# block 1

### Drive-strength map, block 1

(2 px per um)
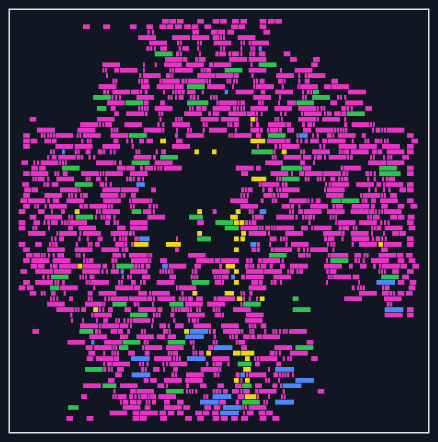

$ cat config.mk
export PLATFORM = sky130hd
export DESIGN_NAME = settings_regfile
export DESIGN_NICKNAME = d
export VERILOG_FILES = /design/src/rtl/settings_pkg.sv /design/src/rtl/settings_checker.sv /design/src/rtl/settings_regfile.sv
export SDC_FILE = /design/constraint.sdc
export NUM_CORES = 1
export LEC_CHECK = 0
export CAP_MARGIN = 10
export CORE_AREA = 4 4 205 207
export DETAILED_ROUTE_END_ITERATION = 12
export DIE_AREA = 0 0 209 211
export PLACE_DENSITY = 0.56
export SYNTH_ARGS = -nofsm -noshare
export SYNTH_HDL_FRONTEND = slang
export SYNTH_SLANG_ARGS = --single-unit
$ cat constraint.sdc
create_clock -name clk -period 2.4 [get_ports clk]
set_input_delay 0.48 -clock clk [delete_from_list [all_inputs] [get_ports clk]]
set_output_delay 0.48 -clock clk [all_outputs]
set_load 0.02 [all_outputs]
$ cat src/rtl/settings_pkg.sv
// settings_pkg: shared types for the matrix-settings register file.
//   field_addr_e : shadow field selector carried on wr_addr
//   err_code_e   : commit rejection reason, in check-priority order
//   state_e      : commit FSM states
//   CFG_GEN_W    : width of the successful-apply counter
package settings_pkg;

    localparam int CFG_GEN_W = 8;

    typedef enum logic [1:0] {
        FLD_ROW = 2'd0,
        FLD_COL = 2'd1,
        FLD_MIN = 2'd2,
        FLD_MAX = 2'd3
    } field_addr_e;

    typedef enum logic [1:0] {
        ERR_NONE   = 2'd0,
        ERR_ROW    = 2'd1,
        ERR_COL    = 2'd2,
        ERR_BOUNDS = 2'd3
    } err_code_e;

    typedef enum logic [1:0] {
        ST_IDLE   = 2'd0,
        ST_CHECK  = 2'd1,
        ST_APPLY  = 2'd2,
        ST_REJECT = 2'd3
    } state_e;

endpackage

$ cat src/rtl/settings_checker.sv
// settings_checker: combinational legality check of a staged configuration.
//   row, col            : dimensions, unsigned, legal range 1..MAX_DIM
//   data_min, data_max  : element bounds, signed, data_min <= data_max
//   pass                : all checks satisfied
//   err_code            : first failing check (row, then col, then bounds)
module settings_checker
    import settings_pkg::*;
#(
    parameter int DATA_W  = 32,
    parameter int MAX_DIM = 32
) (
    input  logic [DATA_W-1:0] row,
    input  logic [DATA_W-1:0] col,
    input  logic [DATA_W-1:0] data_min,
    input  logic [DATA_W-1:0] data_max,
    output logic              pass,
    output err_code_e         err_code
);

    localparam logic [DATA_W-1:0] MAX_DIM_V = DATA_W'(MAX_DIM);

    function automatic logic dim_ok(input logic [DATA_W-1:0] v);
        return (v != {DATA_W{1'b0}}) && (v <= MAX_DIM_V);
    endfunction

    // Priority-ordered checks: the earliest failing field determines the code.
    always_comb begin
        pass     = 1'b0;
        err_code = ERR_NONE;
        if (!dim_ok(row)) begin
            err_code = ERR_ROW;
        end else if (!dim_ok(col)) begin
            err_code = ERR_COL;
        end else if ($signed(data_min) > $signed(data_max)) begin
            err_code = ERR_BOUNDS;
        end else begin
            pass = 1'b1;
        end
    end

endmodule

$ cat src/rtl/settings_regfile.sv
// settings_regfile: staged matrix-settings registers with validated commit.
// Host writes land in shadow registers; a commit request runs a range check
// and either copies the shadow set to the active set in one edge or restores
// the shadow set from the active one and reports an error code.
//   wr_valid/wr_ready/wr_addr/wr_data : shadow field write (IDLE only)
//   commit_req                        : validate-and-apply request (IDLE only)
//   commit_done                       : one-cycle completion pulse
//   commit_ok, err_code               : result of the last commit
//   busy                              : commit in progress
//   cfg_gen                           : count of successful applies (wraps)
//   rd_max_row/rd_max_col/rd_data_min/rd_data_max : active configuration
module settings_regfile
    import settings_pkg::*;
#(
    parameter int DATA_W  = 32,
    parameter int MAX_DIM = 32,
    parameter int DEF_ROW = 5,
    parameter int DEF_COL = 5,
    parameter int DEF_MIN = 1,
    parameter int DEF_MAX = 9
) (
    input  logic                 clk,
    input  logic                 rst_n,
    input  logic                 wr_valid,
    output logic                 wr_ready,
    input  logic [1:0]           wr_addr,
    input  logic [DATA_W-1:0]    wr_data,
    input  logic                 commit_req,
    output logic                 commit_done,
    output logic                 commit_ok,
    output logic [1:0]           err_code,
    output logic                 busy,
    output logic [CFG_GEN_W-1:0] cfg_gen,
    output logic [DATA_W-1:0]    rd_max_row,
    output logic [DATA_W-1:0]    rd_max_col,
    output logic [DATA_W-1:0]    rd_data_min,
    output logic [DATA_W-1:0]    rd_data_max
);

    localparam logic [DATA_W-1:0] DEF_ROW_V = DATA_W'(DEF_ROW);
    localparam logic [DATA_W-1:0] DEF_COL_V = DATA_W'(DEF_COL);
    localparam logic [DATA_W-1:0] DEF_MIN_V = DATA_W'(DEF_MIN);
    localparam logic [DATA_W-1:0] DEF_MAX_V = DATA_W'(DEF_MAX);

    state_e                 state_r;
    logic [DATA_W-1:0]      sh_row_r, sh_col_r, sh_min_r, sh_max_r;
    logic [DATA_W-1:0]      act_row_r, act_col_r, act_min_r, act_max_r;
    logic                   wr_ready_r, busy_r, commit_done_r, commit_ok_r;
    err_code_e              err_code_r;
    err_code_e              chk_err_r;
    logic [CFG_GEN_W-1:0]   cfg_gen_r;

    logic                   chk_pass_s;
    err_code_e              chk_err_s;

    settings_checker #(
        .DATA_W  (DATA_W),
        .MAX_DIM (MAX_DIM)
    ) u_checker (
        .row      (sh_row_r),
        .col      (sh_col_r),
        .data_min (sh_min_r),
        .data_max (sh_max_r),
        .pass     (chk_pass_s),
        .err_code (chk_err_s)
    );

    // Commit FSM plus shadow/active register file; all outputs come from here.
    always_ff @(posedge clk or negedge rst_n) begin
        if (!rst_n) begin
            state_r       <= ST_IDLE;
            sh_row_r      <= DEF_ROW_V;
            sh_col_r      <= DEF_COL_V;
            sh_min_r      <= DEF_MIN_V;
            sh_max_r      <= DEF_MAX_V;
            act_row_r     <= DEF_ROW_V;
            act_col_r     <= DEF_COL_V;
            act_min_r     <= DEF_MIN_V;
            act_max_r     <= DEF_MAX_V;
            wr_ready_r    <= 1'b1;
            busy_r        <= 1'b0;
            commit_done_r <= 1'b0;
            commit_ok_r   <= 1'b1;
            err_code_r    <= ERR_NONE;
            chk_err_r     <= ERR_NONE;
            cfg_gen_r     <= {CFG_GEN_W{1'b0}};
        end else begin
            commit_done_r <= 1'b0;
            case (state_r)
                ST_IDLE: begin
                    // A write in the same cycle as commit_req lands first, so the
                    // checker sees it during CHECK.
                    if (wr_valid) begin
                        case (field_addr_e'(wr_addr))
                            FLD_ROW: sh_row_r <= wr_data;
                            FLD_COL: sh_col_r <= wr_data;
                            FLD_MIN: sh_min_r <= wr_data;
                            FLD_MAX: sh_max_r <= wr_data;
                            default: sh_row_r <= sh_row_r;
                        endcase
                    end
                    if (commit_req) begin
                        state_r    <= ST_CHECK;
                        busy_r     <= 1'b1;
                        wr_ready_r <= 1'b0;
                    end
                end
                ST_CHECK: begin
                    chk_err_r <= chk_err_s;
                    state_r   <= chk_pass_s ? ST_APPLY : ST_REJECT;
                end
                ST_APPLY: begin
                    act_row_r     <= sh_row_r;
                    act_col_r     <= sh_col_r;
                    act_min_r     <= sh_min_r;
                    act_max_r     <= sh_max_r;
                    cfg_gen_r     <= cfg_gen_r + CFG_GEN_W'(1);
                    commit_ok_r   <= 1'b1;
                    err_code_r    <= ERR_NONE;
                    commit_done_r <= 1'b1;
                    busy_r        <= 1'b0;
                    wr_ready_r    <= 1'b1;
                    state_r       <= ST_IDLE;
                end
                ST_REJECT: begin
                    // Discard staged writes so the next commit starts from the
                    // configuration that is actually live.
                    sh_row_r      <= act_row_r;
                    sh_col_r      <= act_col_r;
                    sh_min_r      <= act_min_r;
                    sh_max_r      <= act_max_r;
                    commit_ok_r   <= 1'b0;
                    err_code_r    <= chk_err_r;
                    commit_done_r <= 1'b1;
                    busy_r        <= 1'b0;
                    wr_ready_r    <= 1'b1;
                    state_r       <= ST_IDLE;
                end
                default: begin
                    state_r    <= ST_IDLE;
                    busy_r     <= 1'b0;
                    wr_ready_r <= 1'b1;
                end
            endcase
        end
    end

    assign wr_ready    = wr_ready_r;
    assign busy        = busy_r;
    assign commit_done = commit_done_r;
    assign commit_ok   = commit_ok_r;
    assign err_code    = err_code_r;
    assign cfg_gen     = cfg_gen_r;
    assign rd_max_row  = act_row_r;
    assign rd_max_col  = act_col_r;
    assign rd_data_min = act_min_r;
    assign rd_data_max = act_max_r;

endmodule

# block 2

==> src/rtl/mxu_pkg.sv <==
// rtl/mxu_pkg.sv - shared MXU constants and weight-loader state type
package mxu_pkg;

  localparam int MXU_ROWS   = 4;
  localparam int MXU_COLS   = 4;
  localparam int MXU_DATA_W = 8;
  localparam int MXU_Y_W    = 8;

  // Target index no PE row ever matches; used to mask stall cycles.
  localparam logic [MXU_Y_W-1:0] SENTINEL = '1;

  typedef enum logic [1:0] {
    ST_IDLE = 2'd0,
    ST_LOAD = 2'd1,
    ST_FIN  = 2'd2
  } load_state_e;

endpackage

==> src/rtl/mxu_weight_loader.sv <==
// rtl/mxu_weight_loader.sv - sequences one ROWS-deep weight load into the MXU array
module mxu_weight_loader
  import mxu_pkg::*;
#(
  parameter int ROWS   = MXU_ROWS,
  parameter int COLS   = MXU_COLS,
  parameter int DATA_W = MXU_DATA_W,
  parameter int Y_W    = MXU_Y_W
) (
  input  logic                   clk,
  input  logic                   rst_n,
  input  logic                   start,
  input  logic                   abort,
  input  logic                   w_valid,
  output logic                   w_ready,
  input  logic [COLS*DATA_W-1:0] w_data,
  output logic                   load_phase,
  output logic [Y_W-1:0]         load_weight_target_y,
  output logic [COLS*DATA_W-1:0] load_weight,
  output logic                   busy,
  output logic                   done
);

  localparam logic [Y_W-1:0] NO_ROW   = {Y_W{1'b1}};
  localparam logic [Y_W-1:0] LAST_ROW = Y_W'(ROWS - 1);

  load_state_e    state;
  logic [Y_W-1:0] row_cnt;
  logic           accept;

  assign w_ready = (state == ST_LOAD) && !abort;
  assign accept  = w_ready && w_valid;

  always_ff @(posedge clk or negedge rst_n) begin
    if (!rst_n) begin
      state                <= ST_IDLE;
      row_cnt              <= '0;
      load_phase           <= 1'b0;
      load_weight_target_y <= '0;
      busy                 <= 1'b0;
      done                 <= 1'b0;
    end else begin
      done <= 1'b0;
      case (state)
        ST_IDLE: begin
          load_phase           <= 1'b0;
          load_weight_target_y <= '0;
          row_cnt              <= '0;
          if (start && !abort) begin
            state <= ST_LOAD;
            busy  <= 1'b1;
          end
        end
        ST_LOAD: begin
          if (abort) begin
            state                <= ST_IDLE;
            load_phase           <= 1'b0;
            load_weight_target_y <= '0;
            busy                 <= 1'b0;
            row_cnt              <= '0;
          end else begin
            load_phase <= 1'b1;
            if (accept) begin
              load_weight_target_y <= row_cnt;
              row_cnt              <= row_cnt + Y_W'(1);
              if (row_cnt == LAST_ROW) state <= ST_FIN;
            end else begin
              load_weight_target_y <= NO_ROW;
            end
          end
        end
        ST_FIN: begin
          state                <= ST_IDLE;
          load_phase           <= 1'b0;
          load_weight_target_y <= '0;
          busy                 <= 1'b0;
          row_cnt              <= '0;
          done                 <= !abort;
        end
        default: state <= ST_IDLE;
      endcase
    end
  end

  // Lanes only move on an accepted beat, so stall cycles hold the last row.
  for (genvar c = 0; c < COLS; c++) begin : g_lane
    logic [DATA_W-1:0] lane_q;
    always_ff @(posedge clk or negedge rst_n) begin
      if (!rst_n) lane_q <= '0;
      else if (accept) lane_q <= w_data[c*DATA_W +: DATA_W];
    end
    assign load_weight[c*DATA_W +: DATA_W] = lane_q;
  end

endmodule
==> config.mk <==
export PLATFORM = sky130hd
export DESIGN_NAME = mxu_weight_loader
export DESIGN_NICKNAME = d
export VERILOG_FILES = /design/src/rtl/mxu_pkg.sv /design/src/rtl/mxu_weight_loader.sv
export SDC_FILE = /design/constraint.sdc
export NUM_CORES = 1
export LEC_CHECK = 0
export ABC_AREA = 1
export CAP_MARGIN = 5
export CORE_UTILIZATION = 45
export DETAILED_ROUTE_END_ITERATION = 6
export PLACE_DENSITY_LB_ADDON = 0.3
export SLEW_MARGIN = 20
export SYNTH_ARGS = -nofsm -noshare
export SYNTH_HDL_FRONTEND = slang
export SYNTH_SLANG_ARGS = --single-unit
==> constraint.sdc <==
create_clock -name clk -period 1.7 [get_ports clk]
set_input_delay 0.255 -clock clk [delete_from_list [all_inputs] [get_ports clk]]
set_output_delay 0.255 -clock clk [all_outputs]
set_load 0.01 [all_outputs]
# block 3

`src/rtl/uart_rx_cfg_if.sv`:
```
// uart_rx_cfg_if: serial line, frame configuration and result pulses of the configurable UART receiver.
//   master: drives RX_IN and the frame configuration (Prescale, Data_Len, Par_En, Par_Typ, Stop_Bits),
//           observes P_DATA, Data_Valid, PAR_Err, STP_Err, Break_Det.
//   slave:  the receiver side of the same signals.
interface uart_rx_cfg_if #(
    parameter int DATA_WIDTH     = 8,
    parameter int PRESCALE_WIDTH = 6,
    parameter int LEN_WIDTH      = 4
);
    logic                      RX_IN;
    logic [PRESCALE_WIDTH-1:0] Prescale;
    logic [LEN_WIDTH-1:0]      Data_Len;
    logic                      Par_En;
    logic                      Par_Typ;
    logic                      Stop_Bits;
    logic [DATA_WIDTH-1:0]     P_DATA;
    logic                      Data_Valid;
    logic                      PAR_Err;
    logic                      STP_Err;
    logic                      Break_Det;

    modport master (
        output RX_IN, Prescale, Data_Len, Par_En, Par_Typ, Stop_Bits,
        input  P_DATA, Data_Valid, PAR_Err, STP_Err, Break_Det
    );

    modport slave (
        input  RX_IN, Prescale, Data_Len, Par_En, Par_Typ, Stop_Bits,
        output P_DATA, Data_Valid, PAR_Err, STP_Err, Break_Det
    );
endinterface

```
`src/rtl/uart_rx_cfg.sv`:
```
// uart_rx_cfg: runtime-configurable UART receiver with 3-sample majority vote, parity, stop and break reporting.
//   clk   : oversampling clock (Prescale cycles per bit)
//   rst_n : asynchronous active-low reset
//   bus   : uart_rx_cfg_if.slave -- RX_IN and frame configuration in; P_DATA and one-cycle
//           Data_Valid / PAR_Err / STP_Err / Break_Det pulses out
module uart_rx_cfg #(
    parameter int DATA_WIDTH     = 8,
    parameter int PRESCALE_WIDTH = 6,
    parameter int LEN_WIDTH      = 4
) (
    input  logic          clk,
    input  logic          rst_n,
    uart_rx_cfg_if.slave  bus
);
    typedef enum logic [2:0] {IDLE, START, DATA, PARITY, STOP, WAIT_IDLE} state_t;

    state_t                    state_q, state_d;
    logic [1:0]                sync_q;
    logic [PRESCALE_WIDTH-1:0] edge_q, edge_d;
    logic [LEN_WIDTH-1:0]      bit_q, bit_d;
    logic [1:0]                samp_q, samp_d;
    logic [DATA_WIDTH-1:0]     data_q, data_d;
    logic                      par_q, par_d;
    logic                      serr_q, serr_d;
    logic [PRESCALE_WIDTH-1:0] pre_q, pre_d;
    logic [LEN_WIDTH-1:0]      len_q, len_d;
    logic                      pen_q, pen_d;
    logic                      ptyp_q, ptyp_d;
    logic                      stop2_q, stop2_d;
    logic [DATA_WIDTH-1:0]     p_data_q, p_data_d;
    logic                      dv_q, dv_d;
    logic                      pe_q, pe_d;
    logic                      se_q, se_d;
    logic                      brk_q, brk_d;

    logic                      rx_s;
    logic [PRESCALE_WIDTH-1:0] half;
    logic                      wrap;
    logic                      dec;
    logic                      maj;
    logic [LEN_WIDTH-1:0]      len_c;

    assign rx_s  = sync_q[1];
    assign half  = pre_q >> 1;
    assign wrap  = edge_q == pre_q - PRESCALE_WIDTH'(1);
    assign dec   = edge_q == half + PRESCALE_WIDTH'(1);
    // The third vote is the live line value in the decision cycle itself.
    assign maj   = (samp_q[0] & samp_q[1]) | (samp_q[0] & rx_s) | (samp_q[1] & rx_s);
    assign len_c = (bus.Data_Len < LEN_WIDTH'(5)) ? LEN_WIDTH'(5) :
                   (bus.Data_Len > LEN_WIDTH'(DATA_WIDTH)) ? LEN_WIDTH'(DATA_WIDTH) : bus.Data_Len;

    assign bus.P_DATA     = p_data_q;
    assign bus.Data_Valid = dv_q;
    assign bus.PAR_Err    = pe_q;
    assign bus.STP_Err    = se_q;
    assign bus.Break_Det  = brk_q;

    always_comb begin
        state_d  = state_q;
        edge_d   = wrap ? '0 : edge_q + PRESCALE_WIDTH'(1);
        bit_d    = bit_q;
        samp_d   = samp_q;
        data_d   = data_q;
        par_d    = par_q;
        serr_d   = serr_q;
        pre_d    = pre_q;
        len_d    = len_q;
        pen_d    = pen_q;
        ptyp_d   = ptyp_q;
        stop2_d  = stop2_q;
        p_data_d = p_data_q;
        dv_d     = 1'b0;
        pe_d     = 1'b0;
        se_d     = 1'b0;
        brk_d    = 1'b0;
        if (edge_q == half - PRESCALE_WIDTH'(1)) samp_d[0] = rx_s;
        if (edge_q == half) samp_d[1] = rx_s;
        case (state_q)
            IDLE: begin
                edge_d = '0;
                bit_d  = '0;
                if (!rx_s) begin
                    state_d = START;
                    pre_d   = bus.Prescale;
                    len_d   = len_c;
                    pen_d   = bus.Par_En;
                    ptyp_d  = bus.Par_Typ;
                    stop2_d = bus.Stop_Bits;
                    data_d  = '0;
                    par_d   = 1'b0;
                    serr_d  = 1'b0;
                end
            end
            START: begin
                if (dec && maj) begin
                    state_d = IDLE;
                    edge_d  = '0;
                end else if (wrap) begin
                    state_d = DATA;
                    bit_d   = '0;
                end
            end
            DATA: begin
                if (dec) data_d = data_q | (DATA_WIDTH'(maj) << bit_q);
                if (wrap) begin
                    bit_d   = (bit_q == len_q - LEN_WIDTH'(1)) ? '0 : bit_q + LEN_WIDTH'(1);
                    state_d = (bit_q != len_q - LEN_WIDTH'(1)) ? DATA : pen_q ? PARITY : STOP;
                end
            end
            PARITY: begin
                if (dec) par_d = maj;
                if (wrap) begin
                    state_d = STOP;
                    bit_d   = '0;
                end
            end
            STOP: begin
                if (wrap) bit_d = bit_q + LEN_WIDTH'(1);
                if (dec) begin
                    // par_q stays 0 when parity is disabled, so it never blocks a break.
                    if (bit_q == '0 && !maj && data_q == '0 && !par_q) begin
                        brk_d   = 1'b1;
                        state_d = WAIT_IDLE;
                    end else if (bit_q == LEN_WIDTH'(stop2_q)) begin
                        pe_d     = pen_q && (par_q != (^data_q ^ ptyp_q));
                        se_d     = serr_q || !maj;
                        dv_d     = !pe_d && !se_d;
                        p_data_d = dv_d ? data_q : p_data_q;
                        state_d  = IDLE;
                        edge_d   = '0;
                    end else begin
                        serr_d = !maj;
                    end
                end
            end
            WAIT_IDLE: begin
                edge_d = '0;
                if (rx_s) state_d = IDLE;
            end
            default: state_d = IDLE;
        endcase
    end

    always_ff @(posedge clk or negedge rst_n) begin
        if (!rst_n) begin
            sync_q   <= 2'b11;
            state_q  <= IDLE;
            edge_q   <= '0;
            bit_q    <= '0;
            samp_q   <= '0;
            data_q   <= '0;
            par_q    <= 1'b0;
            serr_q   <= 1'b0;
            pre_q    <= '0;
            len_q    <= '0;
            pen_q    <= 1'b0;
            ptyp_q   <= 1'b0;
            stop2_q  <= 1'b0;
            p_data_q <= '0;
            dv_q     <= 1'b0;
            pe_q     <= 1'b0;
            se_q     <= 1'b0;
            brk_q    <= 1'b0;
        end else begin
            sync_q   <= {sync_q[0], bus.RX_IN};
            state_q  <= state_d;
            edge_q   <= edge_d;
            bit_q    <= bit_d;
            samp_q   <= samp_d;
            data_q   <= data_d;
            par_q    <= par_d;
            serr_q   <= serr_d;
            pre_q    <= pre_d;
            len_q    <= len_d;
            pen_q    <= pen_d;
            ptyp_q   <= ptyp_d;
            stop2_q  <= stop2_d;
            p_data_q <= p_data_d;
            dv_q     <= dv_d;
            pe_q     <= pe_d;
            se_q     <= se_d;
            brk_q    <= brk_d;
        end
    end
endmodule

```
`src/flat_wrapper.sv`:
```
// flat-port wrapper written by rule: the top's interface ports become plain ports
module uart_rx_cfg_flat 
#(
    parameter int DATA_WIDTH     = 8,
    parameter int PRESCALE_WIDTH = 6,
    parameter int LEN_WIDTH      = 4
)
  (clk, rst_n, bus_RX_IN, bus_Prescale, bus_Data_Len, bus_Par_En, bus_Par_Typ, bus_Stop_Bits, bus_P_DATA, bus_Data_Valid, bus_PAR_Err, bus_STP_Err, bus_Break_Det);
  uart_rx_cfg_if #(.DATA_WIDTH(DATA_WIDTH), .PRESCALE_WIDTH(PRESCALE_WIDTH), .LEN_WIDTH(LEN_WIDTH)) bus_i ();
  input  logic clk;
  input  logic rst_n;
  input wire logic [$bits(bus_i.RX_IN)-1:0] bus_RX_IN;
  input wire logic [$bits(bus_i.Prescale)-1:0] bus_Prescale;
  input wire logic [$bits(bus_i.Data_Len)-1:0] bus_Data_Len;
  input wire logic [$bits(bus_i.Par_En)-1:0] bus_Par_En;
  input wire logic [$bits(bus_i.Par_Typ)-1:0] bus_Par_Typ;
  input wire logic [$bits(bus_i.Stop_Bits)-1:0] bus_Stop_Bits;
  output wire logic [$bits(bus_i.P_DATA)-1:0] bus_P_DATA;
  output wire logic [$bits(bus_i.Data_Valid)-1:0] bus_Data_Valid;
  output wire logic [$bits(bus_i.PAR_Err)-1:0] bus_PAR_Err;
  output wire logic [$bits(bus_i.STP_Err)-1:0] bus_STP_Err;
  output wire logic [$bits(bus_i.Break_Det)-1:0] bus_Break_Det;
  assign bus_i.RX_IN = bus_RX_IN;
  assign bus_i.Prescale = bus_Prescale;
  assign bus_i.Data_Len = bus_Data_Len;
  assign bus_i.Par_En = bus_Par_En;
  assign bus_i.Par_Typ = bus_Par_Typ;
  assign bus_i.Stop_Bits = bus_Stop_Bits;
  assign bus_P_DATA = bus_i.P_DATA;
  assign bus_Data_Valid = bus_i.Data_Valid;
  assign bus_PAR_Err = bus_i.PAR_Err;
  assign bus_STP_Err = bus_i.STP_Err;
  assign bus_Break_Det = bus_i.Break_Det;
  uart_rx_cfg #(.DATA_WIDTH(DATA_WIDTH), .PRESCALE_WIDTH(PRESCALE_WIDTH), .LEN_WIDTH(LEN_WIDTH)) u_core (.clk(clk), .rst_n(rst_n), .bus(bus_i));
endmodule
```
`config.mk`:
```
export PLATFORM = sky130hd
export DESIGN_NAME = uart_rx_cfg_flat
export DESIGN_NICKNAME = d
export VERILOG_FILES = /design/src/rtl/uart_rx_cfg_if.sv /design/src/rtl/uart_rx_cfg.sv /design/src/flat_wrapper.sv
export SDC_FILE = /design/constraint.sdc
export NUM_CORES = 1
export LEC_CHECK = 0
export CAP_MARGIN = 10
export CORE_MARGIN = 2
export CORE_UTILIZATION = 36
export DETAILED_ROUTE_END_ITERATION = 6
export PLACE_DENSITY_LB_ADDON = 0.08
export SYNTH_ARGS = -nofsm -noshare
export SYNTH_HDL_FRONTEND = slang
export SYNTH_SLANG_ARGS = --single-unit
```
`constraint.sdc`:
```
create_clock -name clk -period 2.3 [get_ports clk]
set_input_delay 0.345 -clock clk [delete_from_list [all_inputs] [get_ports clk]]
set_output_delay 0.345 -clock clk [all_outputs]
set_load 0.005 [all_outputs]
```
# block 4

[src/rtl/gmii_rx_frame_ctrl_if.sv]
// GMII receive bundle as delivered by the DDR-to-SDR converter.
// error carries DV xor ER from the RGMII falling-edge sample.
interface gmii_if;
    logic [7:0] data;
    logic       valid;
    logic       error;

    modport master (output data, output valid, output error);
    modport slave  (input data, input valid, input error);
endinterface

[src/rtl/gmii_rx_frame_ctrl.sv]
// GMII receive framer: preamble/SFD tracking, length policing,
// SOP/EOP/error marking and frame statistics.
module gmii_rx_frame_ctrl #(
    parameter int MIN_LEN = 64,
    parameter int MAX_LEN = 1518,
    parameter int CNT_W   = 16
) (
    input  logic             clk,
    input  logic             rst_n,
    gmii_if.slave            gmii_if_rx_i,
    input  logic             en_i,
    output logic [7:0]       m_data_o,
    output logic             m_valid_o,
    output logic             m_sop_o,
    output logic             m_eop_o,
    output logic             m_err_o,
    output logic [CNT_W-1:0] frame_cnt_o,
    output logic [CNT_W-1:0] bad_cnt_o,
    output logic [CNT_W-1:0] drop_cnt_o
);
    localparam int LEN_RAW = $clog2(MAX_LEN + 2);
    localparam int LEN_W   = (LEN_RAW < 11) ? 11 : LEN_RAW;

    localparam logic [LEN_W-1:0] LEN_ONE = LEN_W'(1);
    localparam logic [LEN_W-1:0] LEN_MIN = LEN_W'(MIN_LEN);
    localparam logic [LEN_W-1:0] LEN_MAX = LEN_W'(MAX_LEN);
    localparam logic [LEN_W-1:0] LEN_SAT = LEN_W'(MAX_LEN + 1);

    localparam logic [1:0] S_IDLE = 2'd0;
    localparam logic [1:0] S_PRE  = 2'd1;
    localparam logic [1:0] S_DATA = 2'd2;
    localparam logic [1:0] S_DROP = 2'd3;

    logic       dv;
    logic       rx_er;
    logic [7:0] rxd;

    assign dv    = gmii_if_rx_i.valid;
    assign rx_er = gmii_if_rx_i.valid ^ gmii_if_rx_i.error;
    assign rxd   = gmii_if_rx_i.data;

    logic [1:0]       state_q, state_d;
    logic [7:0]       hold_q, hold_d;
    logic             hold_vld_q, hold_vld_d;
    logic [LEN_W-1:0] len_q, len_d;
    logic             ferr_q, ferr_d;
    logic [7:0]       data_q, data_d;
    logic             valid_q, valid_d;
    logic             sop_q, sop_d;
    logic             eop_q, eop_d;
    logic             merr_q, merr_d;
    logic             zl_q, zl_d;
    logic             drop_inc;
    logic             pre_byte;

    logic [CNT_W-1:0] frame_cnt_q, bad_cnt_q, drop_cnt_q;

    always_comb begin
        state_d    = state_q;
        hold_d     = hold_q;
        hold_vld_d = hold_vld_q;
        len_d      = len_q;
        ferr_d     = ferr_q;
        data_d     = data_q;
        valid_d    = 1'b0;
        sop_d      = 1'b0;
        eop_d      = 1'b0;
        merr_d     = 1'b0;
        zl_d       = 1'b0;
        drop_inc   = 1'b0;
        pre_byte   = 1'b0;

        unique case (state_q)
            S_IDLE: begin
                if (dv && !en_i) begin
                    state_d  = S_DROP;
                    drop_inc = 1'b1;
                end else if (dv) begin
                    pre_byte = 1'b1;
                end
            end
            S_PRE: begin
                if (!dv) begin
                    state_d  = S_IDLE;
                    drop_inc = 1'b1;
                end else begin
                    pre_byte = 1'b1;
                end
            end
            S_DATA: begin
                // Held byte leaves once this cycle's dv decides EOP.
                if (hold_vld_q) begin
                    valid_d = 1'b1;
                    data_d  = hold_q;
                    sop_d   = (len_q == LEN_ONE);
                    if (!dv) begin
                        eop_d  = 1'b1;
                        merr_d = ferr_q | (len_q < LEN_MIN);
                    end else if (len_q >= LEN_MAX) begin
                        eop_d  = 1'b1;
                        merr_d = 1'b1;
                    end
                end
                if (!dv) begin
                    state_d    = S_IDLE;
                    hold_vld_d = 1'b0;
                    zl_d       = ~hold_vld_q;
                end else if (hold_vld_q && len_q >= LEN_MAX) begin
                    state_d    = S_DROP;
                    hold_vld_d = 1'b0;
                    len_d      = LEN_SAT;
                end else begin
                    hold_d     = rxd;
                    hold_vld_d = 1'b1;
                    len_d      = (len_q >= LEN_SAT) ? len_q : len_q + LEN_ONE;
                    ferr_d     = ferr_q | rx_er;
                end
            end
            S_DROP: begin
                if (!dv) state_d = S_IDLE;
            end
        endcase

        // IDLE hands the first byte straight to the preamble check so a
        // bare SFD is accepted.
        if (pre_byte) begin
            if (rx_er || (rxd != 8'h55 && rxd != 8'hD5)) begin
                state_d  = S_DROP;
                drop_inc = 1'b1;
            end else if (rxd == 8'hD5) begin
                state_d    = S_DATA;
                len_d      = '0;
                ferr_d     = 1'b0;
                hold_vld_d = 1'b0;
            end else begin
                state_d = S_PRE;
            end
        end
    end

    always_ff @(posedge clk or negedge rst_n) begin
        if (!rst_n) begin
            state_q    <= S_IDLE;
            hold_q     <= '0;
            hold_vld_q <= 1'b0;
            len_q      <= '0;
            ferr_q     <= 1'b0;
            data_q     <= '0;
            valid_q    <= 1'b0;
            sop_q      <= 1'b0;
            eop_q      <= 1'b0;
            merr_q     <= 1'b0;
            zl_q       <= 1'b0;
        end else begin
            state_q    <= state_d;
            hold_q     <= hold_d;
            hold_vld_q <= hold_vld_d;
            len_q      <= len_d;
            ferr_q     <= ferr_d;
            data_q     <= data_d;
            valid_q    <= valid_d;
            sop_q      <= sop_d;
            eop_q      <= eop_d;
            merr_q     <= merr_d;
            zl_q       <= zl_d;
        end
    end

    // A zero-length frame is a runt with no bytes to mark.
    always_ff @(posedge clk or negedge rst_n) begin
        if (!rst_n) begin
            frame_cnt_q <= '0;
            bad_cnt_q   <= '0;
            drop_cnt_q  <= '0;
        end else begin
            if (eop_q && !merr_q)
                frame_cnt_q <= frame_cnt_q + 1'b1;
            if ((eop_q && merr_q) || zl_q)
                bad_cnt_q <= bad_cnt_q + 1'b1;
            if (drop_inc)
                drop_cnt_q <= drop_cnt_q + 1'b1;
        end
    end

    assign m_data_o    = data_q;
    assign m_valid_o   = valid_q;
    assign m_sop_o     = sop_q;
    assign m_eop_o     = eop_q;
    assign m_err_o     = merr_q;
    assign frame_cnt_o = frame_cnt_q;
    assign bad_cnt_o   = bad_cnt_q;
    assign drop_cnt_o  = drop_cnt_q;
endmodule

[src/flat_wrapper.sv]
// flat-port wrapper written by rule: the top's interface ports become plain ports
module gmii_rx_frame_ctrl_flat 
#(
    parameter int MIN_LEN = 64,
    parameter int MAX_LEN = 1518,
    parameter int CNT_W   = 16
)
  (clk, rst_n, en_i, m_data_o, m_valid_o, m_sop_o, m_eop_o, m_err_o, frame_cnt_o, bad_cnt_o, drop_cnt_o, gmii_if_rx_i_data, gmii_if_rx_i_valid, gmii_if_rx_i_error);
  gmii_if gmii_if_rx_i_i ();
  input  logic clk;
  input  logic rst_n;
  input  logic en_i;
  output logic [7:0] m_data_o;
  output logic m_valid_o;
  output logic m_sop_o;
  output logic m_eop_o;
  output logic m_err_o;
  output logic [CNT_W-1:0] frame_cnt_o;
  output logic [CNT_W-1:0] bad_cnt_o;
  output logic [CNT_W-1:0] drop_cnt_o;
  input wire logic [$bits(gmii_if_rx_i_i.data)-1:0] gmii_if_rx_i_data;
  input wire logic [$bits(gmii_if_rx_i_i.valid)-1:0] gmii_if_rx_i_valid;
  input wire logic [$bits(gmii_if_rx_i_i.error)-1:0] gmii_if_rx_i_error;
  assign gmii_if_rx_i_i.data = gmii_if_rx_i_data;
  assign gmii_if_rx_i_i.valid = gmii_if_rx_i_valid;
  assign gmii_if_rx_i_i.error = gmii_if_rx_i_error;
  gmii_rx_frame_ctrl #(.MIN_LEN(MIN_LEN), .MAX_LEN(MAX_LEN), .CNT_W(CNT_W)) u_core (.clk(clk), .rst_n(rst_n), .gmii_if_rx_i(gmii_if_rx_i_i), .en_i(en_i), .m_data_o(m_data_o), .m_valid_o(m_valid_o), .m_sop_o(m_sop_o), .m_eop_o(m_eop_o), .m_err_o(m_err_o), .frame_cnt_o(frame_cnt_o), .bad_cnt_o(bad_cnt_o), .drop_cnt_o(drop_cnt_o));
endmodule
[config.mk]
export PLATFORM = sky130hd
export DESIGN_NAME = gmii_rx_frame_ctrl_flat
export DESIGN_NICKNAME = d
export VERILOG_FILES = /design/src/rtl/gmii_rx_frame_ctrl_if.sv /design/src/rtl/gmii_rx_frame_ctrl.sv /design/src/flat_wrapper.sv
export SDC_FILE = /design/constraint.sdc
export NUM_CORES = 1
export LEC_CHECK = 0
export ABC_AREA = 0
export CORE_ASPECT_RATIO = 0.5
export CORE_UTILIZATION = 57
export DETAILED_ROUTE_END_ITERATION = 10
export GPL_ROUTABILITY_DRIVEN = 1
export GPL_TIMING_DRIVEN = 0
export PLACE_DENSITY = 0.95
export RECOVER_POWER = 50
export SETUP_SLACK_MARGIN = 0.3
export SLEW_MARGIN = 40
export SYNTH_ARGS = -nofsm -noshare
export SYNTH_HDL_FRONTEND = slang
export SYNTH_SLANG_ARGS = --single-unit
[constraint.sdc]
create_clock -name clk -period 2.9 [get_ports clk]
set_clock_uncertainty 0.05 [all_clocks]
set_input_delay 0.725 -clock clk [delete_from_list [all_inputs] [get_ports clk]]
set_output_delay 0.725 -clock clk [all_outputs]
set_load 0.02 [all_outputs]
### M3 wires, block 4

(4 px per um)
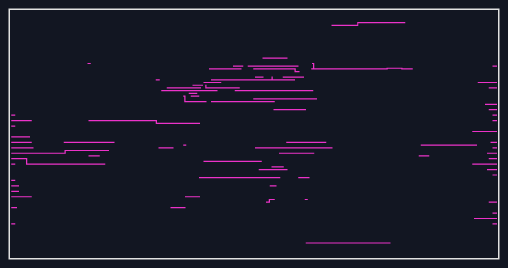
wire length on this layer	525 um
nets with wire on the layer	64
longest straight run	20.9 um
main direction	horizontal
total number of vias: 3197
met3 Usage GRT: 6.93%
Detailed Route WL: 9020 um

==> flow_metrics.py, block 4 <==
# Physical implementation metrics
metrics = {
    "worst_setup_path": {
        "critical_path_depth": 6,
        "path_class": "in2reg",
    },
    "finish": {
        "drive_gt1_share_pct": 10.5,
        "logic_area_um2": 1830,
        "layout_top_cell": "dfrtp_1",
    },
    "flow_run": {
        "warnings": 28,
    },
    "synth": {
        "common_cells": "84 x dfrtp_1, 26 x xnor2_1, 25 x nand2_1, 21 x nand4_1, 19 x xor2_1",
        "edf_count": 0,
        "top_area_share_pct": 51.2,
        "ys_warn_count": 0,
    },
    "sta": {
        "setup_tns_ps": 0,
        "clock.fmax_mhz": 388,
        "tightest_slew_ps": 1320,
    },
    "placement": {
        "placed_cell_area_um2": 4970,
        "place.gp.congestion": 0.907,
    },
    "die": {
        "io_pins": 73,
    },
    "clock_tree": {
        "clock.latency.late_pin_ps": 340,
        "postCtsSetupRepairBufs": 0,
        "cts_tree": "yes",
    },
    "route": {
        "first_pass_iters": 6,
    },
    "global_routing": {
        "grt_pass1_vias": 2959,
    },
    "run_status": {
        "outcome": "completed",
    },
}
## block 4: power by group
part	total (uW)	leakage [uW]	switching, uW	internal [uW]
clock network	1160	0.000146	463	693
logic	1650	0.00109	862	785
registers	1750	0.00105	288	1460
total	4560	0.00229	1610	2940
## block 4: final cells by class
| cell class | instances | area share [%] |
|---|---|---|
| plain buffers | 14 | 1.86 |
| clock buffers | 11 | 4.64 |
| clock inverters | 5 | 1.15 |
| inverters | 17 | 1.22 |
| multi-input cells | 244 | 35.0 |
| flip-flops and latches | 84 | 40.2 |
| well taps | 92 | 2.20 |
| repair buffers | 73 | 13.8 |
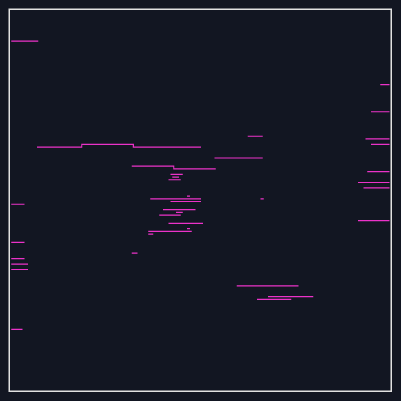
*M3 wires, block 3*
(4 px per um)
main direction	horizontal
share of all routed wire	3.3%
met3 Usage GRT: 2.85%
Detailed Route WL: 7390 um
total number of vias: 2444

==> flow_metrics.py, block 3 <==
# Physical implementation metrics
metrics = {
    "run_status": {
        "outcome": "completed",
    },
    "power": {
        "power_uw": 4620,
        "p_switching_uw": 1900,
        "p_leak_uw": 0.00171,
        "p_sw_share_pct": 41.1,
    },
    "worst_setup_path": {
        "path_class": "reg2reg",
        "critPathCaptureType": "register",
    },
    "route": {
        "ant_nets": 0,
        "first_pass_iters": 6,
    },
    "hold_path": {
        "worst_hold_path_type": "in2async",
    },
    "clock_tree": {
        "clock.latency.late_pin_ps": 310,
    },
    "placement": {
        "io_buffer_count": 27,
        "hpwl_um": 5440,
    },
    "global_routing": {
        "grt_pass1_vias": 2431,
        "grt_antenna_before_repair": 0,
        "grt_max_degree": 27,
        "grt_overflow": 0,
    },
    "sta": {
        "setup_violations": 0,
        "clock.fmax_mhz": 447,
    },
    "finish": {
        "synthToLayoutAreaGrowth_pct": 28.1,
        "nets": 401,
        "final.fill_count": 770,
    },
    "synth": {
        "ys_cells": 317,
        "yosys.area_share.adder_pct": 5.36,
    },
}
## block 3: area by class of cell
cell class                 count  area share, %
clock buffer                   5           1.80
clock inverter                 3           1.11
inverter                      19           1.86
multi-input combinational    232           43.4
sequential                    52           34.1
tap                          105           3.43
timing repair buffer          63           14.3
## block 3: per-layer routing
metal / vias up / part of all wire (%) / global-route usage [%]
met5: - / 0 / 0
met4: 0 / 0.97 / 3.62
met3: 9 / 3.3 / 2.85
met2: 53 / 45 / 26.6
met1: 1177 / 51 / 25.3
li1: 1205 / - / -
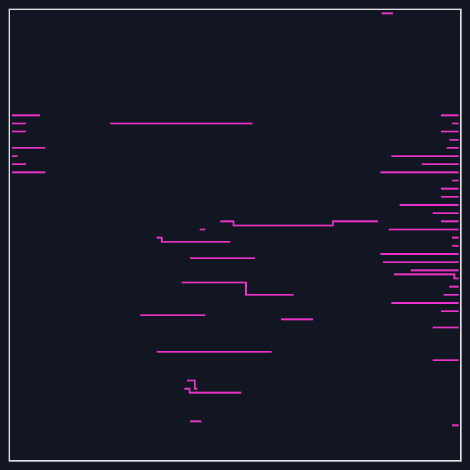
*M3 wires, block 2*
(6 px per um)
wire length on this layer	310 um
share of all routed wire	5.8%
longest straight run	23.5 um
main direction	horizontal
Detailed Route WL: 5400 um
total number of vias: 2087

==> flow_metrics.py, block 2 <==
# Physical implementation metrics
metrics = {
    "die": {
        "placementRows": 26,
        "core_um2": 5110,
    },
    "hold_path": {
        "worst_hold_path_type": "in2async",
    },
    "finish": {
        "comb_share_pct": 27.0,
        "finish.utilization_pct": 68.0,
    },
    "placement": {
        "io_buffer_count": 80,
    },
    "sta": {
        "setup_violations": 0,
        "worst_slack_ps": 115,
    },
    "power": {
        "p_sw_share_pct": 33.7,
    },
    "worst_setup_path": {
        "ff2ff_path_depth": 8,
        "crit_arrival_ps": 1810,
    },
    "synth": {
        "netlist_area_um2": 2400,
        "edf_count": 0,
        "common_cells": "134 x nand2_1, 53 x dfrtp_1, 19 x inv_1, 18 x nor2_1, 9 x o21ai_2",
    },
    "route": {
        "wl_met1_um": 2260,
        "wl_met2_um": 2760,
    },
    "clock_tree": {
        "clock.latency.late_pin_ps": 300,
    },
    "run_status": {
        "outcome": "completed",
    },
}
[block 2: critical path, delay by kind of cell (launching register included)]
kind | cells | cell delay, ps
simple gates | 3 | 380
buf+inv | 3 | 430
flops | 1 | 410
compound gates | 1 | 80
fa+ha+maj | 1 | 190
[block 2: flip-flops by register name, indices dropped and copies added (netlist names)]
register and flops:
busy 1, done 1, g_lane.lane_q 32, load_phase 1
load_weight_target_y 8, row_cnt 8, state 2
### Routed clock nets over the placement, block 1

(2 px per um)
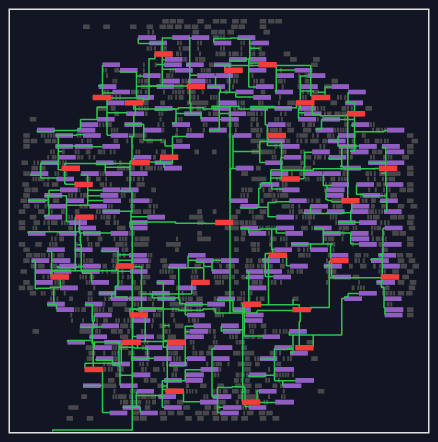
[purple] flip-flops | count: 274
[red] clock drivers | count: 34
[green] clock wires | length: 4010 um
routed clock nets	35
Latency at later pin: 530 ps
clock power share: 23.9%
Power Clock: 5330 uW

About 'Drive-strength map' of block 1:
colour	size	cells	most used
yellow	_3 and _4 cells	39	buf_4
blue	_2 cells	29	dfstp_2
magenta	_0 and _1 cells	1365	nand2_1
green	_6 and larger	56	clkbuf_16
PnR worst setup slack: 210 ps
Non-clk bufs: 214
Final Instance Area: 15700 um^2
area delta synth->final: 31.4%

==> flow_metrics.py, block 1 <==
# Physical implementation metrics
metrics = {
    "worst_setup_path": {
        "worstSetupEndpoint": "state_r[0]",
        "cp_max_fo": 3,
        "critPathCaptureType": "register",
        "slowest_stage": "dfrtp_1",
        "critical_path_depth": 8,
    },
    "synth": {
        "top_cell": "nand2_1",
        "ys_sh_xor_pct": 0.659,
        "common_cells": "567 x nand2_1, 258 x dfrtp_1, 97 x a22oi_1, 63 x o21ai_0, 40 x inv_1",
        "edf_count": 0,
        "synthFlopType": "dfrtp_1",
        "syn-num-nets": 1356,
        "area_leaders": "dfrtp_1 54%, nand2_1 18%, a22oi_1 6.1%, dfstp_2 3.5%, ha_1 3.5%",
    },
    "power": {
        "peakVddDrop_uv": 504,
    },
    "finish": {
        "dominant_cells": "flip-flops and latches",
        "diodes": 0,
        "layout.nonclk_buf_share_pct": 13.8,
        "comb_share_pct": 29.9,
    },
    "die": {
        "die_w_um": 209,
    },
    "clock_tree": {
        "cts_resized": 0,
        "clockBufferDepth": 3,
    },
    "run_status": {
        "outcome": "completed",
    },
    "hold_path": {
        "worst_hold_path_type": "in2async",
    },
    "sta": {
        "period_minus_slack_ps": 2190,
    },
    "placement": {
        "placed_cell_area_um2": 14500,
    },
    "route": {
        "vias": 9744,
    },
}
-- block 1: layer usage --
metal,up-vias,track usage [%],wire length (um)
met1,4832,24.3,17300
met2,257,26.9,17500
met4,0,4.82,935
met5,-,0,0
met3,52,3.46,2170
li1,4603,-,-
-- block 1: where the power goes --
group | switching (uW) | leakage (uW) | internal [uW]
combinational | 5390 | 0.00331 | 3480
sequential | 1580 | 0.00354 | 6540
clock | 2020 | 0.000573 | 3300
total | 8990 | 0.00743 | 13300

# block 5

### Sequential cells grouped by signal name, block 5

(2 px per um) Other sequential cells in the stronger grey, the rest of the logic in the fainter grey.
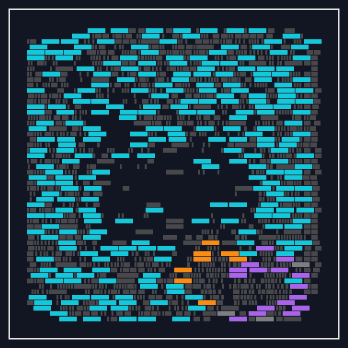

==> config.mk <==
export PLATFORM = sky130hd
export DESIGN_NAME = window_assembler_flat
export DESIGN_NICKNAME = d
export VERILOG_FILES = /design/src/rtl/window_assembler_pkg.sv /design/src/rtl/window_assembler_if.sv /design/src/rtl/window_assembler_shift_reg.sv /design/src/rtl/window_assembler.sv /design/src/flat_wrapper.sv
export SDC_FILE = /design/constraint.sdc
export NUM_CORES = 1
export LEC_CHECK = 0
export ABC_AREA = 1
export CAP_MARGIN = 20
export CORE_MARGIN = 8
export CORE_UTILIZATION = 50
export CTS_CLUSTER_SIZE = 20
export DETAILED_ROUTE_END_ITERATION = 12
export PLACE_DENSITY = 0.92
export SLEW_MARGIN = 20
export SYNTH_ARGS = -nofsm -noshare
export SYNTH_HDL_FRONTEND = slang
export SYNTH_SLANG_ARGS = --single-unit
==> constraint.sdc <==
create_clock -name clk -period 3.5 [get_ports clk]
set_input_delay 1.05 -clock clk [delete_from_list [all_inputs] [get_ports clk]]
set_output_delay 1.05 -clock clk [all_outputs]
set_load 0.02 [all_outputs]
==> src/rtl/window_assembler_pkg.sv <==
`default_nettype none
// ============================================================================
// lsh_pkg : base encoding, assembler FSM states and default LSH sizes
// Revision: 1.0
// ============================================================================
package lsh_pkg;

  typedef enum logic [1:0] {
    BASE_A = 2'b00,
    BASE_C = 2'b01,
    BASE_G = 2'b10,
    BASE_T = 2'b11
  } base_t;

  typedef enum logic [0:0] {
    ST_FILL = 1'b0,
    ST_HOLD = 1'b1
  } assembler_state_t;

  localparam int DEFAULT_WINDOW_SIZE = 128;
  localparam int DEFAULT_KMER_SIZE   = 16;
  localparam int DEFAULT_LANES       = 4;

endpackage
`default_nettype wire

==> src/rtl/window_assembler_if.sv <==
`default_nettype none
// ============================================================================
// window_assembler_if : base stream in, window + handshake out to the hasher
// Revision: 1.0
// ============================================================================
interface window_assembler_if
  import lsh_pkg::*;
#(
  parameter int WINDOW_SIZE = DEFAULT_WINDOW_SIZE,
  parameter int LANES       = DEFAULT_LANES,
  parameter int ID_WIDTH    = 16
);
  logic                         in_valid;
  logic                         in_ready;
  logic [LANES-1:0][1:0]        in_bases;
  logic                         in_seq_start;
  logic                         in_last;
  logic                         in_is_insert;
  logic [WINDOW_SIZE-1:0][1:0]  window;
  logic [ID_WIDTH-1:0]          window_id;
  logic                         window_reset;
  logic                         is_insert;
  logic                         ready_for_hashing;
  logic                         hashing_is_done;

  modport master (
    output in_valid, in_bases, in_seq_start, in_last, in_is_insert, hashing_is_done,
    input  in_ready, window, window_id, window_reset, is_insert, ready_for_hashing
  );

  modport slave (
    input  in_valid, in_bases, in_seq_start, in_last, in_is_insert, hashing_is_done,
    output in_ready, window, window_id, window_reset, is_insert, ready_for_hashing
  );
endinterface
`default_nettype wire

==> src/rtl/window_assembler_shift_reg.sv <==
`default_nettype none
// ============================================================================
// window_shift_reg : LANES-wide shift register, new lanes enter at the top
// Revision: 1.0
// ============================================================================
module window_shift_reg
  import lsh_pkg::*;
#(
  parameter int WINDOW_SIZE = DEFAULT_WINDOW_SIZE,
  parameter int LANES       = DEFAULT_LANES
) (
  input  wire logic                        clk,
  input  wire logic                        rst_n,
  input  wire logic                        load_en,
  input  wire logic [LANES-1:0][1:0]       lanes,
  output logic      [WINDOW_SIZE-1:0][1:0] window
);

  logic [WINDOW_SIZE-1:0][1:0] window_q;
  logic [WINDOW_SIZE-1:0][1:0] window_d;

  // Lane 0 lands at WINDOW_SIZE-LANES so index 0 always holds the oldest base.
  always_comb begin
    window_d = window_q;
    if (load_en) begin
      window_d = {lanes, window_q[WINDOW_SIZE-1:LANES]};
    end
  end

  always_ff @(posedge clk or negedge rst_n) begin
    if (!rst_n) begin
      window_q <= '0;
    end else begin
      window_q <= window_d;
    end
  end

  assign window = window_q;

endmodule
`default_nettype wire

==> src/rtl/window_assembler.sv <==
`default_nettype none
// ============================================================================
// window_assembler : builds WINDOW_SIZE-base windows for the LSH hasher.
// Optional overlap between windows: define WINDOW_ASSEMBLER_OVERLAP_EN.
// Revision: 1.0
// ============================================================================
module window_assembler
  import lsh_pkg::*;
#(
  parameter int WINDOW_SIZE = DEFAULT_WINDOW_SIZE,
  parameter int LANES       = DEFAULT_LANES,
  parameter int STRIDE      = 64,
  parameter int ID_WIDTH    = 16
) (
  input wire logic          clk,
  input wire logic          rst_n,
  window_assembler_if.slave bus
);

  localparam int CNT_W = $clog2(WINDOW_SIZE + 1);
  localparam logic [CNT_W-1:0] c_full   = CNT_W'(WINDOW_SIZE);
  localparam logic [CNT_W-1:0] c_lanes  = CNT_W'(LANES);
  localparam logic [CNT_W-1:0] c_retain = CNT_W'(WINDOW_SIZE - STRIDE);
`ifdef WINDOW_ASSEMBLER_OVERLAP_EN
  localparam bit c_overlap = 1'b1;
`else
  localparam bit c_overlap = 1'b0;
`endif

  assembler_state_t    state_q, state_d;
  logic [CNT_W-1:0]    fill_cnt_q, fill_cnt_d;
  logic [CNT_W-1:0]    fill_next;
  logic [ID_WIDTH-1:0] window_id_q, window_id_d;
  logic                is_insert_q, is_insert_d;
  logic                window_reset_q, window_reset_d;
  logic                rfh_q, rfh_d;
  logic                last_q, last_d;
  logic                accept;

  always_comb begin
    state_d        = state_q;
    fill_cnt_d     = fill_cnt_q;
    window_id_d    = window_id_q;
    is_insert_d    = is_insert_q;
    last_d         = last_q;
    window_reset_d = 1'b0;
    fill_next      = '0;
    accept         = 1'b0;

    case (state_q)
      ST_FILL: begin
        accept = bus.in_valid;
        if (accept) begin
          fill_next = (bus.in_seq_start ? '0 : fill_cnt_q) + c_lanes;
          if (bus.in_seq_start) begin
            window_id_d    = '0;
            is_insert_d    = bus.in_is_insert;
            window_reset_d = 1'b1;
          end
          if (fill_next == c_full) begin
            state_d    = ST_HOLD;
            fill_cnt_d = fill_next;
            last_d     = bus.in_last;
          end else if (bus.in_last) begin
            fill_cnt_d = '0;
          end else begin
            fill_cnt_d = fill_next;
          end
        end
      end
      ST_HOLD: begin
        if (bus.hashing_is_done) begin
          state_d     = ST_FILL;
          window_id_d = window_id_q + 1'b1;
          // A sequence that ended on this window has nothing left to overlap with.
          fill_cnt_d  = (c_overlap && !last_q) ? c_retain : '0;
        end
      end
      default: state_d = ST_FILL;
    endcase

    rfh_d = (state_d == ST_HOLD);
  end

  always_ff @(posedge clk or negedge rst_n) begin
    if (!rst_n) begin
      state_q        <= ST_FILL;
      fill_cnt_q     <= '0;
      window_id_q    <= '0;
      is_insert_q    <= 1'b0;
      window_reset_q <= 1'b0;
      rfh_q          <= 1'b0;
      last_q         <= 1'b0;
    end else begin
      state_q        <= state_d;
      fill_cnt_q     <= fill_cnt_d;
      window_id_q    <= window_id_d;
      is_insert_q    <= is_insert_d;
      window_reset_q <= window_reset_d;
      rfh_q          <= rfh_d;
      last_q         <= last_d;
    end
  end

  window_shift_reg #(
    .WINDOW_SIZE (WINDOW_SIZE),
    .LANES       (LANES)
  ) u_shift (
    .clk     (clk),
    .rst_n   (rst_n),
    .load_en (accept),
    .lanes   (bus.in_bases),
    .window  (bus.window)
  );

  assign bus.in_ready          = (state_q == ST_FILL);
  assign bus.ready_for_hashing = rfh_q;
  assign bus.window_id         = window_id_q;
  assign bus.window_reset      = window_reset_q;
  assign bus.is_insert         = is_insert_q;

endmodule
`default_nettype wire

==> src/flat_wrapper.sv <==
// flat-port wrapper written by rule: the top's interface ports become plain ports
module window_assembler_flat import lsh_pkg::*;
#(
  parameter int WINDOW_SIZE = DEFAULT_WINDOW_SIZE,
  parameter int LANES       = DEFAULT_LANES,
  parameter int STRIDE      = 64,
  parameter int ID_WIDTH    = 16
)
  (clk, rst_n, bus_in_valid, bus_in_bases, bus_in_seq_start, bus_in_last, bus_in_is_insert, bus_hashing_is_done, bus_in_ready, bus_window, bus_window_id, bus_window_reset, bus_is_insert, bus_ready_for_hashing);
  window_assembler_if #(.WINDOW_SIZE(WINDOW_SIZE), .LANES(LANES), .ID_WIDTH(ID_WIDTH)) bus_i ();
  input wire logic clk;
  input wire logic rst_n;
  input wire logic [$bits(bus_i.in_valid)-1:0] bus_in_valid;
  input wire logic [$bits(bus_i.in_bases)-1:0] bus_in_bases;
  input wire logic [$bits(bus_i.in_seq_start)-1:0] bus_in_seq_start;
  input wire logic [$bits(bus_i.in_last)-1:0] bus_in_last;
  input wire logic [$bits(bus_i.in_is_insert)-1:0] bus_in_is_insert;
  input wire logic [$bits(bus_i.hashing_is_done)-1:0] bus_hashing_is_done;
  output wire logic [$bits(bus_i.in_ready)-1:0] bus_in_ready;
  output wire logic [$bits(bus_i.window)-1:0] bus_window;
  output wire logic [$bits(bus_i.window_id)-1:0] bus_window_id;
  output wire logic [$bits(bus_i.window_reset)-1:0] bus_window_reset;
  output wire logic [$bits(bus_i.is_insert)-1:0] bus_is_insert;
  output wire logic [$bits(bus_i.ready_for_hashing)-1:0] bus_ready_for_hashing;
  assign bus_i.in_valid = bus_in_valid;
  assign bus_i.in_bases = bus_in_bases;
  assign bus_i.in_seq_start = bus_in_seq_start;
  assign bus_i.in_last = bus_in_last;
  assign bus_i.in_is_insert = bus_in_is_insert;
  assign bus_i.hashing_is_done = bus_hashing_is_done;
  assign bus_in_ready = bus_i.in_ready;
  assign bus_window = bus_i.window;
  assign bus_window_id = bus_i.window_id;
  assign bus_window_reset = bus_i.window_reset;
  assign bus_is_insert = bus_i.is_insert;
  assign bus_ready_for_hashing = bus_i.ready_for_hashing;
  window_assembler #(.WINDOW_SIZE(WINDOW_SIZE), .LANES(LANES), .STRIDE(STRIDE), .ID_WIDTH(ID_WIDTH)) u_core (.clk(clk), .rst_n(rst_n), .bus(bus_i));
endmodule
# block 6

`src/rtl/chromosome_error_accumulator.sv`:
```
// Per-channel mismatch counter for serial chromosome evaluation, with a registered total and done pulse.
// Build option: define ERRSUM_SATURATE_EN to clamp channel counters instead of wrapping.
module chromosome_error_lane #(
  parameter int SUM_WIDTH = 32
) (
  input  logic                 iClock,
  input  logic                 iResetN,
  input  logic                 iZero,
  input  logic                 iInc,
  output logic [SUM_WIDTH-1:0] oSum,
  output logic                 oWrap
);
  // An increment landing on the all-ones value is the overflow event in both build modes.
  assign oWrap = iInc && (oSum == '1);

  always_ff @(posedge iClock or negedge iResetN) begin
    if (!iResetN)  oSum <= '0;
    else if (iZero) oSum <= '0;
    else if (iInc) begin
`ifdef ERRSUM_SATURATE_EN
      if (!oWrap) oSum <= oSum + 1'b1;
`else
      oSum <= oSum + 1'b1;
`endif
    end
  end
endmodule

module chromosome_error_accumulator #(
  parameter int CHANNELS         = 8,
  parameter int SUM_WIDTH        = 32,
  parameter int SEQ_DEPTH        = 16,
  parameter int SEQ_IDX_WIDTH    = 4,
  parameter int CYCLES_TO_IGNORE = 5,
  localparam int TOTAL_WIDTH     = SUM_WIDTH + $clog2(CHANNELS)
) (
  input  logic                            iClock,
  input  logic                            iResetN,
  input  logic                            iStart,
  input  logic                            iClear,
  input  logic                            iSampleValid,
  input  logic                            iLast,
  input  logic [SEQ_IDX_WIDTH-1:0]        iCurrentSequence,
  input  logic [SEQ_DEPTH*CHANNELS-1:0]   iExpectedSequence,
  input  logic [CHANNELS-1:0]             iChannelMask,
  input  logic [CHANNELS-1:0]             iChromosomeOutput,
  output logic [CHANNELS*SUM_WIDTH-1:0]   oErrorSums,
  output logic [TOTAL_WIDTH-1:0]          oTotalError,
  output logic                            oBusy,
  output logic                            oDone,
  output logic                            oOverflow
);
  typedef enum logic [2:0] {IDLE, SETTLE, ACCUM, DRAIN, HOLD} state_t;

  localparam int IGN_W = $clog2(CYCLES_TO_IGNORE + 2);
  localparam logic [IGN_W-1:0] IGN_LAST = IGN_W'(CYCLES_TO_IGNORE > 0 ? CYCLES_TO_IGNORE - 1 : 0);

  state_t                             state, stateNext;
  logic [IGN_W-1:0]                   ignCnt, ignCntNext;
  logic                               doneNext;
  logic                               zero, accept;
  logic [CHANNELS-1:0]                expWord, inc, wrap;
  logic [CHANNELS-1:0][SUM_WIDTH-1:0] sumArr;
  logic [TOTAL_WIDTH-1:0]             totalNext;

  assign zero   = iStart | iClear;
  assign accept = (state == ACCUM) && iSampleValid && !zero;
  assign oBusy  = (state == SETTLE) || (state == ACCUM) || (state == DRAIN);
  assign oErrorSums = sumArr;

  // Out-of-range indices match no entry, leaving the expected word at zero.
  always_comb begin
    expWord = '0;
    for (int k = 0; k < SEQ_DEPTH; k++)
      if (32'(iCurrentSequence) == k) expWord = iExpectedSequence[k*CHANNELS +: CHANNELS];
  end

  always_comb begin
    stateNext  = state;
    ignCntNext = ignCnt;
    doneNext   = 1'b0;
    if (iStart) begin
      stateNext  = (CYCLES_TO_IGNORE == 0) ? ACCUM : SETTLE;
      ignCntNext = '0;
    end else if (iClear) begin
      stateNext  = IDLE;
      ignCntNext = '0;
    end else begin
      case (state)
        SETTLE: if (iSampleValid) begin
          if (iLast)                   stateNext  = DRAIN;
          else if (ignCnt == IGN_LAST) stateNext  = ACCUM;
          else                         ignCntNext = ignCnt + 1'b1;
        end
        ACCUM:  if (iSampleValid && iLast) stateNext = DRAIN;
        DRAIN: begin
          stateNext = HOLD;
          doneNext  = 1'b1;
        end
        default: ;
      endcase
    end
  end

  for (genvar c = 0; c < CHANNELS; c++) begin : gLane
    assign inc[c] = accept && iChannelMask[c] && (iChromosomeOutput[c] ^ expWord[c]);
    chromosome_error_lane #(.SUM_WIDTH(SUM_WIDTH)) uLane (
      .iClock (iClock),
      .iResetN(iResetN),
      .iZero  (zero),
      .iInc   (inc[c]),
      .oSum   (sumArr[c]),
      .oWrap  (wrap[c])
    );
  end

  // Total is wide enough for every channel at full scale, so it cannot wrap.
  always_comb begin
    totalNext = '0;
    for (int c = 0; c < CHANNELS; c++) totalNext = totalNext + TOTAL_WIDTH'(sumArr[c]);
  end

  always_ff @(posedge iClock or negedge iResetN) begin
    if (!iResetN) begin
      state       <= IDLE;
      ignCnt      <= '0;
      oDone       <= 1'b0;
      oOverflow   <= 1'b0;
      oTotalError <= '0;
    end else begin
      state  <= stateNext;
      ignCnt <= ignCntNext;
      oDone  <= doneNext;
      if (zero) begin
        oOverflow   <= 1'b0;
        oTotalError <= '0;
      end else begin
        oOverflow   <= oOverflow | (|wrap);
        oTotalError <= totalNext;
      end
    end
  end
endmodule

```
`config.mk`:
```
export PLATFORM = sky130hd
export DESIGN_NAME = chromosome_error_accumulator
export DESIGN_NICKNAME = d
export VERILOG_FILES = /design/src/rtl/chromosome_error_accumulator.sv
export SDC_FILE = /design/constraint.sdc
export NUM_CORES = 1
export LEC_CHECK = 0
export CORE_MARGIN = 2
export CORE_UTILIZATION = 40
export CTS_CLUSTER_SIZE = 25
export DETAILED_ROUTE_END_ITERATION = 16
export PLACE_DENSITY = 0.75
export SYNTH_ARGS = -nofsm -noshare
export SYNTH_HDL_FRONTEND = slang
export SYNTH_SLANG_ARGS = --single-unit
```
`constraint.sdc`:
```
create_clock -name iClock -period 8.4 [get_ports iClock]
set_input_delay 1.26 -clock iClock [delete_from_list [all_inputs] [get_ports iClock]]
set_output_delay 1.26 -clock iClock [all_outputs]
set_load 0.02 [all_outputs]
```
# block 7

### src/rtl/dmem_arbiter.sv
// Round-robin arbiter sharing a single-port data memory between the core (port 0)
// and the debug/loader path (port 1); each access runs IDLE -> ACCESS -> RESP.
module dmem_arbiter #(
   parameter int unsigned DEPTH = 1024
) (
   input  logic        clk,
   input  logic        rst_n,
   input  logic        req0,
   input  logic        we0,
   input  logic [31:0] addr0,
   input  logic [31:0] wdata0,
   input  logic        req1,
   input  logic        we1,
   input  logic [31:0] addr1,
   input  logic [31:0] wdata1,
   output logic        done0,
   output logic        done1,
   output logic [31:0] rdata,
   output logic        err,
   output logic        busy,
   output logic        WE,
   output logic [31:0] WA,
   output logic [31:0] WD,
   input  logic [31:0] DataRD
);

   typedef enum logic [1:0] {IDLE, ACCESS, RESP} state_t;

   localparam logic [31:0] LIMIT = 32'(DEPTH);

   state_t      state, state_nxt;
   logic        last, owner, we_l, bad;
   logic        gnt, sel_we, in_range;
   logic [31:0] sel_addr, sel_wdata;

   // On a tie the port that did not win last time is served.
   always_comb begin
      gnt       = req1 & (~req0 | ~last);
      sel_we    = gnt ? we1    : we0;
      sel_addr  = gnt ? addr1  : addr0;
      sel_wdata = gnt ? wdata1 : wdata0;
      in_range  = (sel_addr < LIMIT);
   end

   always_ff @(posedge clk or negedge rst_n) begin
      if (!rst_n) state <= IDLE;
      else        state <= state_nxt;
   end

   always_comb begin
      state_nxt = state;
      case (state)
         IDLE:    if (req0 || req1) state_nxt = ACCESS;
         ACCESS:  state_nxt = RESP;
         RESP:    state_nxt = IDLE;
         default: state_nxt = IDLE;
      endcase
   end

   always_ff @(posedge clk or negedge rst_n) begin
      if (!rst_n) begin
         last  <= 1'b1;
         owner <= 1'b0;
         we_l  <= 1'b0;
         bad   <= 1'b0;
         WE    <= 1'b0;
         WA    <= '0;
         WD    <= '0;
         done0 <= 1'b0;
         done1 <= 1'b0;
         rdata <= '0;
         err   <= 1'b0;
      end else begin
         case (state)
            IDLE: begin
               if (req0 || req1) begin
                  owner <= gnt;
                  last  <= gnt;
                  we_l  <= sel_we;
                  // Out-of-range accesses never drive the memory.
                  if (in_range) begin
                     WE  <= sel_we;
                     WA  <= sel_addr;
                     WD  <= sel_wdata;
                     bad <= 1'b0;
                  end else begin
                     WE  <= 1'b0;
                     WA  <= '0;
                     WD  <= '0;
                     bad <= 1'b1;
                  end
               end
            end
            ACCESS: begin
               WE    <= 1'b0;
               rdata <= (!we_l && !bad) ? DataRD : 32'h0;
               err   <= bad;
               done0 <= ~owner;
               done1 <= owner;
            end
            RESP: begin
               done0 <= 1'b0;
               done1 <= 1'b0;
               err   <= 1'b0;
            end
            default: ;
         endcase
      end
   end

   assign busy = (state != IDLE);

endmodule

### config.mk
export PLATFORM = sky130hd
export DESIGN_NAME = dmem_arbiter
export DESIGN_NICKNAME = d
export VERILOG_FILES = /design/src/rtl/dmem_arbiter.sv
export SDC_FILE = /design/constraint.sdc
export NUM_CORES = 1
export LEC_CHECK = 0
export ABC_AREA = 0
export CORE_MARGIN = 1.5
export CORE_UTILIZATION = 34
export CTS_CLUSTER_SIZE = 30
export DETAILED_ROUTE_END_ITERATION = 10
export PLACE_DENSITY = 0.76
export SETUP_SLACK_MARGIN = 0.02
export SLEW_MARGIN = 20
export SYNTH_ARGS = -nofsm -noshare
export SYNTH_HDL_FRONTEND = slang
export SYNTH_SLANG_ARGS = --single-unit
### constraint.sdc
create_clock -name clk -period 1.51 [get_ports clk]
set_input_delay 0.3775 -clock clk [delete_from_list [all_inputs] [get_ports clk]]
set_output_delay 0.3775 -clock clk [all_outputs]
set_load 0.02 [all_outputs]
# block 8

### config.mk
export PLATFORM = sky130hd
export DESIGN_NAME = rob_commit_unit_flat
export DESIGN_NICKNAME = d
export VERILOG_FILES = /design/src/rtl/rob_commit_unit_if.sv /design/src/rtl/rob_commit_unit.sv /design/src/flat_wrapper.sv
export SDC_FILE = /design/constraint.sdc
export NUM_CORES = 1
export LEC_CHECK = 0
export CORE_MARGIN = 10
export CORE_UTILIZATION = 40
export CTS_CLUSTER_SIZE = 25
export DETAILED_ROUTE_END_ITERATION = 6
export REMOVE_ABC_BUFFERS = 1
export SETUP_SLACK_MARGIN = 0.4
export SYNTH_ARGS = -nofsm -noshare
export SYNTH_HDL_FRONTEND = slang
export SYNTH_SLANG_ARGS = --single-unit
### constraint.sdc
create_clock -name clk_i -period 8.3 [get_ports clk_i]
set_clock_uncertainty 0.05 [all_clocks]
set_input_delay 1.66 -clock clk_i [delete_from_list [all_inputs] [get_ports clk_i]]
set_output_delay 1.66 -clock clk_i [all_outputs]
set_load 0.05 [all_outputs]
### src/rtl/rob_commit_unit_if.sv
// rob_commit_unit_if: dispatch, pointer-block, writeback and commit signals of the ROB commit unit
interface rob_commit_if #(
  parameter int ROBsize      = 16,
  parameter int addrSize     = $clog2(ROBsize),
  parameter int dataWidth    = 32,
  parameter int regAddrWidth = 5
);
  logic                    alloc_i;
  logic [regAddrWidth-1:0] allocDest_i;
  logic                    allocRegWrite_i;
  logic [addrSize-1:0]     tail_i;
  logic                    tailReset_i;
  logic [addrSize-1:0]     head_i;
  logic                    stall_i;
  logic [addrSize-1:0]     allocTag_o;
  logic                    wbValid_i;
  logic [addrSize-1:0]     wbTag_i;
  logic [dataWidth-1:0]    wbData_i;
  logic                    wbMispredict_i;
  logic                    updateHead_o;
  logic                    commitValid_o;
  logic [regAddrWidth-1:0] commitDest_o;
  logic [dataWidth-1:0]    commitData_o;
  logic                    flush_o;
  modport master (
    output alloc_i, allocDest_i, allocRegWrite_i, tail_i, tailReset_i, head_i, stall_i,
    output wbValid_i, wbTag_i, wbData_i, wbMispredict_i,
    input  allocTag_o, updateHead_o, commitValid_o, commitDest_o, commitData_o, flush_o
  );
  modport slave (
    input  alloc_i, allocDest_i, allocRegWrite_i, tail_i, tailReset_i, head_i, stall_i,
    input  wbValid_i, wbTag_i, wbData_i, wbMispredict_i,
    output allocTag_o, updateHead_o, commitValid_o, commitDest_o, commitData_o, flush_o
  );
endinterface

### src/rtl/rob_commit_unit.sv
// rob_commit_unit: ROB entry store with in-order retirement and one-cycle mispredict flush
module rob_commit_unit #(
  parameter int ROBsize      = 16,
  parameter int addrSize     = $clog2(ROBsize),
  parameter int dataWidth    = 32,
  parameter int regAddrWidth = 5
) (
  input logic clk_i,
  input logic reset_i,
  rob_commit_if.slave rob
);
  typedef enum logic {RUN, FLUSH} state_t;
  state_t state_q, state_d;
  logic [ROBsize-1:0] valid_q, valid_d, done_q, done_d, misp_q, misp_d, regw_q, regw_d;
  logic [regAddrWidth-1:0] dest_q [ROBsize];
  logic [regAddrWidth-1:0] dest_d [ROBsize];
  logic [dataWidth-1:0] data_q [ROBsize];
  logic [dataWidth-1:0] data_d [ROBsize];
  logic commit_valid_q, commit_valid_d, flush_q, flush_d;
  logic [regAddrWidth-1:0] commit_dest_q, commit_dest_d;
  logic [dataWidth-1:0] commit_data_q, commit_data_d;
  logic [addrSize-1:0] alloc_tag;
  logic run, alloc_en, wb_en, update_head;
  assign run         = state_q == RUN;
  assign alloc_tag   = rob.tailReset_i ? rob.tail_i + addrSize'(1) : '0;
  assign alloc_en    = rob.alloc_i & ~rob.stall_i & run;
  assign wb_en       = rob.wbValid_i & run & valid_q[rob.wbTag_i];
  assign update_head = run & valid_q[rob.head_i] & done_q[rob.head_i];
  // later assignments win: alloc overrides a same-index retire or writeback
  always_comb begin
    valid_d = valid_q;
    done_d  = done_q;
    misp_d  = misp_q;
    regw_d  = regw_q;
    dest_d  = dest_q;
    data_d  = data_q;
    if (update_head) valid_d[rob.head_i] = 1'b0;
    if (wb_en) begin
      done_d[rob.wbTag_i] = 1'b1;
      misp_d[rob.wbTag_i] = rob.wbMispredict_i;
      data_d[rob.wbTag_i] = rob.wbData_i;
    end
    if (alloc_en) begin
      valid_d[alloc_tag] = 1'b1;
      done_d[alloc_tag]  = 1'b0;
      misp_d[alloc_tag]  = 1'b0;
      regw_d[alloc_tag]  = rob.allocRegWrite_i;
      dest_d[alloc_tag]  = rob.allocDest_i;
    end
    if (!run) begin
      valid_d = '0;
      done_d  = '0;
    end
    commit_valid_d = update_head & regw_q[rob.head_i];
    commit_dest_d  = update_head ? dest_q[rob.head_i] : commit_dest_q;
    commit_data_d  = update_head ? data_q[rob.head_i] : commit_data_q;
    flush_d        = update_head & misp_q[rob.head_i];
    state_d        = flush_d ? FLUSH : RUN;
  end
  always_ff @(posedge clk_i or posedge reset_i) begin
    if (reset_i) begin
      state_q        <= RUN;
      valid_q        <= '0;
      done_q         <= '0;
      misp_q         <= '0;
      commit_valid_q <= 1'b0;
      commit_dest_q  <= '0;
      commit_data_q  <= '0;
      flush_q        <= 1'b0;
    end else begin
      state_q        <= state_d;
      valid_q        <= valid_d;
      done_q         <= done_d;
      misp_q         <= misp_d;
      commit_valid_q <= commit_valid_d;
      commit_dest_q  <= commit_dest_d;
      commit_data_q  <= commit_data_d;
      flush_q        <= flush_d;
    end
  end
  // payload is only read behind valid/done, so it needs no reset
  always_ff @(posedge clk_i) begin
    regw_q <= regw_d;
    dest_q <= dest_d;
    data_q <= data_d;
  end
  assign rob.allocTag_o    = alloc_tag;
  assign rob.updateHead_o  = update_head;
  assign rob.commitValid_o = commit_valid_q;
  assign rob.commitDest_o  = commit_dest_q;
  assign rob.commitData_o  = commit_data_q;
  assign rob.flush_o       = flush_q;
endmodule

### src/flat_wrapper.sv
// flat-port wrapper written by rule: the top's interface ports become plain ports
module rob_commit_unit_flat 
#(
  parameter int ROBsize      = 16,
  parameter int addrSize     = $clog2(ROBsize),
  parameter int dataWidth    = 32,
  parameter int regAddrWidth = 5
)
  (clk_i, reset_i, rob_alloc_i, rob_allocDest_i, rob_allocRegWrite_i, rob_tail_i, rob_tailReset_i, rob_head_i, rob_stall_i, rob_wbValid_i, rob_wbTag_i, rob_wbData_i, rob_wbMispredict_i, rob_allocTag_o, rob_updateHead_o, rob_commitValid_o, rob_commitDest_o, rob_commitData_o, rob_flush_o);
  rob_commit_if #(.ROBsize(ROBsize), .addrSize(addrSize), .dataWidth(dataWidth), .regAddrWidth(regAddrWidth)) rob_i ();
  input logic clk_i;
  input logic reset_i;
  input wire logic [$bits(rob_i.alloc_i)-1:0] rob_alloc_i;
  input wire logic [$bits(rob_i.allocDest_i)-1:0] rob_allocDest_i;
  input wire logic [$bits(rob_i.allocRegWrite_i)-1:0] rob_allocRegWrite_i;
  input wire logic [$bits(rob_i.tail_i)-1:0] rob_tail_i;
  input wire logic [$bits(rob_i.tailReset_i)-1:0] rob_tailReset_i;
  input wire logic [$bits(rob_i.head_i)-1:0] rob_head_i;
  input wire logic [$bits(rob_i.stall_i)-1:0] rob_stall_i;
  input wire logic [$bits(rob_i.wbValid_i)-1:0] rob_wbValid_i;
  input wire logic [$bits(rob_i.wbTag_i)-1:0] rob_wbTag_i;
  input wire logic [$bits(rob_i.wbData_i)-1:0] rob_wbData_i;
  input wire logic [$bits(rob_i.wbMispredict_i)-1:0] rob_wbMispredict_i;
  output wire logic [$bits(rob_i.allocTag_o)-1:0] rob_allocTag_o;
  output wire logic [$bits(rob_i.updateHead_o)-1:0] rob_updateHead_o;
  output wire logic [$bits(rob_i.commitValid_o)-1:0] rob_commitValid_o;
  output wire logic [$bits(rob_i.commitDest_o)-1:0] rob_commitDest_o;
  output wire logic [$bits(rob_i.commitData_o)-1:0] rob_commitData_o;
  output wire logic [$bits(rob_i.flush_o)-1:0] rob_flush_o;
  assign rob_i.alloc_i = rob_alloc_i;
  assign rob_i.allocDest_i = rob_allocDest_i;
  assign rob_i.allocRegWrite_i = rob_allocRegWrite_i;
  assign rob_i.tail_i = rob_tail_i;
  assign rob_i.tailReset_i = rob_tailReset_i;
  assign rob_i.head_i = rob_head_i;
  assign rob_i.stall_i = rob_stall_i;
  assign rob_i.wbValid_i = rob_wbValid_i;
  assign rob_i.wbTag_i = rob_wbTag_i;
  assign rob_i.wbData_i = rob_wbData_i;
  assign rob_i.wbMispredict_i = rob_wbMispredict_i;
  assign rob_allocTag_o = rob_i.allocTag_o;
  assign rob_updateHead_o = rob_i.updateHead_o;
  assign rob_commitValid_o = rob_i.commitValid_o;
  assign rob_commitDest_o = rob_i.commitDest_o;
  assign rob_commitData_o = rob_i.commitData_o;
  assign rob_flush_o = rob_i.flush_o;
  rob_commit_unit #(.ROBsize(ROBsize), .addrSize(addrSize), .dataWidth(dataWidth), .regAddrWidth(regAddrWidth)) u_core (.clk_i(clk_i), .reset_i(reset_i), .rob(rob_i));
endmodule

==> layout pictures side by side <==
Clock nets.
(a)
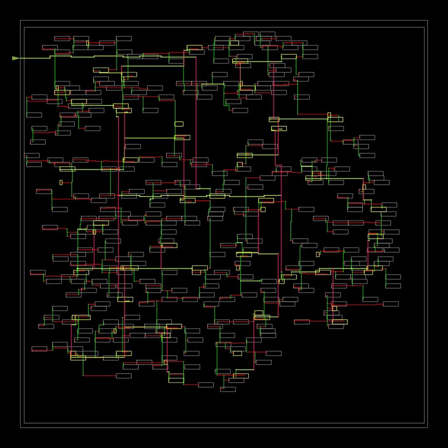
(b)
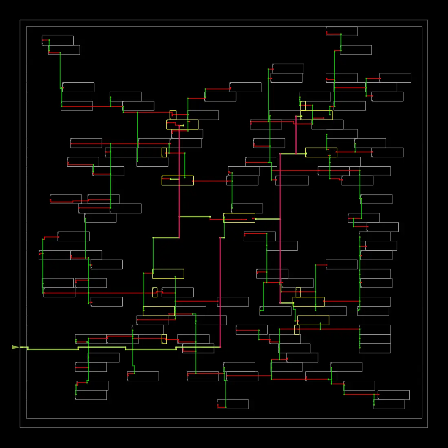
(c)
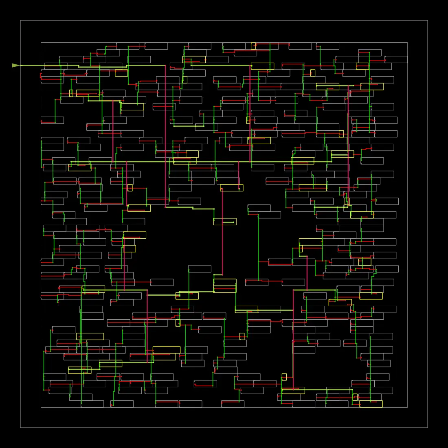
(d)
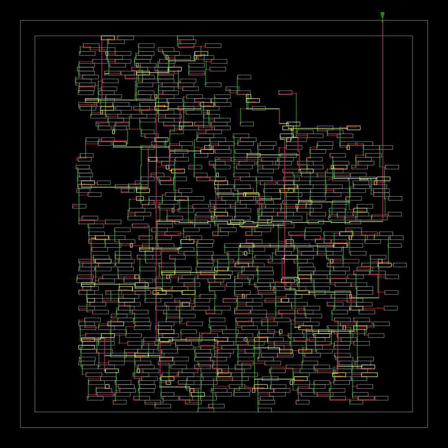
- (c) = block 5
- (b) = block 7
- (d) = block 8
- (a) = block 6
Of these, most clock buffers: (d)

### M3 wires, block 7

(4 px per um)
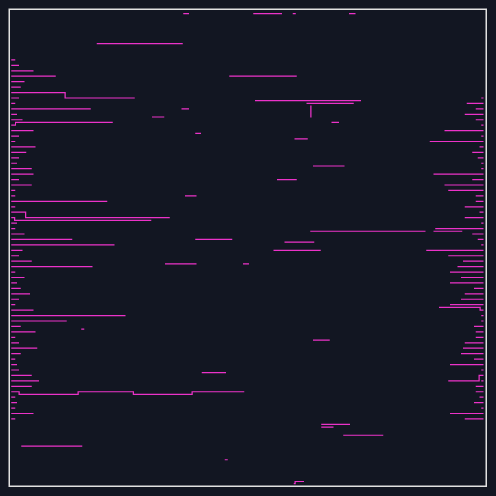
share of all routed wire	6.3%
nets with wire on the layer	147
main direction	horizontal
longest straight run	35.9 um
wire length on this layer	965 um
total number of vias: 4267
met3 Usage GRT: 5.03%
Detailed Route WL: 15400 um

### Sequential cells grouped by signal name, block 7

(3 px per um) Other sequential cells in the stronger grey, the rest of the logic in the fainter grey.
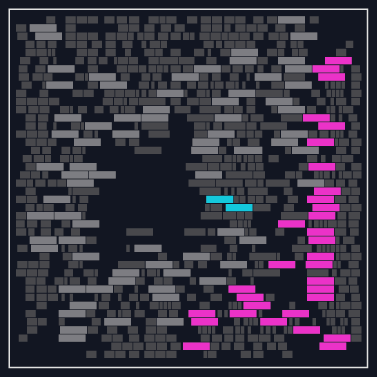
colour	signal	sequential cells
magenta	rdata	32
cyan	state	2
sequential cell area share: 32.0%
post-layout util: 62.8%
register area: 2650 um^2
Seq. pwr: 3040 uW

==> flow_metrics.py, block 7 <==
# Physical implementation metrics
metrics = {
    "clock_tree": {
        "root_buffer": "clkbuf_16",
    },
    "synth": {
        "ys_cells": 425,
        "ys_seq_share_pct": 58.1,
        "ys_sh_mux_pct": 9.92,
        "yosys.area_share.adder_pct": 0.822,
        "yosysUniqueCellTypes": 30,
        "synthCells": 425,
    },
    "sta": {
        "worst_slack_ps": -283,
        "whs_ps": 414,
        "setup_violations": 83,
        "setup_tns_ps": -12930,
        "period_minus_slack_ps": 1790,
        "rsz0062_at_grt": "yes",
    },
    "power": {
        "p_comb_uw": 2830,
        "p_clk_share_pct": 26.1,
    },
    "die": {
        "die_w_um": 119,
        "nWellTaps": 176,
    },
    "worst_setup_path": {
        "startpoint_type": "register",
        "critical_path_depth": 8,
    },
    "run_status": {
        "outcome": "finished with violations",
        "violations": "setup timing",
    },
    "finish": {
        "seq_cells": 106,
    },
    "route": {
        "drcViolationCount": 0,
    },
}
==> block 7: placed cells by master (no fill, tap or decap), drive strengths merged, types with 3 or more instances in the layout <==
cell,n
nand3,3
nor4,9
clkdlybuf4s50,164
o21ai,80
clkbuf,19
inv,38
and2,22
buf,41
dfrtp,105
mux2i,43
ha,3
nand2,79
dlygate4sd2,99
==> block 7: flip-flops by register name, indices dropped and copies added, names as in the netlist <==
name	count
WA	32
WD	32
WE	1
bad	1
done0	1
done1	1
err	1
last	1
owner	1
rdata	32
state	2
we_l	1
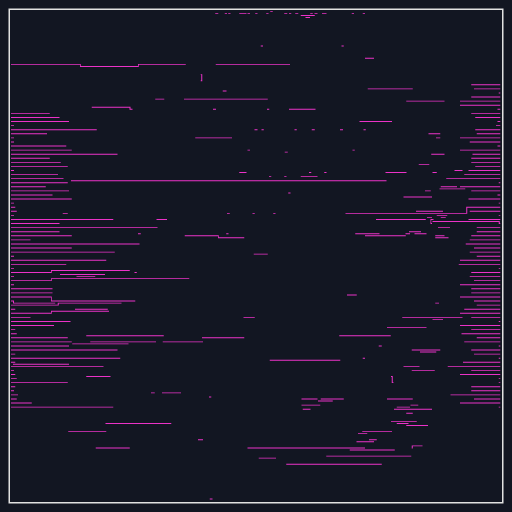
*M3 wires, block 5*
(3 px per um)
main direction	horizontal
nets with wire on the layer	235
share of all routed wire	9.3%
total number of vias: 9367
met3 Usage GRT: 6.94%
Detailed Route WL: 31200 um

## Picture notes: 'Sequential cells grouped by signal name' of block 5
colour	signal	sequential cells	where
purple	u_core.bus.window_id	16	bottom right
cyan	u_core.u_shift.window	256	widely spread
orange	u_core.fill_cnt_q	8	bottom middle
not coloured	3
Seq. pwr: 4090 uW
post-layout util: 69.4%
sequential cell area share: 47.1%
register area: 7080 um^2

==> flow_metrics.py, block 5 <==
# Physical implementation metrics
metrics = {
    "route": {
        "top_layer": "met4",
    },
    "power": {
        "p_int_uw": 6450,
        "p_switching_uw": 2820,
    },
    "worst_setup_path": {
        "r2r_slack_ps": 1370,
        "path_class": "reg2out",
        "startpoint_type": "register",
        "required_ps": 2450,
        "r2r_end": "u_core.bus.window_id[13]",
        "slowest_stage": "clkdlybuf4s50_1",
    },
    "clock_tree": {
        "holdBufCountCts": 0,
        "cts_tree": "yes",
        "cts_buffers": 28,
    },
    "global_routing": {
        "grt_max_degree": 153,
    },
    "synth": {
        "area_leaders": "dfrtp_1 65%, nand2_1 27%, inv_1 1.2%, buf_2 1.1%, nor2_1 1.1%",
        "ys.flops": 283,
        "ys_warn_count": 0,
    },
    "finish": {
        "comb_share_pct": 23.1,
        "seq_cells": 283,
    },
    "run_status": {
        "outcome": "completed",
    },
    "sta": {
        "finalHoldViolCount": 0,
    },
}
block 5: metrics by stage:
step	hold slack, ps	std cells	instance area [um^2]	worst slack (ps)
global placement	462	1791	14100	503
finish	490	1841	15000	745
CTS	487	1841	15000	704
floorplan	460	1269	11000	1550
detailed placement	465	1791	14100	369
global route	515	1841	15000	649
block 5: cell families after synthesis:
group                    after synthesis  share of synthesized area (%)
buffers and inverters                 97                           3.69
adder cells (fa/ha/maj)                2                          0.228
flip-flops                           283                           64.7
AND-OR/OR-AND                         36                           1.73
AND/OR/NAND/NOR                      851                           29.7
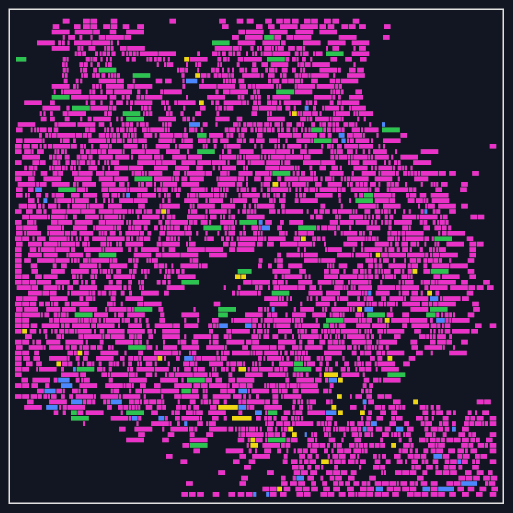
*Drive-strength map, block 6*
(2 px per um)
colour	size	cells	most used
green	_6 and larger	53	clkbuf_16
blue	_2 cells	50	or2_2
magenta	_0 and _1 cells	2909	clkdlybuf4s50_1
yellow	_3 and _4 cells	36	buf_4
area delta synth->final: 27.3%
Final Instance Area: 29900 um^2
Non-clk bufs: 474

==> flow_metrics.py, block 6 <==
# Physical implementation metrics
metrics = {
    "run_status": {
        "outcome": "completed",
    },
    "synth": {
        "ys_sh_xor_pct": 3.95,
        "ys_cells": 2608,
        "yosys.area_share.adder_pct": 18.7,
        "synth_area_per_cell_um2": 9.00,
        "top_logic_kind": "simple AND/OR/NAND/NOR gates",
        "area_leaders": "dfrtp_1 32%, fa_1 16%, inv_1 6.2%, nand2_1 4.2%, xnor2_1 3.1%",
    },
    "placement": {
        "dp_slack_ps": 2650,
    },
    "global_routing": {
        "grtUsageMet2_pct": 45.1,
    },
    "route": {
        "top_layer": "met5",
        "via_per_inst": 5.68,
        "vias": 21671,
    },
    "worst_setup_path": {
        "cp_max_fo": 9,
        "critical_path_depth": 19,
    },
    "clock_tree": {
        "postCtsSetupRepairBufs": 0,
        "cts.sinks": 299,
        "cts_resized": 0,
    },
    "sta": {
        "slew_headroom_pct": 17.8,
        "finalHoldViolCount": 0,
    },
    "power": {
        "power_uw": 3370,
        "power.share.combinational_pct": 8.4,
        "p_clk_share_pct": 48.8,
        "peakVddDrop_uv": 99.8,
    },
    "hold_path": {
        "worstHoldStart": "gLane[7].uLane.oSum[30]",
    },
    "finish": {
        "nets": 3411,
    },
}
## block 6: how the worst max path moves through the flow
stage / end / slack (ps)
4_1_cts: oTotalError[34] / 2610
2_1_floorplan: oTotalError[33] / 3110
5_1_grt: oTotalError[34] / 2140
3_5_place_dp: oTotalError[34] / 2650
6_report: oTotalError[34] / 2500
3_3_place_gp: oTotalError[33] / 2720
## block 6: cell type report
class	count	share of cell area [%]
antenna	1	0.00837
clock buffer	56	3.82
clock inverter	12	0.293
inverter	387	4.86
multi-input combinational	1820	47.1
sequential	299	25.0
tap	765	3.20
timing repair buffer	474	15.7
### M3 wires, block 8

(1.5 px per um)
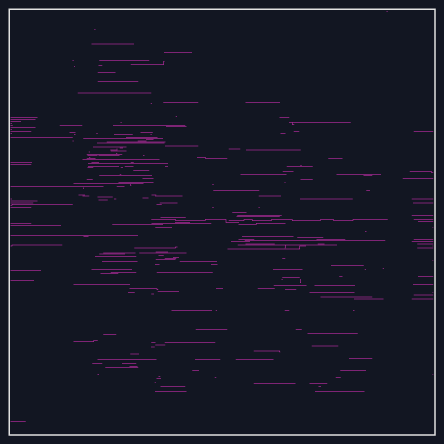
wire length on this layer	3770 um
main direction	horizontal
share of all routed wire	6.0%
longest straight run	93.4 um
nets with wire on the layer	130
total number of vias: 12.9k
Detailed Route WL: 62400 um

==> flow_metrics.py, block 8 <==
# Physical implementation metrics
metrics = {
    "run_status": {
        "outcome": "completed",
    },
    "route": {
        "via_per_inst": 5.66,
        "drcViolationCount": 0,
        "wl_met2_um": 30100,
        "routed-wl-met3_um": 3770,
    },
    "worst_setup_path": {
        "startpoint_type": "primary input",
        "ff2ff_path_depth": 6,
        "worstSetupEndpoint": "rob_updateHead_o",
    },
    "global_routing": {
        "grt_overflow": 0,
        "busiest_layer": "met2",
        "grt_pass1_vias": 13686,
    },
    "flow_run": {
        "cap_violations": 0,
    },
    "clock_tree": {
        "ctsHtreeMaxLevel": 3,
    },
    "hold_path": {
        "worst_hold_path_type": "reg2reg",
    },
    "power": {
        "p_int_uw": 6440,
        "powerDensity_nw_per_um2": 269,
        "power_leader": "sequential cells",
        "p_clk_share_pct": 38.0,
    },
    "synth": {
        "synth-compound-area-share_pct": 1.18,
        "ys_cells": 1212,
        "top_logic_kind": "multiplexers",
    },
    "finish": {
        "final.fill_count": 5636,
        "seq_area_um2": 20400,
        "synthToLayoutAreaGrowth_pct": 15.4,
    },
    "die": {
        "io_pins": 101,
    },
    "sta": {
        "slew_headroom_pct": 10.8,
        "finalMaxSlewViolations": 0,
    },
}
==> block 8: critical path, stage by stage <==
cell	delay (ps)
clkdlybuf4s50_1	640
and3_1	320
a221oi_2	440
o31a_1	240
o211a_4	470
clkdlybuf4s50_1	910
==> block 8: per-stage QoR <==
stage,worst slack (ps),std cells
after floorplan,2580,1152
after global placement,2000,2157
after detailed placement,1910,2157
after CTS,1900,2286
after global routing,1800,2286
final,1890,2286
==> block 8: cell type report <==
class,count,share of cell area (%)
clock buffer,88,6.16
clock inverter,41,1.39
inverter,11,0.141
multi-input combinational,446,21.1
sequential,695,64.1
tap,882,3.46
timing repair buffer,123,3.69


==> gallery <==
Drive-strength map.
panel A
(4 px per um)
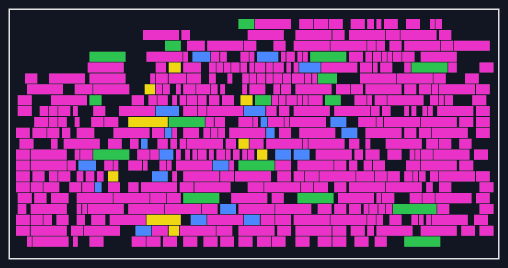
panel B
(1.5 px per um)
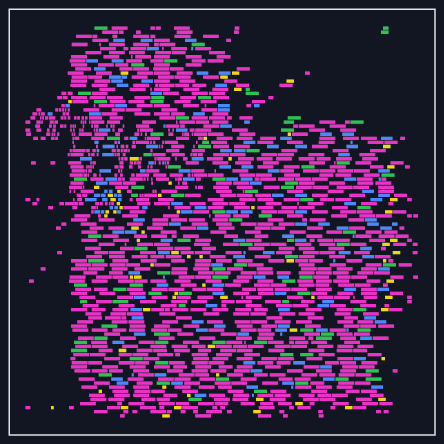
panel C
(4 px per um)
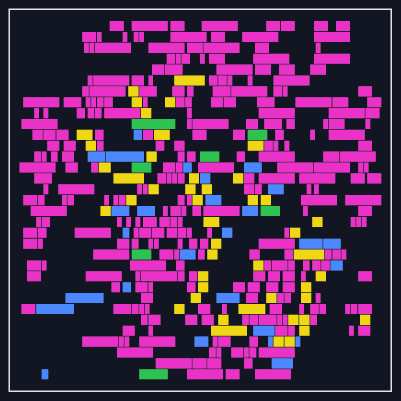
panel D
(3 px per um)
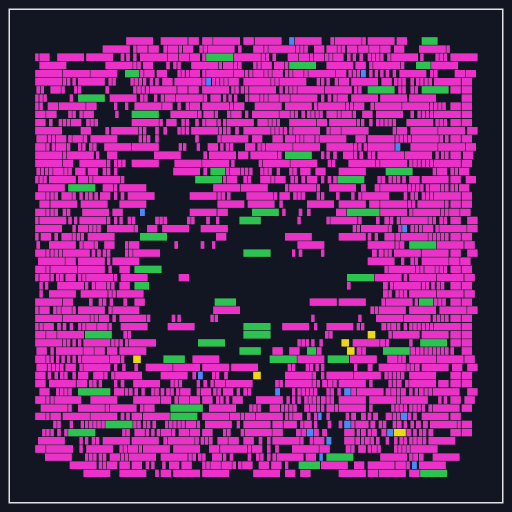
panel E
(6 px per um)
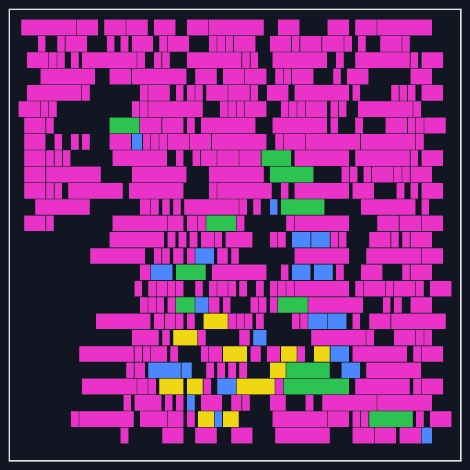
panel F
(4 px per um)
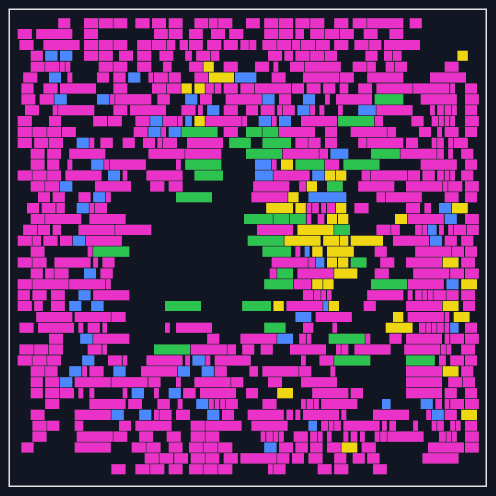
- most cells: panel B
- largest die: panel B
Block 5 is panel D.
Block 3 is panel C.
Block 4 is panel A.
Block 7 is panel F.
Block 2 is panel E.
Block 8 is panel B.

Key to panel C:
colour	size	cells
green	_6 and larger	7
blue	_2 cells	27
yellow	_3 and _4 cells	46
magenta	_0 and _1 cells	294


==> gallery <==
Wiring heat map.
image #1
(1.5 px per um) The die is cut into 25 by 25 equal tiles; black is low, pale yellow is high, scaled to the fullest tile. Values are wire area over tile area, all layers added.
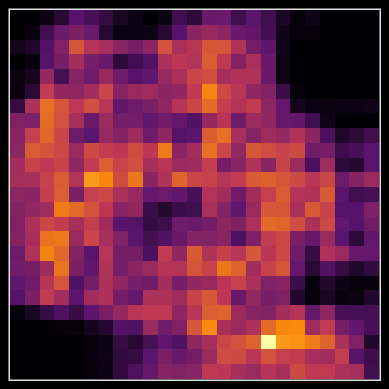
image #2
(4 px per um) The die is cut into 24 by 12 equal tiles; black is low, pale yellow is high, scaled to the fullest tile. Values are wire area over tile area, all layers added.
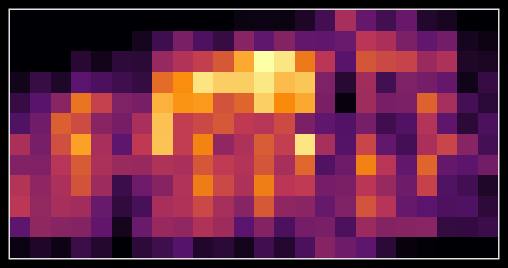
image #3
(3 px per um) The die is cut into 24 by 24 equal tiles; black is low, pale yellow is high, scaled to the fullest tile. Values are wire area over tile area, all layers added.
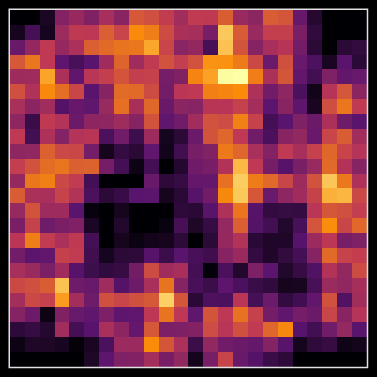
image #4
(4 px per um) The die is cut into 19 by 19 equal tiles; black is low, pale yellow is high, scaled to the fullest tile. Values are wire area over tile area, all layers added.
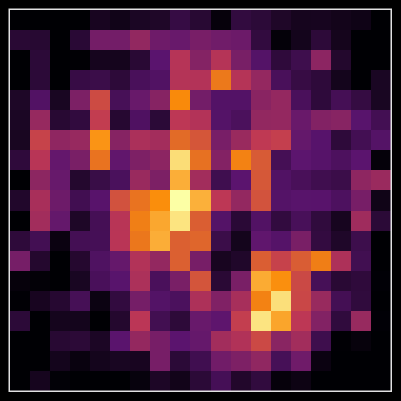
image #5
(2 px per um) The die is cut into 21 by 21 equal tiles; black is low, pale yellow is high, scaled to the fullest tile. Values are wire area over tile area, all layers added.
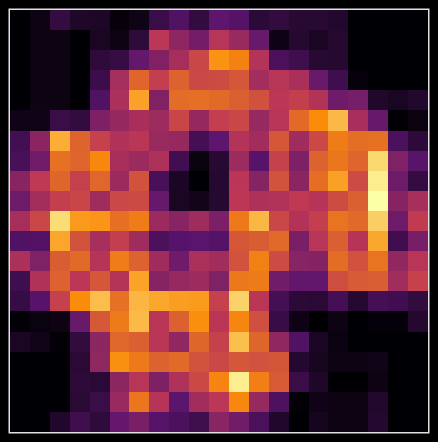
image #6
(1.5 px per um) The die is cut into 28 by 28 equal tiles; black is low, pale yellow is high, scaled to the fullest tile. Values are wire area over tile area, all layers added.
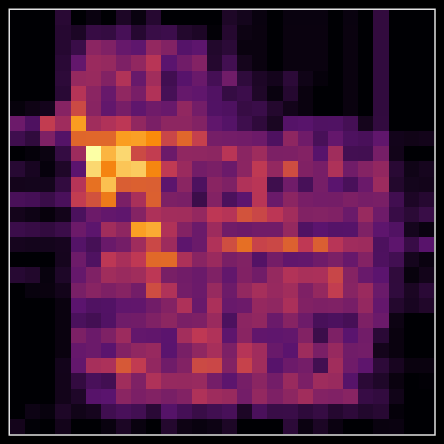
- image #4 = block 3
- image #5 = block 1
- image #1 = block 6
- image #2 = block 4
- image #6 = block 8
- image #3 = block 7
The one with the smallest die is image #2.
The one with the largest die is image #6.

Power figures rest on the tool's default switching activity, not on a simulated workload.
